######## file_io_responder_flat ########
### Placement density heat map, file_io_responder_flat

The die is cut into 19 by 19 equal tiles; white is low, dark blue is high, 0 to 100% covered.
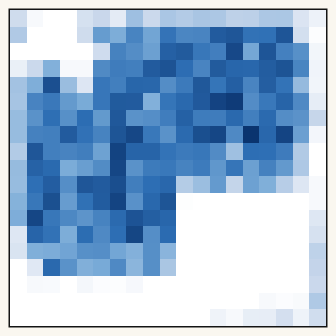

## config.mk

```make
export PLATFORM = sky130hd
export DESIGN_NAME = file_io_responder_flat
export DESIGN_NICKNAME = d
export VERILOG_FILES = /design/src/rtl/file_io_responder_if.sv /design/src/rtl/file_io_responder.sv /design/src/flat_wrapper.sv
export SDC_FILE = /design/constraint.sdc
export NUM_CORES = 1
export LEC_CHECK = 0
export ABC_AREA = 1
export CAP_MARGIN = 20
export CORE_MARGIN = 4
export CORE_UTILIZATION = 42
export DETAILED_ROUTE_END_ITERATION = 7
export GPL_ROUTABILITY_DRIVEN = 0
export PLACE_DENSITY = 0.72
export SETUP_SLACK_MARGIN = 0.2
export SYNTH_ARGS = -nofsm -noshare
export SYNTH_HDL_FRONTEND = slang
export SYNTH_SLANG_ARGS = --single-unit
```

## constraint.sdc

```tcl
create_clock -name clk -period 5.96 [get_ports clk]
set_clock_uncertainty 0.15 [all_clocks]
set_input_delay 1.788 -clock clk [delete_from_list [all_inputs] [get_ports clk]]
set_output_delay 1.788 -clock clk [all_outputs]
set_load 0.01 [all_outputs]
```

## src/rtl/file_io_responder_if.sv

```systemverilog
// rtl/file_io_responder_if.sv - AXI-light bus bundle carrying the result write-back
interface if_axi_light;
    logic [31:0] awaddr;
    logic        awvalid;
    logic        awready;
    logic [31:0] wdata;
    logic [3:0]  wstrb;
    logic        wvalid;
    logic        wready;
    logic [1:0]  bresp;
    logic        bvalid;
    logic        bready;
    logic [31:0] araddr;
    logic        arvalid;
    logic        arready;
    logic [31:0] rdata;
    logic [1:0]  rresp;
    logic        rvalid;
    logic        rready;

    modport master (
        output awaddr, awvalid, wdata, wstrb, wvalid, bready, araddr, arvalid, rready,
        input  awready, wready, bresp, bvalid, arready, rdata, rresp, rvalid
    );
    modport slave (
        input  awaddr, awvalid, wdata, wstrb, wvalid, bready, araddr, arvalid, rready,
        output awready, wready, bresp, bvalid, arready, rdata, rresp, rvalid
    );
endinterface

```

## src/rtl/file_io_responder.sv

```systemverilog
// rtl/file_io_responder.sv - node file-op service over console byte FIFOs; FILE_IO_RESP_RESULT_WB_EN adds AXI result write-back
module file_io_responder #(
    parameter int          DEPTH       = 16,
    parameter logic [31:0] RESULT_ADDR = 32'h00FF_FF80
) (
    input  logic        clk,
    input  logic        res,
    input  logic        file_instr_valid,
    input  logic [31:0] file_instruction,
    input  logic [31:0] file_reg_a0,
    input  logic [31:0] file_reg_a1,
    input  logic [31:0] file_reg_a2,
    input  logic [31:0] axi_offset,
    input  logic        req_ack,
    output logic        sim_file_op_complete,
    output logic [31:0] result,
    input  logic        in_valid,
    input  logic [7:0]  in_data,
    output logic        in_ready,
    output logic        out_valid,
    output logic [7:0]  out_data,
    input  logic        out_ready,
    if_axi_light.master m_axi
);
    localparam int PW = $clog2(DEPTH);
    localparam int CW = PW + 1;

    localparam logic [7:0] OP_PUTC = 8'h01;
    localparam logic [7:0] OP_GETC = 8'h02;
    localparam logic [7:0] OP_STAT = 8'h03;

    typedef enum logic [2:0] {
        IDLE, EXEC, DONE, DROP
`ifdef FILE_IO_RESP_RESULT_WB_EN
        , WR, RESP
`endif
    } state_t;

    state_t state, state_next;

    logic [7:0]  op_q;
    logic [7:0]  a0_q;
    logic [31:0] result_next;
    logic        getc_pop;
    logic        putc_push;

    logic [7:0]    in_mem [DEPTH];
    logic [PW-1:0] in_wr, in_rd;
    logic [CW-1:0] in_count;
    logic          in_full, in_empty, in_push;

    logic [7:0]    out_mem [DEPTH];
    logic [PW-1:0] out_wr, out_rd;
    logic [CW-1:0] out_count;
    logic          out_full, out_empty, out_pop;

    assign in_full   = (in_count == CW'(DEPTH));
    assign in_empty  = (in_count == '0);
    assign out_full  = (out_count == CW'(DEPTH));
    assign out_empty = (out_count == '0);

    assign in_ready  = !in_full;
    assign in_push   = in_valid && !in_full;
    assign out_valid = !out_empty;
    assign out_data  = out_mem[out_rd];
    assign out_pop   = out_ready && !out_empty;

    assign sim_file_op_complete = (state == DONE);

    always_ff @(posedge clk) begin
        if (res) begin
            state <= IDLE;
        end else begin
            state <= state_next;
        end
    end

    always_comb begin
        state_next  = state;
        result_next = result;
        getc_pop    = 1'b0;
        putc_push   = 1'b0;
        case (state)
            IDLE: if (file_instr_valid) state_next = EXEC;
            EXEC: begin
                case (op_q)
                    OP_PUTC: begin
                        if (out_full) begin
                            result_next = 32'hFFFF_FFFF;
                        end else begin
                            result_next = 32'h0;
                            putc_push   = 1'b1;
                        end
                    end
                    OP_GETC: begin
                        if (in_empty) begin
                            result_next = 32'hFFFF_FFFF;
                        end else begin
                            result_next = {24'h0, in_mem[in_rd]};
                            getc_pop    = 1'b1;
                        end
                    end
                    OP_STAT: result_next = {16'(in_count), 16'(out_count)};
                    default: result_next = 32'hFFFF_FFFE;
                endcase
`ifdef FILE_IO_RESP_RESULT_WB_EN
                state_next = WR;
`else
                state_next = DONE;
`endif
            end
`ifdef FILE_IO_RESP_RESULT_WB_EN
            // A channel whose valid has already dropped has completed its handshake.
            WR: if ((!m_axi.awvalid || m_axi.awready) && (!m_axi.wvalid || m_axi.wready))
                    state_next = RESP;
            RESP: if (m_axi.bvalid) state_next = DONE;
`endif
            DONE: if (req_ack) state_next = DROP;
            DROP: if (!file_instr_valid) state_next = IDLE;
            default: state_next = IDLE;
        endcase
    end

    always_ff @(posedge clk) begin
        if (res) begin
            op_q   <= '0;
            a0_q   <= '0;
            result <= '0;
        end else begin
            if (state == IDLE && file_instr_valid) begin
                op_q <= file_instruction[7:0];
                a0_q <= file_reg_a0[7:0];
            end
            result <= result_next;
        end
    end

    always_ff @(posedge clk) begin
        if (in_push)   in_mem[in_wr]   <= in_data;
        if (putc_push) out_mem[out_wr] <= a0_q;
    end

    always_ff @(posedge clk) begin
        if (res) begin
            in_wr     <= '0;
            in_rd     <= '0;
            in_count  <= '0;
            out_wr    <= '0;
            out_rd    <= '0;
            out_count <= '0;
        end else begin
            if (in_push)   in_wr  <= in_wr + PW'(1);
            if (getc_pop)  in_rd  <= in_rd + PW'(1);
            if (putc_push) out_wr <= out_wr + PW'(1);
            if (out_pop)   out_rd <= out_rd + PW'(1);
            if (in_push && !getc_pop)
                in_count <= in_count + CW'(1);
            else if (!in_push && getc_pop)
                in_count <= in_count - CW'(1);
            if (putc_push && !out_pop)
                out_count <= out_count + CW'(1);
            else if (!putc_push && out_pop)
                out_count <= out_count - CW'(1);
        end
    end

`ifdef FILE_IO_RESP_RESULT_WB_EN
    logic [31:0] offset_q;
    logic [31:0] aw_addr;
    logic [31:0] w_data;
    logic        aw_pending;
    logic        w_pending;

    always_ff @(posedge clk) begin
        if (res) begin
            offset_q <= '0;
        end else if (state == IDLE && file_instr_valid) begin
            offset_q <= axi_offset;
        end
    end

    always_ff @(posedge clk) begin
        if (res) begin
            aw_pending <= 1'b0;
            w_pending  <= 1'b0;
            aw_addr    <= '0;
            w_data     <= '0;
        end else if (state == EXEC) begin
            aw_pending <= 1'b1;
            w_pending  <= 1'b1;
            aw_addr    <= offset_q + RESULT_ADDR;
            w_data     <= result_next;
        end else begin
            if (aw_pending && m_axi.awready) aw_pending <= 1'b0;
            if (w_pending && m_axi.wready)   w_pending  <= 1'b0;
        end
    end

    assign m_axi.awaddr  = aw_addr;
    assign m_axi.awvalid = aw_pending;
    assign m_axi.wdata   = w_data;
    assign m_axi.wstrb   = w_pending ? 4'hF : 4'h0;
    assign m_axi.wvalid  = w_pending;
    assign m_axi.bready  = (state == RESP);
`else
    assign m_axi.awaddr  = '0;
    assign m_axi.awvalid = 1'b0;
    assign m_axi.wdata   = '0;
    assign m_axi.wstrb   = '0;
    assign m_axi.wvalid  = 1'b0;
    assign m_axi.bready  = 1'b1;
`endif
    assign m_axi.araddr  = '0;
    assign m_axi.arvalid = 1'b0;
    assign m_axi.rready  = 1'b1;

    logic unused_bits;
    assign unused_bits = ^{file_instruction[31:8], file_reg_a0[31:8], file_reg_a1, file_reg_a2,
                           m_axi.bresp, m_axi.arready, m_axi.rdata, m_axi.rresp, m_axi.rvalid
`ifndef FILE_IO_RESP_RESULT_WB_EN
                           , m_axi.awready, m_axi.wready, m_axi.bvalid, axi_offset, RESULT_ADDR
`endif
                          };
endmodule

```

## src/flat_wrapper.sv

```systemverilog
// flat-port wrapper written by rule: the top's interface ports become plain ports
module file_io_responder_flat 
#(
    parameter int          DEPTH       = 16,
    parameter logic [31:0] RESULT_ADDR = 32'h00FF_FF80
)
  (clk, res, file_instr_valid, file_instruction, file_reg_a0, file_reg_a1, file_reg_a2, axi_offset, req_ack, sim_file_op_complete, result, in_valid, in_data, in_ready, out_valid, out_data, out_ready, m_axi_awaddr, m_axi_awvalid, m_axi_wdata, m_axi_wstrb, m_axi_wvalid, m_axi_bready, m_axi_araddr, m_axi_arvalid, m_axi_rready, m_axi_awready, m_axi_wready, m_axi_bresp, m_axi_bvalid, m_axi_arready, m_axi_rdata, m_axi_rresp, m_axi_rvalid);
  if_axi_light m_axi_i ();
  input  logic clk;
  input  logic res;
  input  logic file_instr_valid;
  input  logic [31:0] file_instruction;
  input  logic [31:0] file_reg_a0;
  input  logic [31:0] file_reg_a1;
  input  logic [31:0] file_reg_a2;
  input  logic [31:0] axi_offset;
  input  logic req_ack;
  output logic sim_file_op_complete;
  output logic [31:0] result;
  input  logic in_valid;
  input  logic [7:0] in_data;
  output logic in_ready;
  output logic out_valid;
  output logic [7:0] out_data;
  input  logic out_ready;
  output wire logic [$bits(m_axi_i.awaddr)-1:0] m_axi_awaddr;
  output wire logic [$bits(m_axi_i.awvalid)-1:0] m_axi_awvalid;
  output wire logic [$bits(m_axi_i.wdata)-1:0] m_axi_wdata;
  output wire logic [$bits(m_axi_i.wstrb)-1:0] m_axi_wstrb;
  output wire logic [$bits(m_axi_i.wvalid)-1:0] m_axi_wvalid;
  output wire logic [$bits(m_axi_i.bready)-1:0] m_axi_bready;
  output wire logic [$bits(m_axi_i.araddr)-1:0] m_axi_araddr;
  output wire logic [$bits(m_axi_i.arvalid)-1:0] m_axi_arvalid;
  output wire logic [$bits(m_axi_i.rready)-1:0] m_axi_rready;
  input wire logic [$bits(m_axi_i.awready)-1:0] m_axi_awready;
  input wire logic [$bits(m_axi_i.wready)-1:0] m_axi_wready;
  input wire logic [$bits(m_axi_i.bresp)-1:0] m_axi_bresp;
  input wire logic [$bits(m_axi_i.bvalid)-1:0] m_axi_bvalid;
  input wire logic [$bits(m_axi_i.arready)-1:0] m_axi_arready;
  input wire logic [$bits(m_axi_i.rdata)-1:0] m_axi_rdata;
  input wire logic [$bits(m_axi_i.rresp)-1:0] m_axi_rresp;
  input wire logic [$bits(m_axi_i.rvalid)-1:0] m_axi_rvalid;
  assign m_axi_awaddr = m_axi_i.awaddr;
  assign m_axi_awvalid = m_axi_i.awvalid;
  assign m_axi_wdata = m_axi_i.wdata;
  assign m_axi_wstrb = m_axi_i.wstrb;
  assign m_axi_wvalid = m_axi_i.wvalid;
  assign m_axi_bready = m_axi_i.bready;
  assign m_axi_araddr = m_axi_i.araddr;
  assign m_axi_arvalid = m_axi_i.arvalid;
  assign m_axi_rready = m_axi_i.rready;
  assign m_axi_i.awready = m_axi_awready;
  assign m_axi_i.wready = m_axi_wready;
  assign m_axi_i.bresp = m_axi_bresp;
  assign m_axi_i.bvalid = m_axi_bvalid;
  assign m_axi_i.arready = m_axi_arready;
  assign m_axi_i.rdata = m_axi_rdata;
  assign m_axi_i.rresp = m_axi_rresp;
  assign m_axi_i.rvalid = m_axi_rvalid;
  file_io_responder #(.DEPTH(DEPTH), .RESULT_ADDR(RESULT_ADDR)) u_core (.clk(clk), .res(res), .file_instr_valid(file_instr_valid), .file_instruction(file_instruction), .file_reg_a0(file_reg_a0), .file_reg_a1(file_reg_a1), .file_reg_a2(file_reg_a2), .axi_offset(axi_offset), .req_ack(req_ack), .sim_file_op_complete(sim_file_op_complete), .result(result), .in_valid(in_valid), .in_data(in_data), .in_ready(in_ready), .out_valid(out_valid), .out_data(out_data), .out_ready(out_ready), .m_axi(m_axi_i));
endmodule
```

######## tile_game ########
$ cat src/rtl/tile_game_pkg.sv
// Shared types and constants for the six-tile pair-matching game.
//   - state_e     : game FSM states
//   - SEG_*       : active-low seven-segment patterns (bit 6 = segment g)
//   - sym_to_seg  : symbol digit -> seven-segment pattern
package tile_game_pkg;

    localparam int N_TILES = 6;
    localparam int SYM_W   = 3;
    localparam int IDX_W   = $clog2(N_TILES);
    localparam int N_PAIRS = N_TILES / 2;

    typedef enum logic [2:0] {
        ST_IDLE  = 3'd0,
        ST_PICK1 = 3'd1,
        ST_PICK2 = 3'd2,
        ST_HOLD  = 3'd3,
        ST_WIN   = 3'd4
    } state_e;

    localparam logic [6:0] SEG_DASH = 7'b0111111;
    localparam logic [6:0] SEG_1    = 7'b1111001;
    localparam logic [6:0] SEG_2    = 7'b0100100;
    localparam logic [6:0] SEG_3    = 7'b0110000;

    // Full 0..7 decode so a different LAYOUT still displays sensibly.
    function automatic logic [6:0] sym_to_seg(input logic [SYM_W-1:0] sym);
        logic [6:0] seg;
        case (sym)
            3'd0:    seg = 7'b1000000;
            3'd1:    seg = SEG_1;
            3'd2:    seg = SEG_2;
            3'd3:    seg = SEG_3;
            3'd4:    seg = 7'b0011001;
            3'd5:    seg = 7'b0010010;
            3'd6:    seg = 7'b0000010;
            default: seg = 7'b1111000;
        endcase
        return seg;
    endfunction

endpackage

$ cat src/rtl/tile_game_tick.sv
// Tick divider: counts 0..TICK_DIV-1 and raises tick_en for one cycle on
// the last count. clr restarts the count from zero so a timed interval
// can begin on a known phase.
//   clk     in  clock
//   srst    in  synchronous active-high reset
//   clr     in  synchronous counter clear
//   tick_en out one-cycle pulse every TICK_DIV cycles
module tile_game_tick #(
    parameter int TICK_DIV = 25_000_000
) (
    input  logic clk,
    input  logic srst,
    input  logic clr,
    output logic tick_en
);

    localparam int CW = (TICK_DIV > 1) ? $clog2(TICK_DIV) : 1;
    localparam logic [CW-1:0] LAST = CW'(TICK_DIV - 1);

    logic [CW-1:0] cnt_q;
    logic [CW-1:0] cnt_d;

    always_comb begin
        cnt_d = cnt_q + 1'b1;
        if (clr || cnt_q == LAST) begin
            cnt_d = '0;
        end
    end

    always_ff @(posedge clk) begin
        if (srst) begin
            cnt_q <= '0;
        end else begin
            cnt_q <= cnt_d;
        end
    end

    assign tick_en = (cnt_q == LAST);

endmodule

$ cat src/rtl/tile_game.sv
// Six-tile memory (pair-matching) game, DE1-SoC top level.
//   CLOCK_50  in   sole clock
//   KEY[0]    in   synchronous active-high reset
//   KEY[1]    in   start / new game (active-low button, falling edge)
//   KEY[3:2]  in   unused
//   SW[5:0]   in   tile flip requests (rising edge flips tile i)
//   SW[9:6]   in   unused
//   LEDR      out  [3:0] moves, [6:4] pairs matched, [8:7] 0, [9] win
//   HEX0..5   out  active-low seven-segment, HEXi shows tile i
// All outputs are registered from the current state, so the display
// follows a state change by one cycle.
module tile_game
    import tile_game_pkg::*;
#(
    parameter int TICK_DIV   = 25_000_000,
    parameter int HOLD_TICKS = 2,
    // Tile 0 in the LSBs: t0=1 t1=2 t2=3 t3=1 t4=3 t5=2.
    parameter logic [N_TILES*SYM_W-1:0] LAYOUT = 18'o231321
) (
    input  logic       CLOCK_50,
    input  logic [3:0] KEY,
    input  logic [9:0] SW,
    output logic [9:0] LEDR,
    output logic [6:0] HEX0,
    output logic [6:0] HEX1,
    output logic [6:0] HEX2,
    output logic [6:0] HEX3,
    output logic [6:0] HEX4,
    output logic [6:0] HEX5
);

    localparam int HW = (HOLD_TICKS > 1) ? $clog2(HOLD_TICKS) : 1;

    logic srst;
    assign srst = KEY[0];

    logic unused_inputs;
    assign unused_inputs = ^{KEY[3:2], SW[9:6]};

    // ------------------------------------------------------------------
    // State
    // ------------------------------------------------------------------
    state_e               state_q, state_d;
    logic [N_TILES-1:0]   sw_prev_q, sw_prev_d;
    logic                 key1_prev_q, key1_prev_d;
    logic [N_TILES-1:0]   revealed_q, revealed_d;   // face-up, not yet matched
    logic [N_TILES-1:0]   matched_q, matched_d;
    logic [IDX_W-1:0]     first_q, first_d;
    logic [IDX_W-1:0]     second_q, second_d;
    logic [3:0]           moves_q, moves_d;
    logic [2:0]           pairs_q, pairs_d;
    logic [HW-1:0]        hold_cnt_q, hold_cnt_d;
    logic [9:0]           ledr_q, ledr_d;
    logic [6:0]           hex_q [N_TILES];
    logic [6:0]           hex_d [N_TILES];

    logic                 tick_en;
    logic                 tick_clr;

    function automatic logic [SYM_W-1:0] tile_sym(input logic [IDX_W-1:0] idx);
        return LAYOUT[int'(idx)*SYM_W +: SYM_W];
    endfunction

    // ------------------------------------------------------------------
    // Edge detection and flip arbitration
    // ------------------------------------------------------------------
    logic [N_TILES-1:0] sw_rise;
    logic               start;
    logic               flip_any;
    logic [IDX_W-1:0]   flip_idx;
    logic [N_TILES-1:0] flip_bit;
    logic               flip_ok;

    assign sw_rise = SW[N_TILES-1:0] & ~sw_prev_q;
    assign start   = key1_prev_q & ~KEY[1];

    // Only the lowest-index edge is considered; if that tile is not
    // flippable the whole request is dropped rather than falling through
    // to a higher index.
    always_comb begin
        flip_idx = '0;
        for (int i = N_TILES - 1; i >= 0; i--) begin
            if (sw_rise[i]) begin
                flip_idx = IDX_W'(i);
            end
        end
    end

    assign flip_any = |sw_rise;
    assign flip_bit = {{(N_TILES-1){1'b0}}, 1'b1} << flip_idx;
    assign flip_ok  = flip_any && !revealed_q[flip_idx] && !matched_q[flip_idx];

    // ------------------------------------------------------------------
    // Hold timer: restart the divider on HOLD entry so the hold lasts
    // exactly HOLD_TICKS*TICK_DIV cycles.
    // ------------------------------------------------------------------
    assign tick_clr = (state_d == ST_HOLD) && (state_q != ST_HOLD);

    tile_game_tick #(
        .TICK_DIV (TICK_DIV)
    ) u_tick (
        .clk     (CLOCK_50),
        .srst    (srst),
        .clr     (tick_clr),
        .tick_en (tick_en)
    );

    // ------------------------------------------------------------------
    // State register
    // ------------------------------------------------------------------
    always_ff @(posedge CLOCK_50) begin
        if (srst) begin
            state_q     <= ST_IDLE;
            sw_prev_q   <= '0;
            key1_prev_q <= 1'b1;
            revealed_q  <= '0;
            matched_q   <= '0;
            first_q     <= '0;
            second_q    <= '0;
            moves_q     <= '0;
            pairs_q     <= '0;
            hold_cnt_q  <= '0;
            ledr_q      <= '0;
            for (int i = 0; i < N_TILES; i++) begin
                hex_q[i] <= SEG_DASH;
            end
        end else begin
            state_q     <= state_d;
            sw_prev_q   <= sw_prev_d;
            key1_prev_q <= key1_prev_d;
            revealed_q  <= revealed_d;
            matched_q   <= matched_d;
            first_q     <= first_d;
            second_q    <= second_d;
            moves_q     <= moves_d;
            pairs_q     <= pairs_d;
            hold_cnt_q  <= hold_cnt_d;
            ledr_q      <= ledr_d;
            for (int i = 0; i < N_TILES; i++) begin
                hex_q[i] <= hex_d[i];
            end
        end
    end

    // ------------------------------------------------------------------
    // Next-state logic
    // ------------------------------------------------------------------
    always_comb begin
        state_d     = state_q;
        sw_prev_d   = SW[N_TILES-1:0];
        key1_prev_d = KEY[1];
        revealed_d  = revealed_q;
        matched_d   = matched_q;
        first_d     = first_q;
        second_d    = second_q;
        moves_d     = moves_q;
        pairs_d     = pairs_q;
        hold_cnt_d  = hold_cnt_q;

        if (start) begin
            // Start from any state begins a fresh game.
            state_d    = ST_PICK1;
            revealed_d = '0;
            matched_d  = '0;
            moves_d    = '0;
            pairs_d    = '0;
            hold_cnt_d = '0;
        end else begin
            unique case (state_q)
                ST_PICK1: begin
                    if (flip_ok) begin
                        revealed_d = revealed_q | flip_bit;
                        first_d    = flip_idx;
                        state_d    = ST_PICK2;
                    end
                end
                ST_PICK2: begin
                    // Tile 'first' is revealed, so flip_ok already excludes it.
                    if (flip_ok) begin
                        if (moves_q != 4'd15) begin
                            moves_d = moves_q + 4'd1;
                        end
                        if (tile_sym(flip_idx) == tile_sym(first_q)) begin
                            matched_d  = matched_q | flip_bit | ({{(N_TILES-1){1'b0}}, 1'b1} << first_q);
                            revealed_d = '0;
                            pairs_d    = pairs_q + 3'd1;
                            state_d    = (pairs_q == 3'(N_PAIRS - 1)) ? ST_WIN : ST_PICK1;
                        end else begin
                            revealed_d = revealed_q | flip_bit;
                            second_d   = flip_idx;
                            hold_cnt_d = '0;
                            state_d    = ST_HOLD;
                        end
                    end
                end
                ST_HOLD: begin
                    if (tick_en) begin
                        if (hold_cnt_q == HW'(HOLD_TICKS - 1)) begin
                            revealed_d = '0;
                            state_d    = ST_PICK1;
                        end else begin
                            hold_cnt_d = hold_cnt_q + 1'b1;
                        end
                    end
                end
                default: begin
                    // IDLE and WIN only react to start.
                end
            endcase
        end
    end

    // ------------------------------------------------------------------
    // Output logic (registered one cycle later)
    // ------------------------------------------------------------------
    always_comb begin
        ledr_d = {(state_q == ST_WIN), 2'b00, pairs_q, moves_q};
        for (int i = 0; i < N_TILES; i++) begin
            hex_d[i] = (revealed_q[i] || matched_q[i])
                     ? sym_to_seg(LAYOUT[i*SYM_W +: SYM_W])
                     : SEG_DASH;
        end
    end

    assign LEDR = ledr_q;
    assign HEX0 = hex_q[0];
    assign HEX1 = hex_q[1];
    assign HEX2 = hex_q[2];
    assign HEX3 = hex_q[3];
    assign HEX4 = hex_q[4];
    assign HEX5 = hex_q[5];

endmodule

$ cat config.mk
export PLATFORM = sky130hd
export DESIGN_NAME = tile_game
export DESIGN_NICKNAME = d
export VERILOG_FILES = /design/src/rtl/tile_game_pkg.sv /design/src/rtl/tile_game_tick.sv /design/src/rtl/tile_game.sv
export SDC_FILE = /design/constraint.sdc
export NUM_CORES = 1
export LEC_CHECK = 0
export ABC_AREA = 1
export CORE_MARGIN = 2
export CORE_UTILIZATION = 53
export CTS_CLUSTER_DIAMETER = 80
export DETAILED_ROUTE_END_ITERATION = 12
export PLACE_DENSITY = 0.91
export SETUP_SLACK_MARGIN = 0.5
export SYNTH_ARGS = -nofsm -noshare
export SYNTH_HDL_FRONTEND = slang
export SYNTH_SLANG_ARGS = --single-unit
$ cat constraint.sdc
create_clock -name CLOCK_50 -period 3 [get_ports CLOCK_50]
set_input_delay 0.3 -clock CLOCK_50 [delete_from_list [all_inputs] [get_ports CLOCK_50]]
set_output_delay 0.3 -clock CLOCK_50 [all_outputs]
set_load 0.01 [all_outputs]
######## channel_packet_deframer ########
==> src/rtl/channel_pkt_pkg.sv <==
// Shared definitions for the channel packet format (deframer and future framer).
package channel_pkt_pkg;

    // Framing markers and default payload length of one channel packet.
    localparam logic [15:0] PKT_HEADER_WORD   = 16'hDEAD;
    localparam logic [15:0] PKT_ENDER_WORD    = 16'hBEEF;
    localparam int unsigned PKT_PAYLOAD_WORDS = 125;

    // Parser state: hunting for a header, expecting the timestamp,
    // streaming payload, expecting the ender.
    typedef enum logic [1:0] {
        ST_HUNT = 2'd0,
        ST_TS   = 2'd1,
        ST_PLD  = 2'd2,
        ST_END  = 2'd3
    } pkt_state_e;

    // Cause reported alongside a framing error pulse.
    typedef enum logic [1:0] {
        ERR_NONE           = 2'd0,
        ERR_ENDER_MISMATCH = 2'd1,
        ERR_STALL_TIMEOUT  = 2'd2
    } err_code_e;

endpackage

==> src/rtl/sat_counter.sv <==
// Saturating up-counter with synchronous clear; holds at all-ones.
module sat_counter #(
    parameter int unsigned W = 16
) (
    input  logic         clk,
    input  logic         rst,
    input  logic         clr,
    input  logic         inc,
    output logic [W-1:0] count
);

    // Count up on inc, stop at all-ones, clear takes priority.
    always_ff @(posedge clk or posedge rst) begin
        if (rst) begin
            count <= '0;
        end else if (clr) begin
            count <= '0;
        end else if (inc && (count != {W{1'b1}})) begin
            count <= count + W'(1);
        end
    end

endmodule

==> src/rtl/channel_packet_deframer.sv <==
// Receive-side parser for the channel packet stream: checks framing,
// captures the timestamp and forwards payload words with sop/eop marks.
//
// Stream handshake: a din word is consumed on every clock edge where
// din_valid is high (there is no back-pressure); every output valid/pulse
// is registered and asserts exactly one cycle after the consumed word
// that caused it.
module channel_packet_deframer
    import channel_pkt_pkg::*;
#(
    parameter int unsigned       DATA_W        = 16,
    parameter int unsigned       PAYLOAD_WORDS = PKT_PAYLOAD_WORDS,
    parameter logic [DATA_W-1:0] HEADER_WORD   = PKT_HEADER_WORD,
    parameter logic [DATA_W-1:0] ENDER_WORD    = PKT_ENDER_WORD,
    parameter int unsigned       STALL_LIMIT   = 64,
    parameter int unsigned       CNT_W         = 16
) (
    input  logic              clk,
    input  logic              rst,
    input  logic [DATA_W-1:0] din,
    input  logic              din_valid,
    output logic [DATA_W-1:0] pld_data,
    output logic              pld_valid,
    output logic              pld_sop,
    output logic              pld_eop,
    output logic [DATA_W-1:0] ts_data,
    output logic              ts_valid,
    output logic              pkt_ok,
    output logic              pkt_err,
    output logic [1:0]        err_code,
    output logic [CNT_W-1:0]  pkt_cnt,
    output logic [CNT_W-1:0]  err_cnt,
    output pkt_state_e        dbg_state
);

    localparam int unsigned IDX_W   = (PAYLOAD_WORDS > 1) ? $clog2(PAYLOAD_WORDS) : 1;
    localparam int unsigned STALL_W = $clog2(STALL_LIMIT + 1);
    localparam logic [IDX_W-1:0]   LAST_IDX   = IDX_W'(PAYLOAD_WORDS - 1);
    localparam logic [STALL_W-1:0] STALL_LAST = STALL_W'(STALL_LIMIT - 1);

    pkt_state_e         state_q, state_d;
    logic [IDX_W-1:0]   idx_q, idx_d;
    logic [STALL_W-1:0] stall_q, stall_d;
    logic               timeout;

    logic [DATA_W-1:0]  pld_data_d, ts_data_d;
    logic               pld_valid_d, pld_sop_d, pld_eop_d, ts_valid_d;
    logic               pkt_ok_d, pkt_err_d;
    logic [1:0]         err_code_d;

    assign dbg_state = state_q;

    // State, payload index and stall timer registers.
    always_ff @(posedge clk or posedge rst) begin
        if (rst) begin
            state_q <= ST_HUNT;
            idx_q   <= '0;
            stall_q <= '0;
        end else begin
            state_q <= state_d;
            idx_q   <= idx_d;
            stall_q <= stall_d;
        end
    end

    // Next-state logic; a stalled packet is abandoned on its STALL_LIMIT-th idle cycle.
    always_comb begin
        state_d = state_q;
        idx_d   = idx_q;
        stall_d = stall_q;
        timeout = 1'b0;
        if (din_valid) begin
            stall_d = '0;
            case (state_q)
                ST_HUNT: if (din == HEADER_WORD) state_d = ST_TS;
                ST_TS: begin
                    idx_d   = '0;
                    state_d = ST_PLD;
                end
                ST_PLD: begin
                    if (idx_q == LAST_IDX) state_d = ST_END;
                    else                   idx_d   = idx_q + IDX_W'(1);
                end
                ST_END: begin
                    // A header in the ender slot starts the next packet right away.
                    if (din != ENDER_WORD && din == HEADER_WORD) state_d = ST_TS;
                    else                                          state_d = ST_HUNT;
                end
                default: state_d = ST_HUNT;
            endcase
        end else if (state_q != ST_HUNT) begin
            if (stall_q == STALL_LAST) begin
                timeout = 1'b1;
                stall_d = '0;
                state_d = ST_HUNT;
            end else begin
                stall_d = stall_q + STALL_W'(1);
            end
        end
    end

    // Next values of the registered outputs.
    always_comb begin
        pld_data_d  = pld_data;
        pld_valid_d = 1'b0;
        pld_sop_d   = 1'b0;
        pld_eop_d   = 1'b0;
        ts_data_d   = ts_data;
        ts_valid_d  = 1'b0;
        pkt_ok_d    = 1'b0;
        pkt_err_d   = 1'b0;
        err_code_d  = err_code;
        if (din_valid) begin
            case (state_q)
                ST_TS: begin
                    ts_data_d  = din;
                    ts_valid_d = 1'b1;
                end
                ST_PLD: begin
                    pld_data_d  = din;
                    pld_valid_d = 1'b1;
                    pld_sop_d   = (idx_q == '0);
                    pld_eop_d   = (idx_q == LAST_IDX);
                end
                ST_END: begin
                    if (din == ENDER_WORD) begin
                        pkt_ok_d = 1'b1;
                    end else begin
                        pkt_err_d  = 1'b1;
                        err_code_d = ERR_ENDER_MISMATCH;
                    end
                end
                default: ;
            endcase
        end else if (timeout) begin
            pkt_err_d  = 1'b1;
            err_code_d = ERR_STALL_TIMEOUT;
        end
    end

    // Output registers; reset clears everything, discarding any packet in flight.
    always_ff @(posedge clk or posedge rst) begin
        if (rst) begin
            pld_data  <= '0;
            pld_valid <= 1'b0;
            pld_sop   <= 1'b0;
            pld_eop   <= 1'b0;
            ts_data   <= '0;
            ts_valid  <= 1'b0;
            pkt_ok    <= 1'b0;
            pkt_err   <= 1'b0;
            err_code  <= '0;
        end else begin
            pld_data  <= pld_data_d;
            pld_valid <= pld_valid_d;
            pld_sop   <= pld_sop_d;
            pld_eop   <= pld_eop_d;
            ts_data   <= ts_data_d;
            ts_valid  <= ts_valid_d;
            pkt_ok    <= pkt_ok_d;
            pkt_err   <= pkt_err_d;
            err_code  <= err_code_d;
        end
    end

    sat_counter #(.W(CNT_W)) u_pkt_cnt (
        .clk   (clk),
        .rst   (rst),
        .clr   (1'b0),
        .inc   (pkt_ok_d),
        .count (pkt_cnt)
    );

    sat_counter #(.W(CNT_W)) u_err_cnt (
        .clk   (clk),
        .rst   (rst),
        .clr   (1'b0),
        .inc   (pkt_err_d),
        .count (err_cnt)
    );

endmodule

==> config.mk <==
export PLATFORM = sky130hd
export DESIGN_NAME = channel_packet_deframer
export DESIGN_NICKNAME = d
export VERILOG_FILES = /design/src/rtl/channel_pkt_pkg.sv /design/src/rtl/sat_counter.sv /design/src/rtl/channel_packet_deframer.sv
export SDC_FILE = /design/constraint.sdc
export NUM_CORES = 1
export LEC_CHECK = 0
export CAP_MARGIN = 20
export CORE_ASPECT_RATIO = 1.5
export CORE_MARGIN = 3
export CORE_UTILIZATION = 55
export CTS_BUF_LIST = sky130_fd_sc_hd__clkbuf_4 sky130_fd_sc_hd__clkbuf_8 sky130_fd_sc_hd__clkbuf_16
export DETAILED_ROUTE_END_ITERATION = 6
export PLACE_DENSITY = 0.93
export SYNTH_ARGS = -nofsm -noshare
export SYNTH_HDL_FRONTEND = slang
export SYNTH_HIERARCHICAL = 1
export SYNTH_SLANG_ARGS = --single-unit
==> constraint.sdc <==
create_clock -name clk -period 8.04 [get_ports clk]
set_input_delay 1.608 -clock clk [delete_from_list [all_inputs] [get_ports clk]]
set_output_delay 1.608 -clock clk [all_outputs]
set_load 0.01 [all_outputs]
### Placed standard cells, tile_game

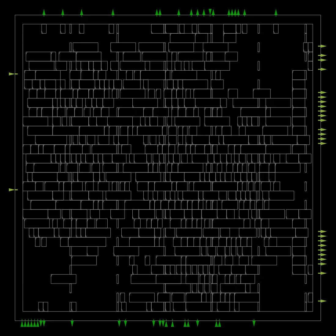
Post-Layout Cell Count: 651
Placeable Area: 0.00718 mm2
Layout Utilization: 63.7%
Well Taps: 99

==> metrics.yaml, tile_game <==
synth_top_cell_by_area: "dfxtp_1"
cts_sinks: 74
num_vias: 3229
drive_above_1_share_pct: 17.8
first_global_vias: 3247
status: "finished, final reports clean"
regMostFlops: "u_tick.cnt_q"
hold_class: "input port to flip-flop"
ys_cells: 505
seqPwrFrac_pct: 47.7
critical_path_class: "input port to flip-flop"
layout.non_clock_inverters: 94
die_h_um: 89.7
dr.pass1.iters: 4
synth_area_mm2: 0.00389
area_leaders: "dfxtp_1 38%, inv_1 8.4%, buf_4 6.9%"
ys_seq_share_pct: 38.0
cts_tree: "yes"
num_antenna_cells: 0
synthTopLogicFamily: "simple AND/OR/NAND/NOR gates"
floorplanUtilization_pct: 54.3
drt-total-wl_mm: 7.84
clk_pin_slew_ps: 70
syn_to_final_growth_pct: 17.4
p_comb_share_pct: 14.7
numSynthFlops: 74
antenna_left: 0
tile_game: timing repair:
action | 4_1_cts | 5_1_grt
endpoints found under the setup margin | 18 | 36
cloned | 1 | 1
pin swaps | 2 | 10
resized | 2 | 12
buffers inserted | 2 | 4
tile_game: per-layer routing:
metal | wire length, um | up-vias | GRT usage [%]
met5 | 0 | - | 0
met4 | 219 | 0 | 11.0
met3 | 348 | 24 | 6.12
met2 | 4240 | 85 | 37.3
met1 | 3030 | 1512 | 20.4
li1 | - | 1608 | -
tile_game: worst min-delay path, stage by stage:
cell	delay (ps)
dlymetal6s2s_1	100
inv_2	50
nor2_1	70
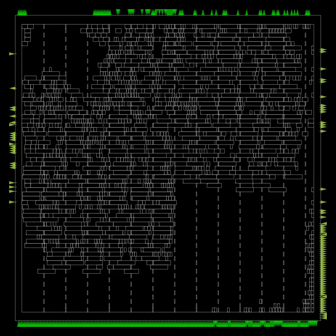
*Placed standard cells, file_io_responder_flat*
flop share of the area: 56.1%
Fill cells: 2939

Notes on 'Placement density heat map' of file_io_responder_flat above:
- emptiest ninth of the die: lower right
- nearly empty tiles: 27%
- mean over tiles: 41%
Initial Util: 42.8%
Placeable Area: 0.0337 mm2
Layout Utilization: 47.7%

==> metrics.yaml, file_io_responder_flat <==
post_drt_wl_per_cell_um: 16.4
path_cells: "inv_1 -> buf_4 -> o21ai_0 -> o211ai_1 -> nand2_1 -> clkdlybuf4s50_1"
min_period_ps: 4620
max_freq_mhz: 217
crit_fanout: 22
ioPinCount: 363
hold_class: "flip-flop to flip-flop"
die_x_um: 193
met3_usage_pct: 2.45
setup_violations: 0
end_kind: "output port"
area_leaders: "edfxtp_1 53%, dfxtp_1 9.1%, buf_4 6.7%"
drc: 0
avgSynthCellArea_um2: 10.8
power_leakage_nw: 5.95
critPathMaxStageDelay_ps: 540
synth-edff-count: 256
pg_clk_mw: 2.14
max_slew_margin_pct: 37.4
cap_violations: 0
arrival_ps: 2680
use_met2_pct: 26.1
status: "finished, final reports clean"
drt-total-wl_mm: 30.1
ys_top_cells_by_count: "256 x edfxtp_1, 182 x nand2_1, 129 x buf_4"
slowest_stage: "inv_1"
dieArea_mm2: 0.0374
num_vias: 9162
top_area_cell_class: "flip-flops and latches"
start_kind: "flip-flop"
cts_root_buf: "clkbuf_16"
xor_area_share_pct: 0.303
fin_area_mm2: 0.0161
==> file_io_responder_flat: critical path: cells and delay by family (launching register included) <==
family	cells	cell delay, ps
buffers and inverters	3	1350
and+or+nand+nor	1	130
AOI/OAI and AO/OA	2	370
DFF	1	330
==> file_io_responder_flat: final timing paths <==
path | start | endpoint | slack (ps) | depth (start not counted)
worst max-delay path | flip-flop | out_data[7] | 1340 | 6
worst min register to register | u_core.op_q[6] | u_core.op_q[6] | 320 | 2
worst min-delay path | u_core.op_q[6] | u_core.op_q[6] | 320 | 2
worst max register to register | u_core.state[1] | u_core.out_count[4] | 2780 | 15
### Pin map, channel_packet_deframer

Pins as bars across the die edge, other pins in gray.
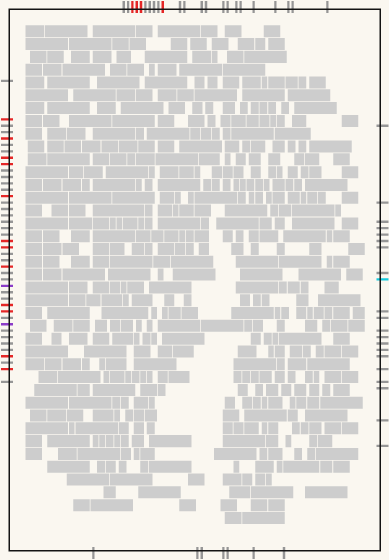
- purple: dbg_state (pins 2; direction output; edge left)
- cyan: rst (pins 1; direction input; edge right)
- red: din (pins 16; direction input; edge 12 left, 4 top)
die width: 78.5 um
IO buf count: 92
Die Ht: 115 um

==> metrics.yaml, channel_packet_deframer <==
comb_cell_power_mw: 0.527
antenna_left: 0
pg_clk_mw: 0.427
endpoint: "u_err_cnt/count[13]"
status: "finished, final reports clean"
power_leakage_nw: 2.26
cp.required_ps: 8300
hold_class: "flip-flop to flip-flop"
top_area_cell_class: "flip-flops and latches"
ioPinCount: 93
layout.non_clock_inverters: 16
cts_root_buf: "clkbuf_16"
numSynthFlops: 88
end_kind: "flip-flop"
track_usage_pct: 26.2
synth_area_mm2: 0.00433
[channel_packet_deframer: synth_stat cells, drive strengths merged, types with 2 or more instances]
master / instances
o41ai: 6
nor2b: 8
nand4: 15
nand2: 23
o21ai: 23
buf: 7
nand3: 17
or4: 17
dfrtp: 88
inv: 16
o31ai: 12
and4: 3
clkbuf: 4
xnor2: 3
nor4: 6
a21o: 2
or3: 15
a21oi: 29
nand4b: 3
a31oi: 4
mux2: 36
ha: 9
nor3: 11
dlygate4sd1: 2
nor2: 17
nor4b: 2
mux2i: 4
nand2b: 4

######## periferico_pwm_multi ########
[config.mk]
export PLATFORM = sky130hd
export DESIGN_NAME = periferico_pwm_multi
export DESIGN_NICKNAME = d
export VERILOG_FILES = /design/src/rtl/periferico_pwm_multi.sv
export SDC_FILE = /design/constraint.sdc
export NUM_CORES = 1
export LEC_CHECK = 0
export ABC_AREA = 1
export ABC_CLOCK_PERIOD_IN_PS = 3100
export CAP_MARGIN = 0
export CORE_MARGIN = 3
export CORE_UTILIZATION = 56
export CTS_BUF_LIST = sky130_fd_sc_hd__clkbuf_16
export DETAILED_ROUTE_END_ITERATION = 10
export GPL_TIMING_DRIVEN = 0
export PLACE_DENSITY = 0.76
export SLEW_MARGIN = 25
export SYNTH_ARGS = -nofsm -noshare
export SYNTH_HDL_FRONTEND = slang
export SYNTH_SLANG_ARGS = --single-unit
[constraint.sdc]
create_clock -name clk -period 3.1 [get_ports clk]
set_input_delay 0.31 -clock clk [delete_from_list [all_inputs] [get_ports clk]]
set_output_delay 0.31 -clock clk [all_outputs]
set_load 0.05 [all_outputs]
[src/rtl/periferico_pwm_multi.sv]
// periferico_pwm_multi: N-channel PWM with prescaler, polarity, shadowed period/duty and wrap interrupt.
module periferico_pwm_multi #(
    parameter int NCH = 2,
    parameter int CW  = 16,
    parameter int PW  = 8
) (
    input  logic            clk,
    input  logic            rst_n,
    input  logic [31:0]     d_in,
    input  logic [7:0]      addr,
    input  logic            wr,
    input  logic            rd,
    output logic [31:0]     d_out,
    output logic [NCH-1:0]  pwm_out,
    output logic            irq
);
    logic [NCH-1:0] wrap, ie, sel, status;
    logic [31:0]    rv [NCH];
    logic [31:0]    rdata;
    logic           st_hit;
    assign st_hit = addr == 8'hF0;
    for (genvar c = 0; c < NCH; c++) begin : g_ch
        logic          en, pol, ien, pwm, tick, ctrl_wr;
        logic [PW-1:0] pre, pcnt;
        logic [CW-1:0] per, duty, aper, aduty, cnt, per_nxt, duty_nxt;
        assign sel[c]   = addr[1:0] == 2'b00 && addr[7:4] == 4'(c);
        assign ctrl_wr  = wr && sel[c] && addr[3:2] == 2'd0;
        assign per_nxt  = wr && sel[c] && addr[3:2] == 2'd1 ? d_in[CW-1:0] : per;
        assign duty_nxt = wr && sel[c] && addr[3:2] == 2'd2 ? d_in[CW-1:0] : duty;
        assign tick     = en && pcnt == pre;
        // PERIOD of 0 or 1 wraps on every tick
        assign wrap[c]  = tick && (aper <= CW'(1) || cnt >= aper - CW'(1));
        always_ff @(posedge clk) begin
            if (!rst_n) begin
                en    <= 1'b0;
                pol   <= 1'b0;
                ien   <= 1'b0;
                pre   <= '0;
                pcnt  <= '0;
                per   <= '0;
                duty  <= '0;
                aper  <= '0;
                aduty <= '0;
                cnt   <= '0;
                pwm   <= 1'b0;
            end else begin
                if (ctrl_wr) begin
                    en  <= d_in[0];
                    pol <= d_in[1];
                    ien <= d_in[2];
                    pre <= d_in[8 +: PW];
                end
                per  <= per_nxt;
                duty <= duty_nxt;
                if (!en) begin
                    pcnt  <= '0;
                    cnt   <= '0;
                    aper  <= per_nxt;
                    aduty <= duty_nxt;
                end else begin
                    pcnt <= tick ? '0 : pcnt + PW'(1);
                    if (wrap[c]) begin
                        cnt   <= '0;
                        aper  <= per;
                        aduty <= duty;
                    end else if (tick) begin
                        cnt <= cnt + CW'(1);
                    end
                end
                pwm <= en ? (cnt < aduty) ^ pol : pol;
            end
        end
        assign ie[c]      = ien;
        assign pwm_out[c] = pwm;
        assign rv[c] = addr[3:2] == 2'd0 ? 32'({pre, 5'b0, ien, pol, en}) :
                       addr[3:2] == 2'd1 ? 32'(per) :
                       addr[3:2] == 2'd2 ? 32'(duty) : 32'(cnt);
    end
    always_comb begin
        rdata = st_hit ? 32'(status) : '0;
        for (int i = 0; i < NCH; i++) rdata = rdata | (sel[i] ? rv[i] : '0);
    end
    always_ff @(posedge clk) begin
        if (!rst_n) begin
            status <= '0;
            irq    <= 1'b0;
            d_out  <= '0;
        end else begin
            status <= (status & ~(wr && st_hit ? d_in[NCH-1:0] : '0)) | wrap;
            irq    <= |(status & ie);
            if (rd) d_out <= rdata;
        end
    end
endmodule

######## decode_stage ########
### src/rtl/jala_pkg.sv
// jala_pkg: shared opcodes, ALU encodings and ID/EX record for the Jala RV32I pipeline
package jala_pkg;

  localparam logic [6:0] OP_LUI    = 7'b0110111;
  localparam logic [6:0] OP_AUIPC  = 7'b0010111;
  localparam logic [6:0] OP_JAL    = 7'b1101111;
  localparam logic [6:0] OP_JALR   = 7'b1100111;
  localparam logic [6:0] OP_BRANCH = 7'b1100011;
  localparam logic [6:0] OP_LOAD   = 7'b0000011;
  localparam logic [6:0] OP_STORE  = 7'b0100011;
  localparam logic [6:0] OP_IMM    = 7'b0010011;
  localparam logic [6:0] OP_REG    = 7'b0110011;
  localparam logic [6:0] OP_FENCE  = 7'b0001111;
  localparam logic [6:0] OP_SYSTEM = 7'b1110011;

  localparam logic [3:0] ALU_ADD    = 4'd0;
  localparam logic [3:0] ALU_SUB    = 4'd1;
  localparam logic [3:0] ALU_SLL    = 4'd2;
  localparam logic [3:0] ALU_SLT    = 4'd3;
  localparam logic [3:0] ALU_SLTU   = 4'd4;
  localparam logic [3:0] ALU_XOR    = 4'd5;
  localparam logic [3:0] ALU_SRL    = 4'd6;
  localparam logic [3:0] ALU_SRA    = 4'd7;
  localparam logic [3:0] ALU_OR     = 4'd8;
  localparam logic [3:0] ALU_AND    = 4'd9;
  localparam logic [3:0] ALU_PASS_B = 4'd10;

  typedef struct packed {
    logic [31:0] pc;
    logic [31:0] rs1_data;
    logic [31:0] rs2_data;
    logic [31:0] imm;
    logic [4:0]  rd;
    logic [3:0]  alu_op;
    logic        src_imm;
    logic        is_load;
    logic        is_store;
    logic        is_branch;
    logic        is_jump;
    logic [2:0]  funct3;
    logic        reg_write;
  } id_ex_t;

  // alt selects SUB on funct3=0 and SRA on funct3=5
  function automatic logic [3:0] alu_from_f3(input logic [2:0] f3, input logic alt);
    case (f3)
      3'd0:    return alt ? ALU_SUB : ALU_ADD;
      3'd1:    return ALU_SLL;
      3'd2:    return ALU_SLT;
      3'd3:    return ALU_SLTU;
      3'd4:    return ALU_XOR;
      3'd5:    return alt ? ALU_SRA : ALU_SRL;
      3'd6:    return ALU_OR;
      default: return ALU_AND;
    endcase
  endfunction

endpackage

### src/rtl/imm_gen.sv
// imm_gen: sign-extended I/S/B/U/J immediate from an RV32I instruction word
module imm_gen
  import jala_pkg::*;
(
  input  logic [31:0] i_instr,
  output logic [31:0] o_imm
);

  logic [6:0] w_op;
  assign w_op = i_instr[6:0];

  // pick the immediate layout from the opcode; formats without one yield 0
  always_comb begin
    o_imm = (w_op == OP_IMM || w_op == OP_LOAD || w_op == OP_JALR) ? {{20{i_instr[31]}}, i_instr[31:20]} :
            (w_op == OP_STORE)  ? {{20{i_instr[31]}}, i_instr[31:25], i_instr[11:7]} :
            (w_op == OP_BRANCH) ? {{19{i_instr[31]}}, i_instr[31], i_instr[7], i_instr[30:25], i_instr[11:8], 1'b0} :
            (w_op == OP_LUI || w_op == OP_AUIPC) ? {i_instr[31:12], 12'b0} :
            (w_op == OP_JAL)    ? {{11{i_instr[31]}}, i_instr[31], i_instr[19:12], i_instr[20], i_instr[30:21], 1'b0} :
            32'b0;
  end

endmodule

### src/rtl/decode_stage.sv
// decode_stage: RV32I ID stage with registered ID/EX boundary, load-use bubble and flush; DECODE_ILLEGAL_TRAP_EN adds o_ex_illegal
module decode_stage
  import jala_pkg::*;
#(
  parameter int              XLEN     = 32,
  parameter logic [XLEN-1:0] RESET_PC = '0
)
(
  input  logic            i_clk,
  input  logic            i_reset,
  input  logic            i_if_valid,
  output logic            o_if_ready,
  input  logic [31:0]     i_if_instr,
  input  logic [XLEN-1:0] i_if_pc,
  input  logic            i_flush,
  output logic [4:0]      o_rf_read_addr1,
  output logic [4:0]      o_rf_read_addr2,
  input  logic [XLEN-1:0] i_rf_read_data1,
  input  logic [XLEN-1:0] i_rf_read_data2,
  input  logic            i_ex_ready,
  output logic            o_ex_valid,
  output logic [XLEN-1:0] o_ex_pc,
  output logic [XLEN-1:0] o_ex_rs1_data,
  output logic [XLEN-1:0] o_ex_rs2_data,
  output logic [XLEN-1:0] o_ex_imm,
  output logic [4:0]      o_ex_rd,
  output logic [3:0]      o_ex_alu_op,
  output logic            o_ex_src_imm,
  output logic            o_ex_is_load,
  output logic            o_ex_is_store,
  output logic            o_ex_is_branch,
  output logic            o_ex_is_jump,
  output logic [2:0]      o_ex_funct3,
`ifdef DECODE_ILLEGAL_TRAP_EN
  output logic            o_ex_illegal,
`endif
  output logic            o_ex_reg_write
);

  logic [6:0]  w_op;
  logic [2:0]  w_f3;
  logic [6:0]  w_f7;
  logic [4:0]  w_rs1;
  logic [4:0]  w_rs2;
  logic [4:0]  w_rd;
  logic [31:0] w_imm;
  logic [3:0]  w_alu;
  logic        w_src_imm;
  logic        w_ld;
  logic        w_st;
  logic        w_br;
  logic        w_jmp;
  logic        w_rw;
  logic        w_use1;
  logic        w_use2;
  logic        w_bad;
  logic        w_adv;
  logic        w_haz;
  logic        w_take;
  id_ex_t      w_dec;
  id_ex_t      r_ex;
  logic        r_valid;

  assign w_op  = i_if_instr[6:0];
  assign w_f3  = i_if_instr[14:12];
  assign w_f7  = i_if_instr[31:25];
  assign w_rs1 = i_if_instr[19:15];
  assign w_rs2 = i_if_instr[24:20];
  assign w_rd  = i_if_instr[11:7];

  assign o_rf_read_addr1 = w_rs1;
  assign o_rf_read_addr2 = w_rs2;

  imm_gen u_imm (.i_instr(i_if_instr), .o_imm(w_imm));

  // opcode decode; anything illegal collapses to a side-effect-free NOP
  always_comb begin
    w_alu     = ALU_ADD;
    w_src_imm = 1'b0;
    w_ld      = 1'b0;
    w_st      = 1'b0;
    w_br      = 1'b0;
    w_jmp     = 1'b0;
    w_rw      = 1'b0;
    w_use1    = 1'b0;
    w_use2    = 1'b0;
    w_bad     = 1'b0;
    case (w_op)
      OP_LUI:    begin w_alu = ALU_PASS_B; w_src_imm = 1'b1; w_rw = 1'b1; end
      OP_AUIPC:  begin w_src_imm = 1'b1; w_rw = 1'b1; end
      OP_JAL:    begin w_src_imm = 1'b1; w_rw = 1'b1; w_jmp = 1'b1; end
      OP_JALR:   begin w_src_imm = 1'b1; w_rw = 1'b1; w_jmp = 1'b1; w_use1 = 1'b1; w_bad = w_f3 != 3'd0; end
      OP_BRANCH: begin w_alu = ALU_SUB; w_br = 1'b1; w_use1 = 1'b1; w_use2 = 1'b1; w_bad = w_f3 == 3'd2 || w_f3 == 3'd3; end
      OP_LOAD:   begin w_src_imm = 1'b1; w_rw = 1'b1; w_ld = 1'b1; w_use1 = 1'b1; w_bad = w_f3 == 3'd3 || w_f3 > 3'd5; end
      OP_STORE:  begin w_src_imm = 1'b1; w_st = 1'b1; w_use1 = 1'b1; w_use2 = 1'b1; w_bad = w_f3 > 3'd2; end
      OP_IMM: begin
        w_alu     = alu_from_f3(w_f3, w_f3 == 3'd5 && i_if_instr[30]);
        w_src_imm = 1'b1;
        w_rw      = 1'b1;
        w_use1    = 1'b1;
        w_bad     = (w_f3 == 3'd1 && w_f7 != 7'h00) || (w_f3 == 3'd5 && w_f7 != 7'h00 && w_f7 != 7'h20);
      end
      OP_REG: begin
        w_alu  = alu_from_f3(w_f3, i_if_instr[30]);
        w_rw   = 1'b1;
        w_use1 = 1'b1;
        w_use2 = 1'b1;
        w_bad  = !(w_f7 == 7'h00 || (w_f7 == 7'h20 && (w_f3 == 3'd0 || w_f3 == 3'd5)));
      end
      OP_FENCE, OP_SYSTEM: ;
      default:   w_bad = 1'b1;
    endcase
    if (w_bad) begin
      w_rw   = 1'b0;
      w_ld   = 1'b0;
      w_st   = 1'b0;
      w_br   = 1'b0;
      w_jmp  = 1'b0;
      w_use1 = 1'b0;
      w_use2 = 1'b0;
    end
    if (w_rd == 5'd0) w_rw = 1'b0;
  end

  assign w_haz = r_valid && r_ex.is_load && r_ex.rd != 5'd0 &&
                 ((w_use1 && r_ex.rd == w_rs1) || (w_use2 && r_ex.rd == w_rs2));
  assign w_adv  = !r_valid || i_ex_ready;
  assign w_take = i_if_valid && !w_haz;
  assign o_if_ready = w_adv && !w_haz && !i_flush;

  assign w_dec = '{pc: i_if_pc, rs1_data: i_rf_read_data1, rs2_data: i_rf_read_data2, imm: w_imm,
                   rd: w_rd, alu_op: w_alu, src_imm: w_src_imm, is_load: w_ld, is_store: w_st,
                   is_branch: w_br, is_jump: w_jmp, funct3: w_f3, reg_write: w_rw};

  // ID/EX register: flush beats everything, a stalled execute holds the record
  always_ff @(posedge i_clk or posedge i_reset) begin
    if (i_reset) begin
      r_valid <= 1'b0;
      r_ex    <= '{pc: RESET_PC, default: '0};
    end else if (i_flush) begin
      r_valid <= 1'b0;
    end else if (w_adv) begin
      r_valid <= w_take;
      if (w_take) r_ex <= w_dec;
    end
  end

`ifdef DECODE_ILLEGAL_TRAP_EN
  logic r_illegal;
  // illegal flag travels with the captured record
  always_ff @(posedge i_clk or posedge i_reset) begin
    if (i_reset) r_illegal <= 1'b0;
    else if (!i_flush && w_adv && w_take) r_illegal <= w_bad;
  end
  assign o_ex_illegal = r_illegal;
`endif

  assign o_ex_valid     = r_valid;
  assign o_ex_pc        = r_ex.pc;
  assign o_ex_rs1_data  = r_ex.rs1_data;
  assign o_ex_rs2_data  = r_ex.rs2_data;
  assign o_ex_imm       = r_ex.imm;
  assign o_ex_rd        = r_ex.rd;
  assign o_ex_alu_op    = r_ex.alu_op;
  assign o_ex_src_imm   = r_ex.src_imm;
  assign o_ex_is_load   = r_ex.is_load;
  assign o_ex_is_store  = r_ex.is_store;
  assign o_ex_is_branch = r_ex.is_branch;
  assign o_ex_is_jump   = r_ex.is_jump;
  assign o_ex_funct3    = r_ex.funct3;
  assign o_ex_reg_write = r_ex.reg_write;

endmodule

### config.mk
export PLATFORM = sky130hd
export DESIGN_NAME = decode_stage
export DESIGN_NICKNAME = d
export VERILOG_FILES = /design/src/rtl/jala_pkg.sv /design/src/rtl/imm_gen.sv /design/src/rtl/decode_stage.sv
export SDC_FILE = /design/constraint.sdc
export NUM_CORES = 1
export LEC_CHECK = 0
export CORE_AREA = 2 2 130 132
export CTS_CLUSTER_SIZE = 8
export DETAILED_ROUTE_END_ITERATION = 16
export DIE_AREA = 0 0 132 134
export PLACE_DENSITY = 0.86
export SYNTH_ARGS = -nofsm -noshare
export SYNTH_HDL_FRONTEND = slang
export SYNTH_SLANG_ARGS = --single-unit
### constraint.sdc
create_clock -name i_clk -period 6.64 [get_ports i_clk]
set_clock_uncertainty 0.2 [all_clocks]
set_input_delay 1.992 -clock i_clk [delete_from_list [all_inputs] [get_ports i_clk]]
set_output_delay 1.992 -clock i_clk [all_outputs]
set_load 0.02 [all_outputs]
### Pin map, periferico_pwm_multi

Pins as bars across the die edge, other pins in gray.
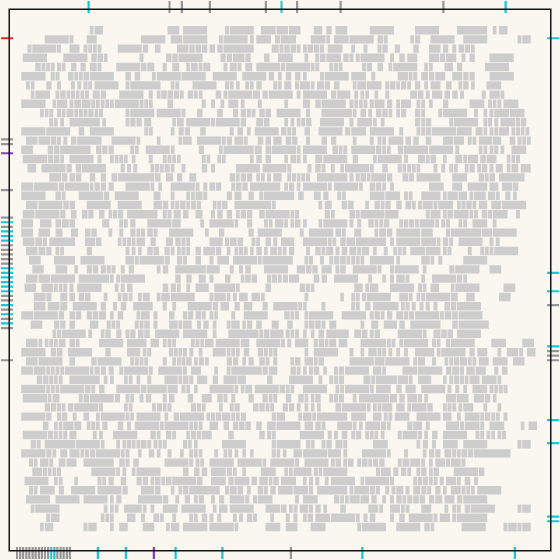
- purple: pwm_out (pins 2; direction output; edge 1 left, 1 bottom)
- cyan: d_out (pins 32; direction output; edge 13 left, 8 bottom, 8 right, 3 top)
- red: clk (pins 1; direction input; edge left)

==> metrics.yaml, periferico_pwm_multi <==
status: "finished, final reports clean"
synth.most_common_cell: "nand2_1"
cts_max_level: 1
crit_cells: 17
synth_cell_type_count: 46
warning_count: 44
flop_cell: "dfxtp_1"
clock_latency_ps: 540
num_antenna_cells: 0
clkPwrFrac_pct: 48.2
drt-met1-wl_mm: 18.4
pg_clk_mw: 3.05
drive_above_1_share_pct: 8.13
dr.first_iter.drc_count: 1670
coreArea_mm2: 0.0229
## periferico_pwm_multi: state kept, by name (all words and copies together) (netlist names)
name	flops
g_ch.per	32
g_ch.pwm	2
status	2
g_ch.pol	2
d_out	16
irq	1
g_ch.en	2
g_ch.aper	32
g_ch.pcnt	16
g_ch.duty	32
g_ch.aduty	32
g_ch.cnt	32
g_ch.ien	2
g_ch.pre	16
## periferico_pwm_multi: what timing repair did
item,CTS,global route
pin swaps,7,12
setup endpoints to repair,92,92
hold buffers,0,0
gates resized,28,35
setup buffers,3,8
### Pin map, decode_stage

Pins as bars across the die edge, other pins in gray.
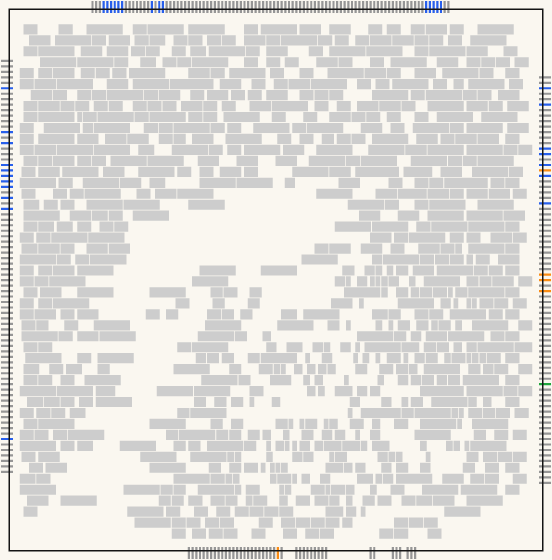
- green: o_ex_is_store (pins 1; direction output; edge right)
- blue: o_ex_rs2_data (pins 32; direction output; edge 14 top, 11 left, 7 right)
- orange: o_rf_read_addr2 (pins 5; direction output; edge 4 right, 1 bottom)
- all pins by edge: 97 top, 76 left, 75 right, 43 bottom

### Routed clock nets over the placement, decode_stage

The bar under the picture is 50 um long.
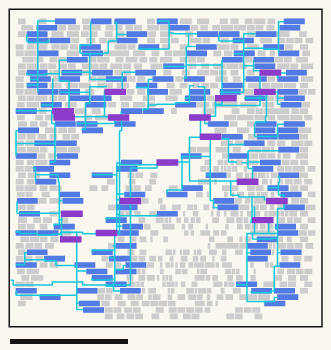
- cyan: clock wires (length 1810 um)
- purple: cells driving clock nets (count 17)
- blue: flip-flops (count 147)
- routed clock nets: 18
- flops lie: all over the die

==> metrics.yaml, decode_stage <==
status: "finished, final reports clean"
min_from: "o_ex_imm[7]"
drive_above_1_share_pct: 22.8
via_per_inst: 5.16
endpoint: "o_if_ready"
ys_sh_simple_pct: 6.19
power.internal_mw: 2.15
comb_area_share_pct: 27.4
fp-row-count: 47
p_switching_mw: 0.849
synth_nets: 631
cp-startpoint: "i_if_instr[2]"
min_period_ps: 6130
num_antenna_cells: 0
met3_usage_pct: 7.82
fin_nets: 923
dr.first_iter.drc_count: 318
layout.non_clock_inverters: 5
crit_fanout: 5
drt-total-wl_mm: 20.8
clk_share_pct: 5.99
rsz0062_at_grt: "no"
crit_cells: 8
clock_latency_ps: 410
placed_area_mm2: 0.0100
==> decode_stage: layout by cell type, fill, tap and decap left out, types with 6 or more instances in the layout <==
master / n
a211o_1: 11
nand3_1: 14
clkbuf_16: 17
o22a_1: 21
clkdlybuf4s50_1: 289
xor2_1: 6
nor2_1: 11
o21ai_0: 10
dfrtp_1: 147
nand2_1: 24
mux2_4: 89
o2bb2ai_1: 10
buf_4: 25
mux2_2: 21
a21oi_1: 14
xnor2_1: 6

######## iline_read_responder_flat ########
### Routed clock nets over the placement, iline_read_responder_flat

The bar under the picture is 50 um long.
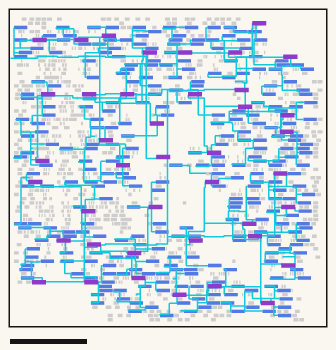

==> src/rtl/iline_read_responder_if.sv <==
`timescale 1ns/1ps
`default_nettype none
// ============================================================================
//  Module   : iline_read_responder_if
//  Brief    : ICache line read bus plus word-memory fetch bus bundle.
//             "slave" is the responder view, "master" is the cache/memory
//             environment view.
//  Revision : 1.0  initial release
// ============================================================================
interface iline_read_responder_if #(
    parameter int WORDS = 4
);
    localparam int CACHE_BLK_SIZE = 32 * WORDS;

    // Cache side
    logic [3:0]                cpu_ren;
    logic [31:0]               cpu_raddr;
    logic                      dev_rrdy;
    logic                      dev_rvalid;
    logic [CACHE_BLK_SIZE-1:0] dev_rdata;
    logic                      req_drop;

    // Word memory side
    logic                      mem_ren;
    logic [31:0]               mem_raddr;
    logic                      mem_rvalid;
    logic [31:0]               mem_rdata;

    modport slave (
        input  cpu_ren, cpu_raddr, mem_rvalid, mem_rdata,
        output dev_rrdy, dev_rvalid, dev_rdata, req_drop, mem_ren, mem_raddr
    );

    modport master (
        output cpu_ren, cpu_raddr, mem_rvalid, mem_rdata,
        input  dev_rrdy, dev_rvalid, dev_rdata, req_drop, mem_ren, mem_raddr
    );
endinterface
`default_nettype wire

==> src/rtl/iline_read_responder.sv <==
`timescale 1ns/1ps
`default_nettype none
// ============================================================================
//  Module   : iline_read_responder
//  Brief    : Accepts an ICache line read, fetches the line one 32-bit word
//             at a time from word memory (one word outstanding), assembles
//             it and returns it with a single-cycle dev_rvalid pulse.
//  Revision : 1.0  initial release
// ============================================================================
module iline_read_responder #(
    parameter int WORDS       = 4,
    parameter int OFFSET_BITS = 4
) (
    input  wire logic             cpu_clk,
    input  wire logic             cpu_rst,
    iline_read_responder_if.slave bus
);
    localparam int CACHE_BLK_SIZE = 32 * WORDS;
    localparam int CW             = (WORDS > 1) ? $clog2(WORDS) : 1;
    localparam logic [CW-1:0] LAST_WORD = CW'(WORDS - 1);

    typedef enum logic [1:0] {
        IDLE  = 2'd0,
        ISSUE = 2'd1,
        WAIT  = 2'd2,
        RESP  = 2'd3
    } state_t;

    state_t                    state;
    state_t                    state_next;
    logic [31:0]               base;
    logic [31:0]               base_next;
    logic [CW-1:0]             count;
    logic [CW-1:0]             count_next;
    logic [CACHE_BLK_SIZE-1:0] line;
    logic [CACHE_BLK_SIZE-1:0] line_next;
    logic [CACHE_BLK_SIZE-1:0] rdata;
    logic                      rdata_load;
    logic [31:0]               raddr;
    logic [31:0]               raddr_next;
    logic                      drop;
    logic                      req_seen;

    // The byte offset inside the line is discarded: the whole line is fetched.
    logic unused_offset;
    assign unused_offset = ^bus.cpu_raddr[OFFSET_BITS-1:0];

    assign req_seen = |bus.cpu_ren;

    // State register; reset abandons any transfer in flight.
    always_ff @(posedge cpu_clk or posedge cpu_rst) begin
        if (cpu_rst) begin
            state <= IDLE;
        end else begin
            state <= state_next;
        end
    end

    // Next-state logic plus the line-assembly datapath decisions.
    always_comb begin
        state_next = state;
        base_next  = base;
        count_next = count;
        line_next  = line;
        rdata_load = 1'b0;
        case (state)
            IDLE: begin
                if (req_seen) begin
                    base_next  = {bus.cpu_raddr[31:OFFSET_BITS], {OFFSET_BITS{1'b0}}};
                    count_next = '0;
                    state_next = ISSUE;
                end
            end
            ISSUE: begin
                state_next = WAIT;
            end
            WAIT: begin
                if (bus.mem_rvalid) begin
                    line_next[{count, 5'b00000} +: 32] = bus.mem_rdata;
                    if (count == LAST_WORD) begin
                        rdata_load = 1'b1;
                        state_next = RESP;
                    end else begin
                        count_next = count + 1'b1;
                        state_next = ISSUE;
                    end
                end
            end
            RESP: begin
                state_next = IDLE;
            end
            default: begin
                state_next = IDLE;
            end
        endcase
        // Word address for the upcoming ISSUE cycle, modulo 2^32.
        raddr_next = base_next + 32'({count_next, 2'b00});
    end

    // Datapath registers: line buffer, output line, word address, drop pulse.
    always_ff @(posedge cpu_clk or posedge cpu_rst) begin
        if (cpu_rst) begin
            base  <= '0;
            count <= '0;
            line  <= '0;
            rdata <= '0;
            raddr <= '0;
            drop  <= 1'b0;
        end else begin
            base  <= base_next;
            count <= count_next;
            line  <= line_next;
            if (rdata_load) begin
                rdata <= line_next;
            end
            if (state_next == ISSUE) begin
                raddr <= raddr_next;
            end
            drop <= (state != IDLE) && req_seen;
        end
    end

    assign bus.dev_rrdy   = (state == IDLE);
    assign bus.dev_rvalid = (state == RESP);
    assign bus.mem_ren    = (state == ISSUE);
    assign bus.mem_raddr  = raddr;
    assign bus.dev_rdata  = rdata;
    assign bus.req_drop   = drop;
endmodule
`default_nettype wire

==> src/flat_wrapper.sv <==
// flat-port wrapper written by rule: the top's interface ports become plain ports
module iline_read_responder_flat 
#(
    parameter int WORDS       = 4,
    parameter int OFFSET_BITS = 4
)
  (cpu_clk, cpu_rst, bus_cpu_ren, bus_cpu_raddr, bus_mem_rvalid, bus_mem_rdata, bus_dev_rrdy, bus_dev_rvalid, bus_dev_rdata, bus_req_drop, bus_mem_ren, bus_mem_raddr);
  iline_read_responder_if #(.WORDS(WORDS)) bus_i ();
  input  wire logic cpu_clk;
  input  wire logic cpu_rst;
  input wire logic [$bits(bus_i.cpu_ren)-1:0] bus_cpu_ren;
  input wire logic [$bits(bus_i.cpu_raddr)-1:0] bus_cpu_raddr;
  input wire logic [$bits(bus_i.mem_rvalid)-1:0] bus_mem_rvalid;
  input wire logic [$bits(bus_i.mem_rdata)-1:0] bus_mem_rdata;
  output wire logic [$bits(bus_i.dev_rrdy)-1:0] bus_dev_rrdy;
  output wire logic [$bits(bus_i.dev_rvalid)-1:0] bus_dev_rvalid;
  output wire logic [$bits(bus_i.dev_rdata)-1:0] bus_dev_rdata;
  output wire logic [$bits(bus_i.req_drop)-1:0] bus_req_drop;
  output wire logic [$bits(bus_i.mem_ren)-1:0] bus_mem_ren;
  output wire logic [$bits(bus_i.mem_raddr)-1:0] bus_mem_raddr;
  assign bus_i.cpu_ren = bus_cpu_ren;
  assign bus_i.cpu_raddr = bus_cpu_raddr;
  assign bus_i.mem_rvalid = bus_mem_rvalid;
  assign bus_i.mem_rdata = bus_mem_rdata;
  assign bus_dev_rrdy = bus_i.dev_rrdy;
  assign bus_dev_rvalid = bus_i.dev_rvalid;
  assign bus_dev_rdata = bus_i.dev_rdata;
  assign bus_req_drop = bus_i.req_drop;
  assign bus_mem_ren = bus_i.mem_ren;
  assign bus_mem_raddr = bus_i.mem_raddr;
  iline_read_responder #(.WORDS(WORDS), .OFFSET_BITS(OFFSET_BITS)) u_core (.cpu_clk(cpu_clk), .cpu_rst(cpu_rst), .bus(bus_i));
endmodule
==> config.mk <==
export PLATFORM = sky130hd
export DESIGN_NAME = iline_read_responder_flat
export DESIGN_NICKNAME = d
export VERILOG_FILES = /design/src/rtl/iline_read_responder_if.sv /design/src/rtl/iline_read_responder.sv /design/src/flat_wrapper.sv
export SDC_FILE = /design/constraint.sdc
export NUM_CORES = 1
export LEC_CHECK = 0
export ABC_CLOCK_PERIOD_IN_PS = 28300
export CORE_MARGIN = 2
export CORE_UTILIZATION = 30
export CTS_CLUSTER_DIAMETER = 50
export DETAILED_ROUTE_END_ITERATION = 8
export GPL_ROUTABILITY_DRIVEN = 0
export PLACE_DENSITY = 0.5
export SLEW_MARGIN = 20
export SYNTH_ARGS = -nofsm -noshare
export SYNTH_HDL_FRONTEND = slang
export SYNTH_SLANG_ARGS = --single-unit
==> constraint.sdc <==
create_clock -name cpu_clk -period 28.3 [get_ports cpu_clk]
set_clock_uncertainty 0.15 [all_clocks]
set_input_delay 2.83 -clock cpu_clk [delete_from_list [all_inputs] [get_ports cpu_clk]]
set_output_delay 2.83 -clock cpu_clk [all_outputs]
set_load 0.05 [all_outputs]
######## lsu_bus_master ########
$ cat src/rtl/lsu_bus_master.sv
// Load/store unit bus master: sequences core accesses onto a single-ported data-memory/IO bus,
// with sub-doubleword stores done as read-modify-write and loads extracted/extended per size.
module lsu_bus_master #(
  parameter int READ_LAT = 1
) (
  input  logic        clk,
  input  logic        reset,
  input  logic        req_valid,
  output logic        req_ready,
  input  logic        req_we,
  input  logic [12:0] req_addr,
  input  logic [2:0]  req_offset,
  input  logic [1:0]  req_size,
  input  logic        req_signed,
  input  logic [63:0] req_wdata,
  output logic        resp_valid,
  output logic [63:0] resp_rdata,
  output logic        resp_err,
  output logic [12:0] direccion,
  output logic [63:0] dataWrite,
  output logic        memWr,
  input  logic [63:0] dataRead
);

  typedef enum logic [1:0] {IDLE, READ, WRITE, RESP} state_t;

  state_t      state, state_n;
  logic [1:0]  cnt, cnt_n;
  logic        q_we, q_signed;
  logic [12:0] q_addr;
  logic [2:0]  q_off;
  logic [1:0]  q_size;
  logic [63:0] q_wdata;
  logic [12:0] direccion_n;
  logic [63:0] datawrite_n, rdata_n;
  logic        memwr_n, rvalid_n, err_n;

  function automatic logic misaligned(input logic [2:0] off, input logic [1:0] size);
    case (size)
      2'd0:    return 1'b0;
      2'd1:    return off[0];
      2'd2:    return |off[1:0];
      default: return |off;
    endcase
  endfunction

  function automatic logic [63:0] extract(input logic [63:0] data, input logic [2:0] off,
                                          input logic [1:0] size, input logic sgn);
    logic signed [63:0] sh;
    sh = $signed(data >> {off, 3'b000});
    case (size)
      2'd0:    return sgn ? 64'(sh[7:0]  ) | {{56{sh[7]}},  8'd0} : {56'd0, sh[7:0]};
      2'd1:    return sgn ? 64'(sh[15:0] ) | {{48{sh[15]}}, 16'd0} : {48'd0, sh[15:0]};
      2'd2:    return sgn ? 64'(sh[31:0] ) | {{32{sh[31]}}, 32'd0} : {32'd0, sh[31:0]};
      default: return sh;
    endcase
  endfunction

  function automatic logic [63:0] merge(input logic [63:0] old, input logic [63:0] wdata,
                                        input logic [2:0] off, input logic [1:0] size);
    logic [7:0]  bm;
    logic [63:0] ws, m;
    case (size)
      2'd0:    bm = 8'h01;
      2'd1:    bm = 8'h03;
      2'd2:    bm = 8'h0F;
      default: bm = 8'hFF;
    endcase
    bm = bm << off;
    ws = wdata << {off, 3'b000};
    for (int i = 0; i < 8; i++) m[8*i +: 8] = bm[i] ? ws[8*i +: 8] : old[8*i +: 8];
    return m;
  endfunction

  assign req_ready = (state == IDLE);

  always_comb begin
    state_n     = state;
    cnt_n       = cnt;
    direccion_n = direccion;
    datawrite_n = dataWrite;
    memwr_n     = 1'b0;
    rvalid_n    = 1'b0;
    rdata_n     = 64'd0;
    err_n       = 1'b0;
    case (state)
      IDLE: if (req_valid) begin
        if (misaligned(req_offset, req_size)) begin
          state_n  = RESP;
          rvalid_n = 1'b1;
          err_n    = 1'b1;
        end else if (req_we && (req_size == 2'd3 || req_addr[12])) begin
          // Full doublewords and IO registers need no merge; IO data stays unshifted
          state_n     = WRITE;
          direccion_n = req_addr;
          datawrite_n = req_wdata;
          memwr_n     = 1'b1;
          rvalid_n    = 1'b1;
        end else begin
          state_n     = READ;
          direccion_n = req_addr;
          cnt_n       = 2'd0;
        end
      end
      READ: begin
        if (cnt == 2'(READ_LAT - 1)) begin
          rvalid_n = 1'b1;
          if (q_we) begin
            state_n     = WRITE;
            datawrite_n = merge(dataRead, q_wdata, q_off, q_size);
            memwr_n     = 1'b1;
          end else begin
            state_n = RESP;
            rdata_n = extract(dataRead, q_addr[12] ? 3'd0 : q_off, q_size, q_signed);
          end
        end else begin
          cnt_n = cnt + 2'd1;
        end
      end
      WRITE:   state_n = IDLE;
      default: state_n = IDLE;
    endcase
  end

  always_ff @(posedge clk) begin
    if (reset) begin
      state      <= IDLE;
      cnt        <= 2'd0;
      direccion  <= 13'd0;
      dataWrite  <= 64'd0;
      memWr      <= 1'b0;
      resp_valid <= 1'b0;
      resp_rdata <= 64'd0;
      resp_err   <= 1'b0;
    end else begin
      state      <= state_n;
      cnt        <= cnt_n;
      direccion  <= direccion_n;
      dataWrite  <= datawrite_n;
      memWr      <= memwr_n;
      resp_valid <= rvalid_n;
      resp_rdata <= rdata_n;
      resp_err   <= err_n;
    end
  end

  // Request capture at acceptance; later input changes are ignored
  always_ff @(posedge clk) begin
    if (state == IDLE && req_valid) begin
      q_we     <= req_we;
      q_addr   <= req_addr;
      q_off    <= req_offset;
      q_size   <= req_size;
      q_signed <= req_signed;
      q_wdata  <= req_wdata;
    end
  end

endmodule

$ cat config.mk
export PLATFORM = sky130hd
export DESIGN_NAME = lsu_bus_master
export DESIGN_NICKNAME = d
export VERILOG_FILES = /design/src/rtl/lsu_bus_master.sv
export SDC_FILE = /design/constraint.sdc
export NUM_CORES = 1
export LEC_CHECK = 0
export CAP_MARGIN = 20
export CORE_ASPECT_RATIO = 0.9
export CORE_UTILIZATION = 35
export CTS_BUF_LIST = sky130_fd_sc_hd__clkbuf_4 sky130_fd_sc_hd__clkbuf_8
export DETAILED_ROUTE_END_ITERATION = 6
export PLACE_DENSITY = 0.72
export SLEW_MARGIN = 0
export SYNTH_ARGS = -nofsm -noshare
export SYNTH_HDL_FRONTEND = slang
export SYNTH_SLANG_ARGS = --single-unit
$ cat constraint.sdc
create_clock -name clk -period 8.8 [get_ports clk]
set_input_delay 1.76 -clock clk [delete_from_list [all_inputs] [get_ports clk]]
set_output_delay 1.76 -clock clk [all_outputs]
set_load 0.005 [all_outputs]
######## seq_addsub ########
===== config.mk =====
export PLATFORM = sky130hd
export DESIGN_NAME = seq_addsub
export DESIGN_NICKNAME = d
export VERILOG_FILES = /design/src/rtl/seq_addsub.sv
export SDC_FILE = /design/constraint.sdc
export NUM_CORES = 1
export LEC_CHECK = 0
export CAP_MARGIN = 25
export CORE_MARGIN = 2
export CORE_UTILIZATION = 35
export DETAILED_ROUTE_END_ITERATION = 10
export PLACE_DENSITY = 0.55
export REMOVE_ABC_BUFFERS = 1
export SLEW_MARGIN = 20
export SYNTH_ARGS = -nofsm -noshare
export SYNTH_HDL_FRONTEND = slang
export SYNTH_SLANG_ARGS = --single-unit

===== constraint.sdc =====
create_clock -name clk -period 3.3 [get_ports clk]
set_input_delay 0.33 -clock clk [delete_from_list [all_inputs] [get_ports clk]]
set_output_delay 0.33 -clock clk [all_outputs]
set_load 0.1 [all_outputs]

===== src/rtl/seq_addsub.sv =====
// Multi-cycle adder/subtractor: one CHUNK-bit ripple slice reused LSB-first,
// one chunk per clock, with carry/overflow/zero flags and start/busy/done handshake.
module seq_addsub #(
   parameter int unsigned WIDTH = 32,
   parameter int unsigned CHUNK = 4
) (
   input  logic             clk,
   input  logic             rst,
   input  logic             start,
   input  logic             SUB,
   input  logic [WIDTH-1:0] A,
   input  logic [WIDTH-1:0] B,
   input  logic             Cin,
   output logic [WIDTH-1:0] S,
   output logic             Cout,
   output logic             V,
   output logic             Z,
   output logic             busy,
   output logic             done
);

   localparam int unsigned N  = WIDTH / CHUNK;
   localparam int unsigned IW = (N > 1) ? $clog2(N) : 1;

   typedef enum logic {IDLE, RUN} state_t;

   state_t           state, state_next;
   logic [WIDTH-1:0] a_sh, b_sh, acc, acc_next;
   logic             carry;
   logic [IW-1:0]    idx;
   logic [CHUNK:0]   sum;
   logic             accept, last;

   always_ff @(posedge clk) begin
      if (rst) state <= IDLE;
      else     state <= state_next;
   end

   always_comb begin
      state_next = state;
      accept     = 1'b0;
      last       = 1'b0;
      busy       = 1'b0;
      case (state)
         IDLE: begin
            if (start) begin
               accept     = 1'b1;
               state_next = RUN;
            end
         end
         RUN: begin
            busy = 1'b1;
            if (idx == IW'(N - 1)) begin
               last       = 1'b1;
               state_next = IDLE;
            end
         end
         default: state_next = IDLE;
      endcase
   end

   // Operands shift right so the active chunk always sits in the low bits;
   // on the final chunk the low slice holds the operand MSBs used for V.
   always_comb begin
      sum      = {1'b0, a_sh[CHUNK-1:0]} + {1'b0, b_sh[CHUNK-1:0]} + {{CHUNK{1'b0}}, carry};
      acc_next = acc;
      acc_next[idx*CHUNK +: CHUNK] = sum[CHUNK-1:0];
   end

   always_ff @(posedge clk) begin
      if (rst) begin
         S     <= '0;
         Cout  <= 1'b0;
         V     <= 1'b0;
         Z     <= 1'b0;
         done  <= 1'b0;
         a_sh  <= '0;
         b_sh  <= '0;
         carry <= 1'b0;
         acc   <= '0;
         idx   <= '0;
      end else begin
         done <= last;
         if (accept) begin
            a_sh  <= A;
            b_sh  <= SUB ? ~B : B;
            carry <= SUB ? ~Cin : Cin;
            acc   <= '0;
            idx   <= '0;
         end else if (state == RUN) begin
            a_sh  <= a_sh >> CHUNK;
            b_sh  <= b_sh >> CHUNK;
            carry <= sum[CHUNK];
            acc   <= acc_next;
            idx   <= idx + IW'(1);
            if (last) begin
               S    <= acc_next;
               Cout <= sum[CHUNK];
               V    <= (a_sh[CHUNK-1] == b_sh[CHUNK-1]) && (sum[CHUNK-1] != a_sh[CHUNK-1]);
               Z    <= (acc_next == '0);
            end
         end
      end
   end

endmodule


### Pin map, lsu_bus_master

Pins as bars across the die edge, other pins in gray.
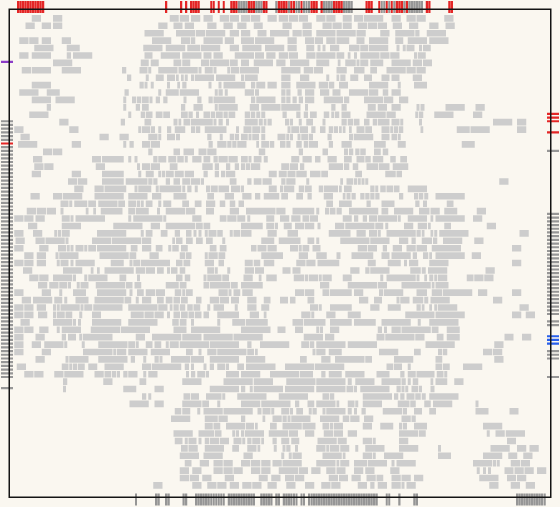
- purple: clk (pins 1; direction input; edge left)
- blue: req_offset (pins 3; direction input; edge right)
- red: resp_rdata (pins 64; direction output; edge 59 top, 4 right, 1 left)
- all pins by edge: 92 top, 90 bottom, 72 left, 42 right

==> metrics.yaml, lsu_bus_master <==
tap_cells: 462
synth.most_common_cell: "nand2_1"
status: "finished with violations"
track_usage_pct: 26.1
layout.non_clock_inverters: 12
path_buffers: 4
drt-total-wl_mm: 47.3
dr.first_iter.drc_count: 1271
r2r.worst_path.cells: 6
synthCells: 1239
seq_share_pct: 31.8
violations: "design-rule violations"
dieArea_mm2: 0.0354
whs_ps: 452
slowest_stage: "buf_4"
warning_count: 26
peakVddDrop_v: 0.000110
max_freq_mhz: 207
dr.pass1.iters: 7
drc: 1
area_leaders: "dfxtp_1 24%, edfxtp_1 18%, mux2i_1 8.9%"
r2r-end: "dataWrite[52]"
use_met2_pct: 40.0
ys_sh_mux_pct: 16.0
p_sw_share_pct: 30.0
==> lsu_bus_master: state kept, by name (all words and copies together), names as in the netlist <==
signal	count
cnt	2
resp_rdata	64
dataWrite	64
q_we	1
resp_err	1
q_size	2
resp_valid	1
q_addr	1
q_off	3
memWr	1
direccion	13
q_signed	1
q_wdata	64
state	2
==> lsu_bus_master: stage by stage <==
| stage | utilization, % | total power, mW |
|---|---|---|
| finish | 47.3 | 2.98 |
| global route | 47.3 | 3.10 |
| CTS | 47.3 | 2.99 |
| detailed placement | 44.6 | 1.88 |
| global placement | 44.6 | 1.87 |
| floorplan | - | 1.59 |
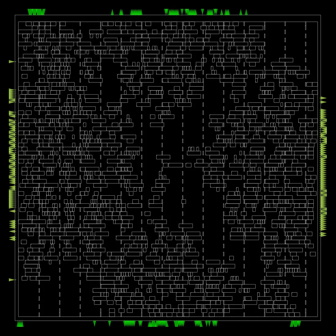
*Placed standard cells, iline_read_responder_flat*
Fill cells: 3874
Post-Layout Cell Count: 1888
Well Taps: 525
Layout Utilization: 41.2%

### Placement density heat map, iline_read_responder_flat

The die is cut into 21 by 21 equal tiles; white is low, dark blue is high, 0 to 100% covered.
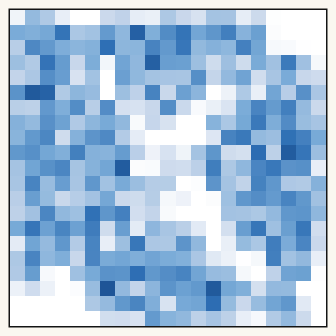
- tiles over 75% full: 2.3%
- fullest tile: 85%
- emptiest ninth of the die: center
- nearly empty tiles: 12%

## Picture notes: 'Routed clock nets over the placement' of iline_read_responder_flat
- blue: flip-flops (count 293)
- cyan: clock wires (length 4540 um)
- purple: cells driving clock nets (count 41)
- routed clock nets: 42

==> metrics.yaml, iline_read_responder_flat <==
status: "finished, final reports clean"
wl_met3_mm: 2.29
synth_cell_type_count: 55
arrival_ps: 6540
path_buffers: 2
r2r-end: "u_core.bus.mem_raddr[22]"
end_kind: "flip-flop"
critPathMaxStageDelay_ps: 720
ys_sh_adder_pct: 0.983
ys_sh_aoi_pct: 10.5
synth_warnings: 0
setup_ws_ps: 22030
dieArea_mm2: 0.0424
total_power_mw: 1.50
antenna_found_initial: 2
ys_top_cells_by_count: "293 x dfrtp_1, 293 x nand2_1, 117 x o21ai_0"
tightest_slew_ps: 1030
finalHoldViolations: 0
cp.required_ps: 28570
-- iline_read_responder_flat: layout make-up --
class | instances | share of cell area [%]
Tap cell | 525 | 3.99
Sequential cell | 293 | 44.5
Timing Repair Buffer | 249 | 14.8
Inverter | 14 | 0.365
Multi-Input combinational cell | 733 | 27.9
Clock inverter | 20 | 1.31
Clock buffer | 54 | 7.03
-- iline_read_responder_flat: where the power goes --
group | internal [mW] | switching, mW | total (mW)
Clock | 0.318 | 0.197 | 0.516
Combinational | 0.146 | 0.312 | 0.458
Sequential | 0.488 | 0.0425 | 0.530
### Placement density heat map, seq_addsub

The die is cut into 14 by 14 equal tiles; white is low, dark blue is high, 0 to 100% covered.
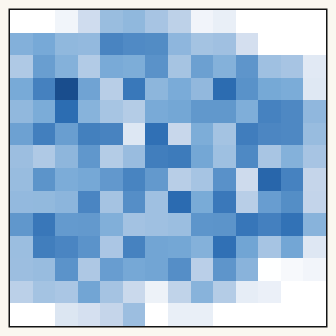
- emptiest ninth of the die: lower right
- tiles over 75% full: 2.6%
- mean over tiles: 41%
- nearly empty tiles: 10%
Initial Util: 35.6%
Placeable Area: 0.0180 mm2

### Routed clock nets over the placement, seq_addsub

The bar under the picture is 50 um long.
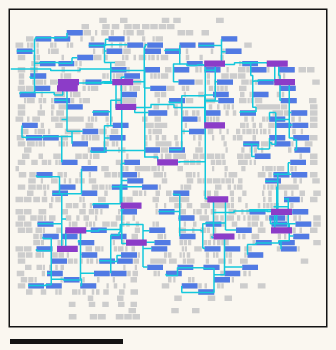
- cyan: clock wires (length 1790 um)
- blue: flip-flops (count 137)
- purple: cells driving clock nets (count 17)
- flops lie: all over the die
clk pwr: 2.02 mW
Clk pwr share: 46.7%
Setup Skew: 5.38 ps

==> metrics.yaml, seq_addsub <==
ioPinCount: 106
cellPowerDensity_mw_per_mm2: 526
r2r-end: "Z"
met3_usage_pct: 4.47
cts_tree: "yes"
gp_congestion: 0.863
synthTopLogicFamily: "simple AND/OR/NAND/NOR gates"
synth_area_mm2: 0.00640
dr.pass1.iters: 4
rsz0062_at_grt: "no"
syn_to_final_growth_pct: 28.8
crit_fanout: 7
top_area_share_pct: 42.9
critical_path_class: "flip-flop to flip-flop"
peakVddDrop_v: 0.000381
synth_cell_type_count: 50
comb_area_share_pct: 40.7
drt-met1-wl_mm: 7.25
avgSynthCellArea_um2: 8.16
power_leakage_nw: 3.11
track_usage_pct: 16.0
crit_cells: 9
total_power_mw: 4.33
status: "finished, final reports clean"
setup_ws_ps: 685
layout.non_clock_inverters: 10
post_drt_wl_per_cell_um: 13.9
seqPwrFrac_pct: 40.6
signal_buffers: 120
power_leader: "clock"
tightest_slew_ps: 994
max_slew_margin_pct: 33.6
clock_latency_ps: 420
setup_violations: 0
rr_startpoint: "idx[1]"
grt.overflow.total: 0
use_met2_pct: 25.0
synth_top_cell_by_area: "dfxtp_1"
grt_pass1_wl_mm: 25.4
==> seq_addsub: through the flow <==
stage	hold slack, ps	setup TNS (ps)	util (%)	cell area [um2]
floorplan	402	-157820	-	6120
global placement	439	0	42.3	7600
detailed placement	444	0	42.3	7600
CTS	404	0	45.9	8240
global route	432	0	45.9	8240
finish	415	0	45.9	8240
==> seq_addsub: state kept, by name, indices dropped and copies added (netlist names) <==
| signal | flops |
|---|---|
| carry | 1 |
| done | 1 |
| V | 1 |
| Cout | 1 |
| Z | 1 |
| idx | 3 |
| state | 1 |
| acc | 32 |
| S | 32 |
| b_sh | 32 |
| a_sh | 32 |

==> screenshots <==
Met3 routing.
Plate I
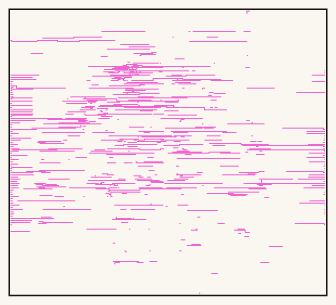
Plate II
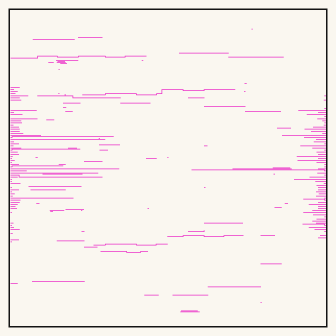
Plate III
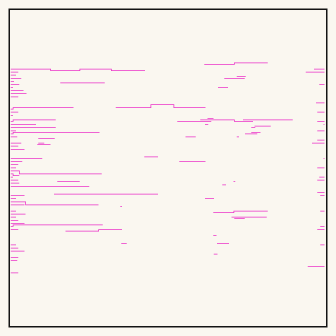
- Plate III = seq_addsub
- Plate II = iline_read_responder_flat
- Plate I = lsu_bus_master

Key to Plate III:
- main direction: horizontal
- wire length on this layer: 902 um
- nets with wire on the layer: 90
- share of all routed wire: 5.9%


######## pipe_stage_reg ########
### Pin map, pipe_stage_reg

Pins as bars across the die edge, other pins in gray.
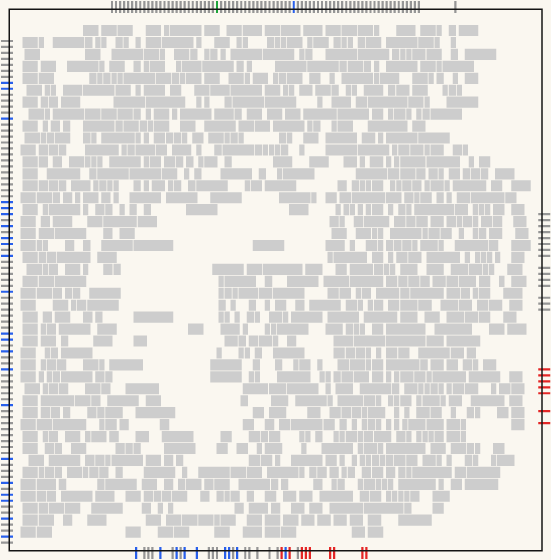

### config.mk
export PLATFORM = sky130hd
export DESIGN_NAME = pipe_stage_reg
export DESIGN_NICKNAME = d
export VERILOG_FILES = /design/src/rtl/pipe_stage_reg.sv
export SDC_FILE = /design/constraint.sdc
export NUM_CORES = 1
export LEC_CHECK = 0
export ABC_AREA = 1
export CORE_AREA = 2 2 119 121
export DETAILED_ROUTE_END_ITERATION = 7
export DIE_AREA = 0 0 121 123
export GPL_TIMING_DRIVEN = 1
export PLACE_DENSITY = 0.81
export SKIP_LAST_GASP = 1
export SLEW_MARGIN = 20
export SYNTH_ARGS = -nofsm -noshare
export SYNTH_HDL_FRONTEND = slang
export SYNTH_SLANG_ARGS = --single-unit
### constraint.sdc
create_clock -name clk -period 1.6 [get_ports clk]
set_clock_uncertainty 0.2 [all_clocks]
set_input_delay 0.16 -clock clk [delete_from_list [all_inputs] [get_ports clk]]
set_output_delay 0.16 -clock clk [all_outputs]
set_load 0.005 [all_outputs]
### src/rtl/pipe_stage_reg.sv
// ----------------------------------------------------------------------------
// pipe_stage_reg
//
// Generic pipeline boundary register for the five-stage exception-capable
// core. One instance sits at each stage boundary (F/D, D/E, E/M, M/W) and
// carries the PC, instruction, exception code and branch-delay flag of the
// slot, together with a valid bit that marks real instructions versus
// bubbles.
//
// Per-cycle action priority: reset > int_req > stall > eret_flush > capture.
//   int_req    : load a bubble whose PC is HANDLER_PC (exception entry).
//   stall      : hold all data outputs.
//   eret_flush : load a bubble whose PC is epc (return from exception).
//   capture    : load the upstream slot. A real instruction keeps its
//                upstream exception if one is already recorded; otherwise
//                it picks up the exception detected at this boundary.
//
// The block also keeps observability state for the hazard unit:
//   stall_cnt    : saturating count of held cycles.
//   flush_cnt    : saturating count of loaded flush bubbles.
//   wdog_timeout : sticky flag set once WDOG_LIMIT consecutive held cycles
//                  have been seen (deadlock indication).
// clr_cnt zeroes all of the above without touching the pipeline data.
//
// Ports:
//   clk, reset                  clock (rising edge), sync active-high reset
//   stall, int_req, eret_flush  stage control from the hazard unit
//   epc                         return PC used by eret_flush
//   clr_cnt                     synchronous clear of counters and watchdog
//   in_valid/in_pc/in_instr/
//   in_exc/in_bd                upstream slot
//   local_exc                   exception found at this boundary
//                               (NONE_EXC when none)
//   out_valid/out_pc/out_instr/
//   out_exc/out_bd              registered slot
//   stall_cnt, flush_cnt        saturating performance counters
//   wdog_timeout                sticky watchdog flag
//
// All outputs come straight from flops: one cycle of latency and no
// combinational path from any input to any output.
// ----------------------------------------------------------------------------
module pipe_stage_reg #(
    parameter int                PC_W       = 32,
    parameter int                INSTR_W    = 32,
    parameter int                EXC_W      = 5,
    parameter logic [PC_W-1:0]   RESET_PC   = 32'h0000_3000,
    parameter logic [PC_W-1:0]   HANDLER_PC = 32'h0000_4180,
    parameter int                NONE_EXC   = 31,
    parameter int                CNT_W      = 16,
    parameter int                WDOG_LIMIT = 64
) (
    input  logic                 clk,
    input  logic                 reset,
    input  logic                 stall,
    input  logic                 int_req,
    input  logic                 eret_flush,
    input  logic [PC_W-1:0]      epc,
    input  logic                 clr_cnt,
    input  logic                 in_valid,
    input  logic [PC_W-1:0]      in_pc,
    input  logic [INSTR_W-1:0]   in_instr,
    input  logic [EXC_W-1:0]     in_exc,
    input  logic                 in_bd,
    input  logic [EXC_W-1:0]     local_exc,
    output logic                 out_valid,
    output logic [PC_W-1:0]      out_pc,
    output logic [INSTR_W-1:0]   out_instr,
    output logic [EXC_W-1:0]     out_exc,
    output logic                 out_bd,
    output logic [CNT_W-1:0]     stall_cnt,
    output logic [CNT_W-1:0]     flush_cnt,
    output logic                 wdog_timeout
);

    // ------------------------------------------------------------------------
    // Constants
    // ------------------------------------------------------------------------
    localparam int               RUN_W     = $clog2(WDOG_LIMIT + 1);
    localparam logic [EXC_W-1:0] NONE_CODE = EXC_W'(NONE_EXC);
    localparam logic [CNT_W-1:0] CNT_MAX   = '1;
    localparam logic [RUN_W-1:0] RUN_MAX   = RUN_W'(WDOG_LIMIT);
    localparam logic [RUN_W-1:0] RUN_PRE   = RUN_W'(WDOG_LIMIT - 1);

    // What the data register does on the coming edge (reset handled apart).
    typedef enum logic [1:0] {
        ACT_CAPTURE,
        ACT_HOLD,
        ACT_INT,
        ACT_ERET
    } stage_act_e;

    stage_act_e           act;
    logic                 held;
    logic                 flush_evt;
    logic [EXC_W-1:0]     merged_exc;
    logic [RUN_W-1:0]     run_len;

    // ------------------------------------------------------------------------
    // Action decode
    // ------------------------------------------------------------------------
    // NOTE: every signal written in always_comb gets a default first, so no
    // path through the block can leave it unassigned and infer a latch.
    always_comb begin
        act = ACT_CAPTURE;
        if (int_req) begin
            act = ACT_INT;
        end else if (stall) begin
            act = ACT_HOLD;
        end else if (eret_flush) begin
            act = ACT_ERET;
        end
    end

    // A held edge is a stall that int_req did not override; eret_flush under
    // stall is dropped (the hazard unit re-asserts it), so it is no flush.
    assign held      = (act == ACT_HOLD);
    assign flush_evt = (act == ACT_INT) || (act == ACT_ERET);

    // The older exception (already carried from upstream) wins over one
    // detected at this boundary.
    assign merged_exc = (in_exc != NONE_CODE) ? in_exc : local_exc;

    // ------------------------------------------------------------------------
    // Slot register
    // ------------------------------------------------------------------------
    // NOTE: sequential state is written with non-blocking assignments only,
    // so every flop samples the pre-edge values regardless of block order.
    always_ff @(posedge clk) begin
        if (reset) begin
            out_valid <= 1'b0;
            out_pc    <= RESET_PC;
            out_instr <= '0;
            out_exc   <= NONE_CODE;
            out_bd    <= 1'b0;
        end else begin
            unique case (act)
                ACT_INT: begin
                    out_valid <= 1'b0;
                    out_pc    <= HANDLER_PC;
                    out_instr <= '0;
                    out_exc   <= NONE_CODE;
                    out_bd    <= 1'b0;
                end
                ACT_HOLD: begin
                    out_valid <= out_valid;
                    out_pc    <= out_pc;
                    out_instr <= out_instr;
                    out_exc   <= out_exc;
                    out_bd    <= out_bd;
                end
                ACT_ERET: begin
                    out_valid <= 1'b0;
                    out_pc    <= epc;
                    out_instr <= '0;
                    out_exc   <= NONE_CODE;
                    out_bd    <= 1'b0;
                end
                default: begin
                    // A bubble arriving from upstream still carries its PC
                    // so later stages can report where the slot came from.
                    out_valid <= in_valid;
                    out_pc    <= in_pc;
                    out_instr <= in_valid ? in_instr   : '0;
                    out_exc   <= in_valid ? merged_exc : NONE_CODE;
                    out_bd    <= in_valid ? in_bd      : 1'b0;
                end
            endcase
        end
    end

    // ------------------------------------------------------------------------
    // Performance counters (saturating, clr_cnt beats a same-cycle event)
    // ------------------------------------------------------------------------
    always_ff @(posedge clk) begin
        if (reset || clr_cnt) begin
            stall_cnt <= '0;
        end else if (held && (stall_cnt != CNT_MAX)) begin
            stall_cnt <= stall_cnt + 1'b1;
        end
    end

    always_ff @(posedge clk) begin
        if (reset || clr_cnt) begin
            flush_cnt <= '0;
        end else if (flush_evt && (flush_cnt != CNT_MAX)) begin
            flush_cnt <= flush_cnt + 1'b1;
        end
    end

    // ------------------------------------------------------------------------
    // Stall watchdog
    // ------------------------------------------------------------------------
    // run_len counts consecutive held edges and parks at WDOG_LIMIT; any
    // edge that moves the slot (capture or either flush) restarts it.
    always_ff @(posedge clk) begin
        if (reset || clr_cnt) begin
            run_len <= '0;
        end else if (held) begin
            if (run_len != RUN_MAX) begin
                run_len <= run_len + 1'b1;
            end
        end else begin
            run_len <= '0;
        end
    end

    // Set on the edge where run_len reaches WDOG_LIMIT; sticky until
    // reset or clr_cnt.
    always_ff @(posedge clk) begin
        if (reset || clr_cnt) begin
            wdog_timeout <= 1'b0;
        end else if (held && (run_len == RUN_PRE)) begin
            wdog_timeout <= 1'b1;
        end
    end

endmodule

######## rgb_led_sequencer ########
**config.mk**
```make
export PLATFORM = sky130hd
export DESIGN_NAME = rgb_led_sequencer
export DESIGN_NICKNAME = d
export VERILOG_FILES = /design/src/rtl/rgb_led_sequencer_pkg.sv /design/src/rtl/rgb_pwm.sv /design/src/rtl/rgb_led_sequencer.sv
export SDC_FILE = /design/constraint.sdc
export NUM_CORES = 1
export LEC_CHECK = 0
export CAP_MARGIN = 15
export CORE_AREA = 2 2 130 107
export DETAILED_ROUTE_END_ITERATION = 8
export DIE_AREA = 0 0 132 109
export GPL_ROUTABILITY_DRIVEN = 0
export HOLD_SLACK_MARGIN = 0.05
export PLACE_DENSITY_LB_ADDON = 0.1
export SYNTH_ARGS = -nofsm -noshare
export SYNTH_HDL_FRONTEND = slang
export SYNTH_HIERARCHICAL = 1
export SYNTH_SLANG_ARGS = --single-unit
```
**constraint.sdc**
```tcl
create_clock -name i_clk -period 4.8 [get_ports i_clk]
set_input_delay 0.48 -clock i_clk [delete_from_list [all_inputs] [get_ports i_clk]]
set_output_delay 0.48 -clock i_clk [all_outputs]
set_load 0.005 [all_outputs]
```
**src/rtl/rgb_led_sequencer_pkg.sv**
```systemverilog
// Shared types and cfg field layout for the RGB LED sequencer.
// Cfg word layout: {dur, duty_r, duty_g, duty_b}, dur in the MSBs.
package rgb_led_sequencer_pkg;

  typedef enum logic {
    ST_IDLE = 1'b0,
    ST_RUN  = 1'b1
  } state_e;

  function automatic int dur_lsb(input int pwm_w);
    return 3 * pwm_w;
  endfunction

  function automatic int duty_r_lsb(input int pwm_w);
    return 2 * pwm_w;
  endfunction

  function automatic int duty_g_lsb(input int pwm_w);
    return pwm_w;
  endfunction

  function automatic int duty_b_lsb(input int pwm_w);
    return 0 * pwm_w;
  endfunction

endpackage

```
**src/rtl/rgb_pwm.sv**
```systemverilog
// Three-channel PWM: shared counter, per-channel compare,
// registered outputs forced low while disabled or clearing.
module rgb_pwm
  import rgb_led_sequencer_pkg::*;
#(
  parameter int P_PWM_W = 4
) (
  input  logic               i_clk,
  input  logic               i_rst,
  input  logic               enable_i,
  input  logic               clear_i,
  input  logic [P_PWM_W-1:0] duty_r_i,
  input  logic [P_PWM_W-1:0] duty_g_i,
  input  logic [P_PWM_W-1:0] duty_b_i,
  output logic               led_r_o,
  output logic               led_g_o,
  output logic               led_b_o
);

  logic [P_PWM_W-1:0] cnt_q;
  logic [2:0]         raw;
  logic [2:0]         led_q;
  logic               on;

  assign raw = {cnt_q < duty_r_i,
                cnt_q < duty_g_i,
                cnt_q < duty_b_i};

  // clear marks a state change, so the next cycle is not RUN output
  assign on = enable_i & ~clear_i;

  always_ff @(posedge i_clk) begin
    if (i_rst) begin
      cnt_q <= '0;
      led_q <= '0;
    end else begin
      if (clear_i)
        cnt_q <= '0;
      else if (enable_i)
        cnt_q <= cnt_q + 1'b1;
      led_q <= on ? raw : 3'b000;
    end
  end

  assign led_r_o = led_q[2];
  assign led_g_o = led_q[1];
  assign led_b_o = led_q[0];

endmodule

```
**src/rtl/rgb_led_sequencer.sv**
```systemverilog
// Steps the RGB LED through a programmable table of
// colour/duration entries on a prescaled tick.
module rgb_led_sequencer
  import rgb_led_sequencer_pkg::*;
#(
  parameter int P_STEPS    = 4,
  parameter int P_PRESCALE = 48000,
  parameter int P_DUR_W    = 8,
  parameter int P_PWM_W    = 4
) (
  input  logic                          i_clk,
  input  logic                          i_rst,
  input  logic                          i_start,
  input  logic                          i_stop,
  input  logic                          i_loop,
  input  logic                          i_cfg_we,
  input  logic [$clog2(P_STEPS)-1:0]    i_cfg_addr,
  input  logic [3*P_PWM_W+P_DUR_W-1:0]  i_cfg_data,
  output logic                          o_led_r,
  output logic                          o_led_g,
  output logic                          o_led_b,
  output logic                          o_busy,
  output logic                          o_done,
  output logic [$clog2(P_STEPS)-1:0]    o_step
);

  localparam int SW = $clog2(P_STEPS);
  localparam int PW = $clog2(P_PRESCALE);
  localparam int CW = 3*P_PWM_W + P_DUR_W;
  localparam int DUR_LSB = dur_lsb(P_PWM_W);
  localparam int R_LSB = duty_r_lsb(P_PWM_W);
  localparam int G_LSB = duty_g_lsb(P_PWM_W);
  localparam int B_LSB = duty_b_lsb(P_PWM_W);

  state_e             state_q;
  logic [SW-1:0]      step_q;
  logic [PW-1:0]      presc_q;
  logic [P_DUR_W-1:0] tick_cnt_q;
  logic               done_q;
  logic [CW-1:0]      table_q [P_STEPS];

  logic [CW-1:0]      act;
  logic [P_DUR_W-1:0] dur;
  logic [P_DUR_W-1:0] d_m1;
  logic run, tick, step_end, last;
  logic start_ok, finish, pwm_clr;

  assign act  = table_q[step_q];
  assign dur  = act[DUR_LSB +: P_DUR_W];
  assign d_m1 = (dur == '0) ? '0 : dur - 1'b1;

  assign run  = (state_q == ST_RUN);
  assign tick = run & (presc_q == PW'(P_PRESCALE-1));
  // >= so a shortened active entry ends on the next tick
  assign step_end = tick & (tick_cnt_q >= d_m1);
  assign last     = (step_q == SW'(P_STEPS-1));
  assign start_ok = ~run & i_start & ~i_stop;
  assign finish   = step_end & last & ~i_loop;
  assign pwm_clr  = start_ok | (run & (i_stop | finish));

  always_ff @(posedge i_clk) begin
    if (i_rst) begin
      state_q    <= ST_IDLE;
      step_q     <= '0;
      presc_q    <= '0;
      tick_cnt_q <= '0;
      done_q     <= 1'b0;
      for (int i = 0; i < P_STEPS; i++)
        table_q[i] <= '0;
    end else begin
      done_q <= 1'b0;
      if (i_cfg_we)
        table_q[i_cfg_addr] <= i_cfg_data;
      unique case (state_q)
        ST_IDLE: begin
          if (start_ok) begin
            state_q    <= ST_RUN;
            step_q     <= '0;
            presc_q    <= '0;
            tick_cnt_q <= '0;
          end
        end
        ST_RUN: begin
          presc_q <= tick ? '0 : presc_q + 1'b1;
          if (i_stop) begin
            state_q    <= ST_IDLE;
            step_q     <= '0;
            presc_q    <= '0;
            tick_cnt_q <= '0;
          end else if (step_end) begin
            tick_cnt_q <= '0;
            step_q     <= step_q + 1'b1;
            if (finish) begin
              state_q <= ST_IDLE;
              step_q  <= '0;
              done_q  <= 1'b1;
            end
          end else if (tick) begin
            tick_cnt_q <= tick_cnt_q + 1'b1;
          end
        end
        default: state_q <= ST_IDLE;
      endcase
    end
  end

  rgb_pwm #(
    .P_PWM_W (P_PWM_W)
  ) u_pwm (
    .i_clk    (i_clk),
    .i_rst    (i_rst),
    .enable_i (run),
    .clear_i  (pwm_clr),
    .duty_r_i (act[R_LSB +: P_PWM_W]),
    .duty_g_i (act[G_LSB +: P_PWM_W]),
    .duty_b_i (act[B_LSB +: P_PWM_W]),
    .led_r_o  (o_led_r),
    .led_g_o  (o_led_g),
    .led_b_o  (o_led_b)
  );

  assign o_busy = run;
  assign o_done = done_q;
  assign o_step = step_q;

endmodule
```
### Placed standard cells, rgb_led_sequencer

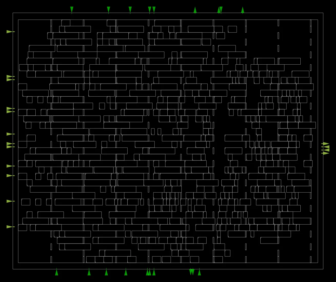
Layout Utilization: 52.9%
Post-Layout Cell Count: 708
flop share of the area: 45.1%
number of cell rows: 38

==> metrics.yaml, rgb_led_sequencer <==
max_slew_margin_pct: 29.5
arrival_ps: 4680
num_antenna_cells: 0
layout_top_cell: "and2_1"
cts_setup_buffers: 0
track_usage_pct: 18.6
top_area_share_pct: 41.4
p_switching_mw: 0.592
slowest_stage: "mux4_1"
regMostFlops: "table_q"
final-max-slew-violation-count: 0
placed_area_mm2: 0.00637
seq_power_mw: 1.15
die_x_um: 132
endpoint: "u_pwm/led_q[2]"
cts_sinks: 117
ys_sh_aoi_pct: 7.35
status: "finished, final reports clean"
antenna_left: 0
synth-edff-count: 80
critPathMaxStageDelay_ps: 690
synth_top_cell_by_area: "edfxtp_1"
drive_above_1_share_pct: 15.2
drc: 0
first_global_vias: 3815
flop_cell: "edfxtp_1"
ys_top_cells_by_count: "82 x and2_1, 80 x edfxtp_1, 37 x dfxtp_1"
clk_pin_slew_ps: 60
power_leakage_nw: 2.55
power_leader: "clock"
setup_ws_ps: 444
numPortBuffers: 34
cap_violations: 0
cellPowerDensity_mw_per_mm2: 369
cts_max_level: 4
via_per_inst: 5.24
-- rgb_led_sequencer: final cells by class --
cell class	instances	area, um2	area share (%)
clock inverters	15	153	2.19
well taps	180	225	3.24
clock buffers	17	425	6.11
flip-flops and latches	117	3140	45.1
inverters	18	67.6	0.971
repair buffers	43	412	5.91
multi-input cells	318	2540	36.4
-- rgb_led_sequencer: per-layer routing --
metal  share of wire [%]  routed length (um)  GRT usage, %  up-vias
li1                    -                   -             -     1818
met1                  48                5950          24.4     1800
met2                  47                5900          29.8       79
met3                 4.1                 509          5.07       14
met4                 1.3                 158          6.99        0
met5                   0                   0             0        -
### Placement density heat map, pipe_stage_reg

The die is cut into 12 by 12 equal tiles; white is low, dark blue is high, 0 to 100% covered.
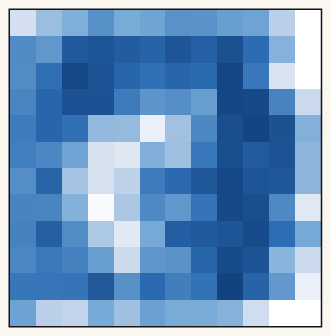
- mean over tiles: 59%
- nearly empty tiles: 3.5%
- tiles over 75% full: 33%

### Placed standard cells, pipe_stage_reg

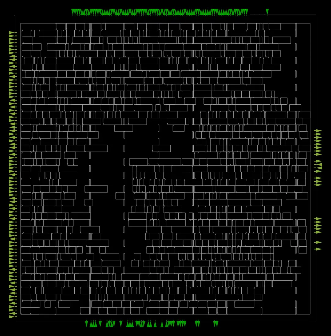
Well Taps: 180
Fill cells: 1109
flop share of the area: 25.1%

## Picture notes: 'Pin map' of pipe_stage_reg
- red: flush_cnt (pins 16; direction output; edge 9 bottom, 7 right)
- blue: out_pc (pins 32; direction output; edge 22 left, 9 bottom, 1 top)
- green: out_valid (pins 1; direction output; edge top)
- all pins by edge: 85 left, 78 top, 33 bottom, 22 right

==> metrics.yaml, pipe_stage_reg <==
grt_max_degree: 36
logic_area_mm2: 0.00285
hold_class: "input port to flip-flop"
rrSetupSlack_ps: -60
use_met1_pct: 26.6
num_antenna_cells: 0
cts_max_level: 3
synth-edff-count: 0
setup_violations: 7
clkPwrFrac_pct: 35.6
setup_ws_ps: -61.8
status: "finished with violations"
post_drt_wl_per_cell_um: 15.2
end_kind: "flip-flop"
pg_clk_mw: 2.17
synth.most_common_cell: "nand2_1"
drt-total-wl_mm: 18.1
final-max-slew-violation-count: 0
grt_pass1_wl_mm: 26.6
violations: "negative setup slack"
seq_power_mw: 2.89
nFlopsAndLatches: 111
[pipe_stage_reg: registers in the layout (all words and copies together), names as in the netlist]
signal and flops:
out_bd 1, out_exc 5, out_valid 1, wdog_timeout 1, run_len 7, out_instr 32, flush_cnt 16, stall_cnt 16
out_pc 32
[pipe_stage_reg: cell families after synthesis]
family                     count (synthesis)
DFF                                      111
xor gates and xnor gates                  16
buffers and inverters                     81
AOI/OAI and AO/OA                        144
adders and majority gates                  4
and+or+nand+nor                          353
[pipe_stage_reg: worst min-delay path: stages]
cell	delay [ps]
clkdlybuf4s50_1	390
nand2_1	60
a21oi_1	50

######## spm_wb_arbiter ########
<file path="config.mk">
export PLATFORM = sky130hd
export DESIGN_NAME = spm_wb_arbiter
export DESIGN_NICKNAME = d
export VERILOG_FILES = /design/src/rtl/spm_types_pkg.sv /design/src/rtl/spm_wb_arbiter_rr_pick.sv /design/src/rtl/spm_wb_arbiter.sv
export SDC_FILE = /design/constraint.sdc
export NUM_CORES = 1
export LEC_CHECK = 0
export CORE_MARGIN = 2
export CORE_UTILIZATION = 42
export CTS_CLUSTER_SIZE = 12
export DETAILED_ROUTE_END_ITERATION = 6
export GPL_ROUTABILITY_DRIVEN = 0
export GPL_TIMING_DRIVEN = 0
export PLACE_DENSITY = 0.89
export SLEW_MARGIN = 20
export SYNTH_ARGS = -nofsm -noshare
export SYNTH_HDL_FRONTEND = slang
export SYNTH_HIERARCHICAL = 1
export SYNTH_SLANG_ARGS = --single-unit
export TNS_END_PERCENT = 1
</file>
<file path="constraint.sdc">
create_clock -name clk -period 6.4 [get_ports clk]
set_clock_uncertainty 0.1 [all_clocks]
set_input_delay 1.28 -clock clk [delete_from_list [all_inputs] [get_ports clk]]
set_output_delay 1.28 -clock clk [all_outputs]
set_load 0.05 [all_outputs]
</file>
<file path="src/rtl/spm_types_pkg.sv">
// Shared types and default sizing for the scratchpad memory subsystem.
// The arbiter and its round-robin picker import this package.
package spm_types;

    localparam int SPM_NUM_BANKS   = 4;
    localparam int SPM_BANK_SIZE   = 512;
    localparam int SPM_DBUS_WIDTH  = 32;
    localparam int SPM_TIMEOUT_CYC = 1024;
    localparam int SPM_NUM_WORDS_W = $clog2(SPM_BANK_SIZE);
    localparam int SPM_BANK_IDX_W  = $clog2(SPM_NUM_BANKS);

    // First beat of every bank writeback, sent ahead of the data words.
    localparam logic [31:0] SPM_WB_MAGIC = 32'hECEBCAFE;

    typedef enum logic [2:0] {
        sram_idle,
        sram_wait_wb,
        sram_header,
        sram_read,
        sram_done
    } spm_sram_read_fsm_t;

    typedef enum logic [1:0] {
        arb_idle,
        arb_grant,
        arb_xfer,
        arb_err
    } spm_wb_arb_fsm_t;

endpackage

</file>
<file path="src/rtl/spm_wb_arbiter_rr_pick.sv">
// Combinational round-robin picker: first requester at or after i_ptr,
// wrapping modulo NUM_BANKS; returns one-hot grant and its index.
module spm_rr_pick
    import spm_types::*;
#(
    parameter int NUM_BANKS = SPM_NUM_BANKS,
    parameter int IDX_W     = $clog2(NUM_BANKS)
) (
    input  logic [NUM_BANKS-1:0] i_req,
    input  logic [IDX_W-1:0]     i_ptr,
    output logic [NUM_BANKS-1:0] o_grant,
    output logic [IDX_W-1:0]     o_idx,
    output logic                 o_valid
);

    logic [IDX_W-1:0] w_slot;
    logic             w_found;

    always_comb begin
        o_grant = '0;
        o_idx   = '0;
        w_found = 1'b0;
        w_slot  = '0;
        for (int k = 0; k < NUM_BANKS; k++) begin
            w_slot = IDX_W'((int'(i_ptr) + k) % NUM_BANKS);
            if (!w_found && i_req[w_slot]) begin
                w_found         = 1'b1;
                o_grant[w_slot] = 1'b1;
                o_idx           = w_slot;
            end
        end
        o_valid = w_found;
    end

endmodule

</file>
<file path="src/rtl/spm_wb_arbiter.sv">
// Round-robin arbiter sharing the bridge writeback bus between scratchpad
// read controllers, with per-bank completion tracking and a stall watchdog.
module spm_wb_arbiter
    import spm_types::*;
#(
    parameter int NUM_BANKS   = SPM_NUM_BANKS,
    parameter int BANK_SIZE   = SPM_BANK_SIZE,
    parameter int DBUS_WIDTH  = SPM_DBUS_WIDTH,
    parameter int TIMEOUT_CYC = SPM_TIMEOUT_CYC
) (
    input  logic                                 clk,
    input  logic                                 rst,
    input  logic                                 wb_enable,
    input  logic [$clog2(BANK_SIZE)-1:0]         num_words,
    input  logic                                 clear_done,
    input  logic [NUM_BANKS-1:0]                 kernel_fin_i,
    output logic [NUM_BANKS-1:0]                 wb_enable_o,
    input  logic [NUM_BANKS-1:0][DBUS_WIDTH-1:0] dbus_in,
    input  logic [NUM_BANKS-1:0]                 dbus_valid_in,
    output logic [NUM_BANKS-1:0]                 ack_o,
    input  logic                                 ack_in,
    output logic [DBUS_WIDTH-1:0]                dbus_out,
    output logic                                 dbus_valid_out,
    output logic [$clog2(NUM_BANKS)-1:0]         grant_id,
    output logic                                 busy,
    output logic [NUM_BANKS-1:0]                 done_mask,
    output logic                                 all_done,
    output logic                                 err
);

    localparam int IDX_W = $clog2(NUM_BANKS);
    localparam int NW_W  = $clog2(BANK_SIZE);
    localparam int WD_W  = $clog2(TIMEOUT_CYC);

    spm_wb_arb_fsm_t        r_state;
    logic [IDX_W-1:0]       r_rr_ptr;
    logic [IDX_W-1:0]       r_grant_id;
    logic [NW_W-1:0]        r_beat_cnt;
    logic [WD_W-1:0]        r_wd_cnt;
    logic [NUM_BANKS-1:0]   r_done_mask;
    logic [NUM_BANKS-1:0]   r_wb_pulse;
    logic                   r_err;

    logic [NUM_BANKS-1:0]   w_elig;
    logic [NUM_BANKS-1:0]   w_pick_grant;
    logic [IDX_W-1:0]       w_pick_idx;
    logic                   w_pick_valid;
    logic                   w_beat;
    logic [IDX_W-1:0]       w_next_ptr;

    assign w_elig     = kernel_fin_i & ~r_done_mask;
    assign w_beat     = (r_state == arb_xfer) && dbus_valid_in[r_grant_id];
    assign w_next_ptr = (r_grant_id == IDX_W'(NUM_BANKS - 1)) ? '0 : r_grant_id + 1'b1;

    spm_rr_pick #(
        .NUM_BANKS (NUM_BANKS),
        .IDX_W     (IDX_W)
    ) u_rr_pick (
        .i_req   (w_elig),
        .i_ptr   (r_rr_ptr),
        .o_grant (w_pick_grant),
        .o_idx   (w_pick_idx),
        .o_valid (w_pick_valid)
    );

    // clear_done is applied first so a same-cycle completion or error re-sets its bit.
    always_ff @(posedge clk or negedge rst) begin
        if (!rst) begin
            r_state     <= arb_idle;
            r_rr_ptr    <= '0;
            r_grant_id  <= '0;
            r_beat_cnt  <= '0;
            r_wd_cnt    <= '0;
            r_done_mask <= '0;
            r_wb_pulse  <= '0;
            r_err       <= 1'b0;
        end else begin
            r_wb_pulse <= '0;
            if (clear_done) begin
                r_done_mask <= '0;
                r_err       <= 1'b0;
            end
            case (r_state)
                arb_idle: begin
                    if (wb_enable && w_pick_valid) begin
                        r_grant_id <= w_pick_idx;
                        r_wb_pulse <= w_pick_grant;
                        r_state    <= arb_grant;
                    end
                end
                arb_grant: begin
                    r_beat_cnt <= '0;
                    r_wd_cnt   <= '0;
                    r_state    <= arb_xfer;
                end
                arb_xfer: begin
                    if (w_beat) begin
                        r_beat_cnt <= r_beat_cnt + 1'b1;
                        r_wd_cnt   <= '0;
                        if (r_beat_cnt == num_words) begin
                            r_done_mask[r_grant_id] <= 1'b1;
                            r_rr_ptr                <= w_next_ptr;
                            r_state                 <= arb_idle;
                        end
                    end else if (r_wd_cnt == WD_W'(TIMEOUT_CYC - 1)) begin
                        r_state <= arb_err;
                    end else begin
                        r_wd_cnt <= r_wd_cnt + 1'b1;
                    end
                end
                arb_err: begin
                    r_err                   <= 1'b1;
                    r_done_mask[r_grant_id] <= 1'b1;
                    r_rr_ptr                <= w_next_ptr;
                    r_state                 <= arb_idle;
                end
                default: r_state <= arb_idle;
            endcase
        end
    end

    // Only the granted bank sees the bridge, and only while data is flowing.
    always_comb begin
        dbus_out       = '0;
        dbus_valid_out = 1'b0;
        ack_o          = '0;
        if (r_state == arb_xfer) begin
            dbus_out          = dbus_in[r_grant_id];
            dbus_valid_out    = dbus_valid_in[r_grant_id];
            ack_o[r_grant_id] = ack_in;
        end
    end

    assign wb_enable_o = r_wb_pulse;
    assign grant_id    = r_grant_id;
    assign busy        = (r_state != arb_idle);
    assign done_mask   = r_done_mask;
    assign all_done    = &r_done_mask;
    assign err         = r_err;

endmodule
</file>
==> metrics.yaml <==
clkPwrFrac_pct: 8.1
cts_setup_buffers: 0
peakVddDrop_v: 0.000191
critical_path_class: "input port to output port"
cts_sinks: 34
arrival_ps: 3240
rrSetupSlack_ps: 3670
syn_to_final_growth_pct: 65.9
min_to: "r_wd_cnt[0]"
numSynthFlops: 34
total_power_mw: 1.94
fp-row-count: 32
rr_startpoint: "r_rr_ptr[0]"
cellPowerDensity_mw_per_mm2: 346
grt_pass1_wl_mm: 18.7
synth.most_common_cell: "and2_1"
seqPwrFrac_pct: 15.8
status: "finished, final reports clean"
comb_cell_power_mw: 1.47
hold_class: "flip-flop to flip-flop"
setup_ws_ps: 1780
ys_top_cells_by_count: "39 x and2_1, 34 x dfrtp_1, 33 x mux4_2"
via_per_inst: 5.58
fin_nets: 699
synth_nets: 492
critPathMaxStageDelay_ps: 840
synth_cell_type_count: 51
yosys_area_mm2: 0.00338
placed_area_mm2: 0.00552
track_usage_pct: 27.5
layout make-up:
cell class | count | area (um2)
sequential | 34 | 851
timing repair buffer | 200 | 2010
clock buffer | 6 | 82.6
tap | 102 | 128
buffer | 20 | 105
inverter | 19 | 71.3
fill | 560 | 2170
multi-input combinational | 254 | 2350
critical path, delay by kind of cell:
kind	cells	cell delay, ps
muxes	1	120
AOI/OAI and AO/OA	1	240
buffers and inverters	3	1580
per-layer routing:
metal	share of wire (%)	track usage (%)
met4	2.0	7.25
met2	50	48.5
met5	0	0
met1	38	32.6
met3	9.2	8.51
### Routed clock nets over the placement, spm_wb_arbiter

The bar under the picture is 20 um long.
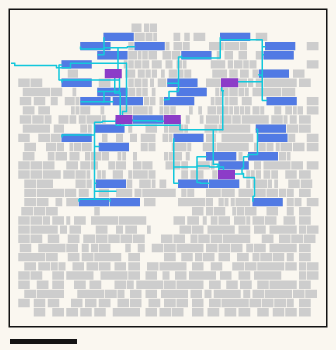
- cyan: clock wires (length 464 um)
- blue: flip-flops (count 34)
- purple: cells driving clock nets (count 5)
- routed clock nets: 6

### Placement density heat map, spm_wb_arbiter

The die is cut into 9 by 9 equal tiles; white is low, dark blue is high, 0 to 100% covered.
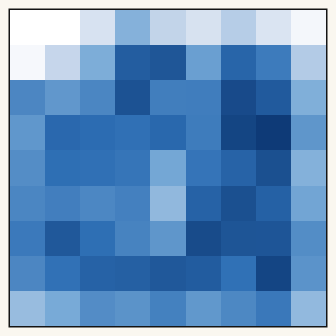
- tiles over 75% full: 31%
- fullest tile: 96%
- mean over tiles: 62%
- nearly empty tiles: 2.5%
- emptiest ninth of the die: upper left



## Gallery

Placed standard cells.
shot_01.png
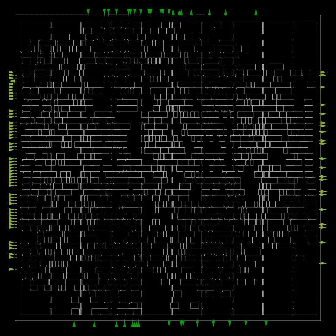
shot_02.png
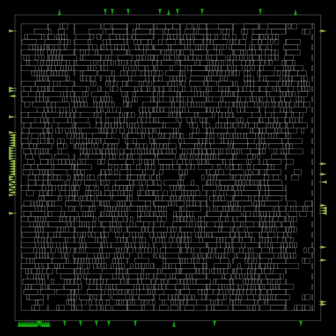
shot_03.png
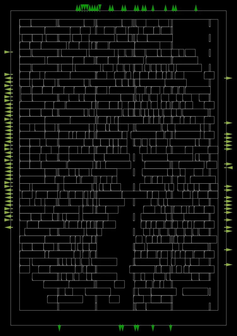
shot_04.png
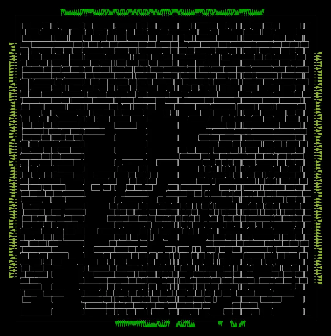
shot_05.png
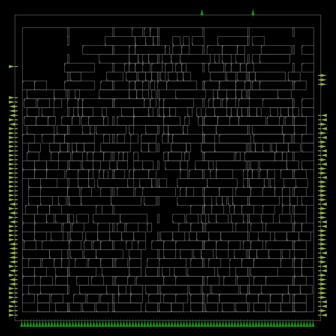
shot_06.png
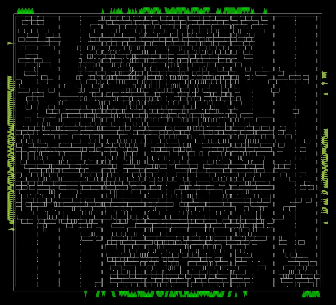
Of these, most cells: shot_02.png
Of these, fewest sequential cells: shot_05.png
| picture | from |
|---|---|
| shot_02.png | periferico_pwm_multi |
| shot_05.png | spm_wb_arbiter |
| shot_06.png | lsu_bus_master |
| shot_04.png | decode_stage |
| shot_01.png | seq_addsub |
| shot_03.png | channel_packet_deframer |


## Gallery

Routed clock nets over the placement.
image #1
The bar under the picture is 50 um long.
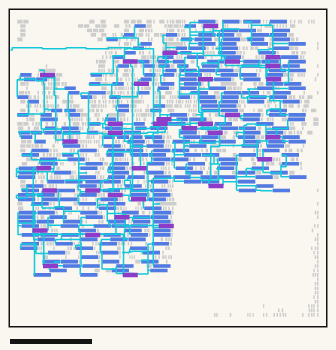
image #2
The bar under the picture is 20 um long.
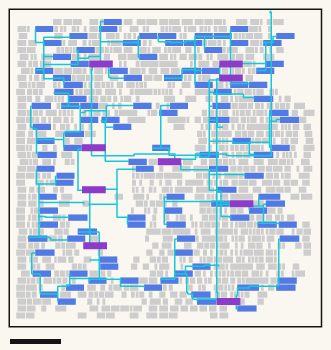
image #3
The bar under the picture is 50 um long.
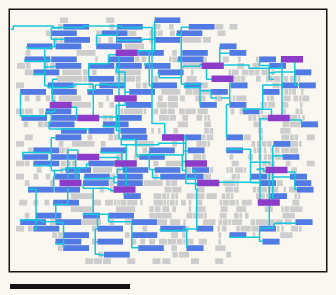
image #4
The bar under the picture is 50 um long.
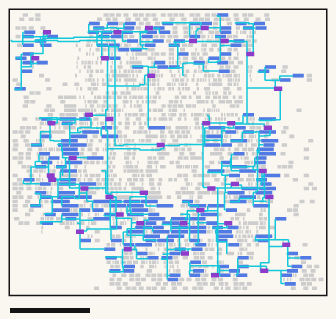
image #5
The bar under the picture is 20 um long.
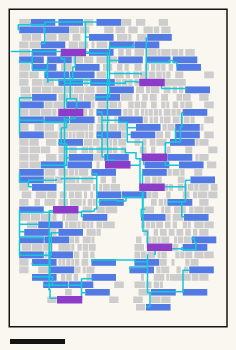
image #6
The bar under the picture is 50 um long.
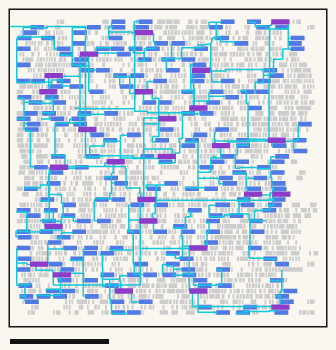
Image #2 is pipe_stage_reg.
Image #1 is file_io_responder_flat.
Image #5 is channel_packet_deframer.
Image #3 is rgb_led_sequencer.
Image #4 is lsu_bus_master.
Image #6 is periferico_pwm_multi.
Of these, smallest die: image #5
Of these, most sequential cells: image #1

Power figures rest on the tool's default switching activity, not on a simulated workload.
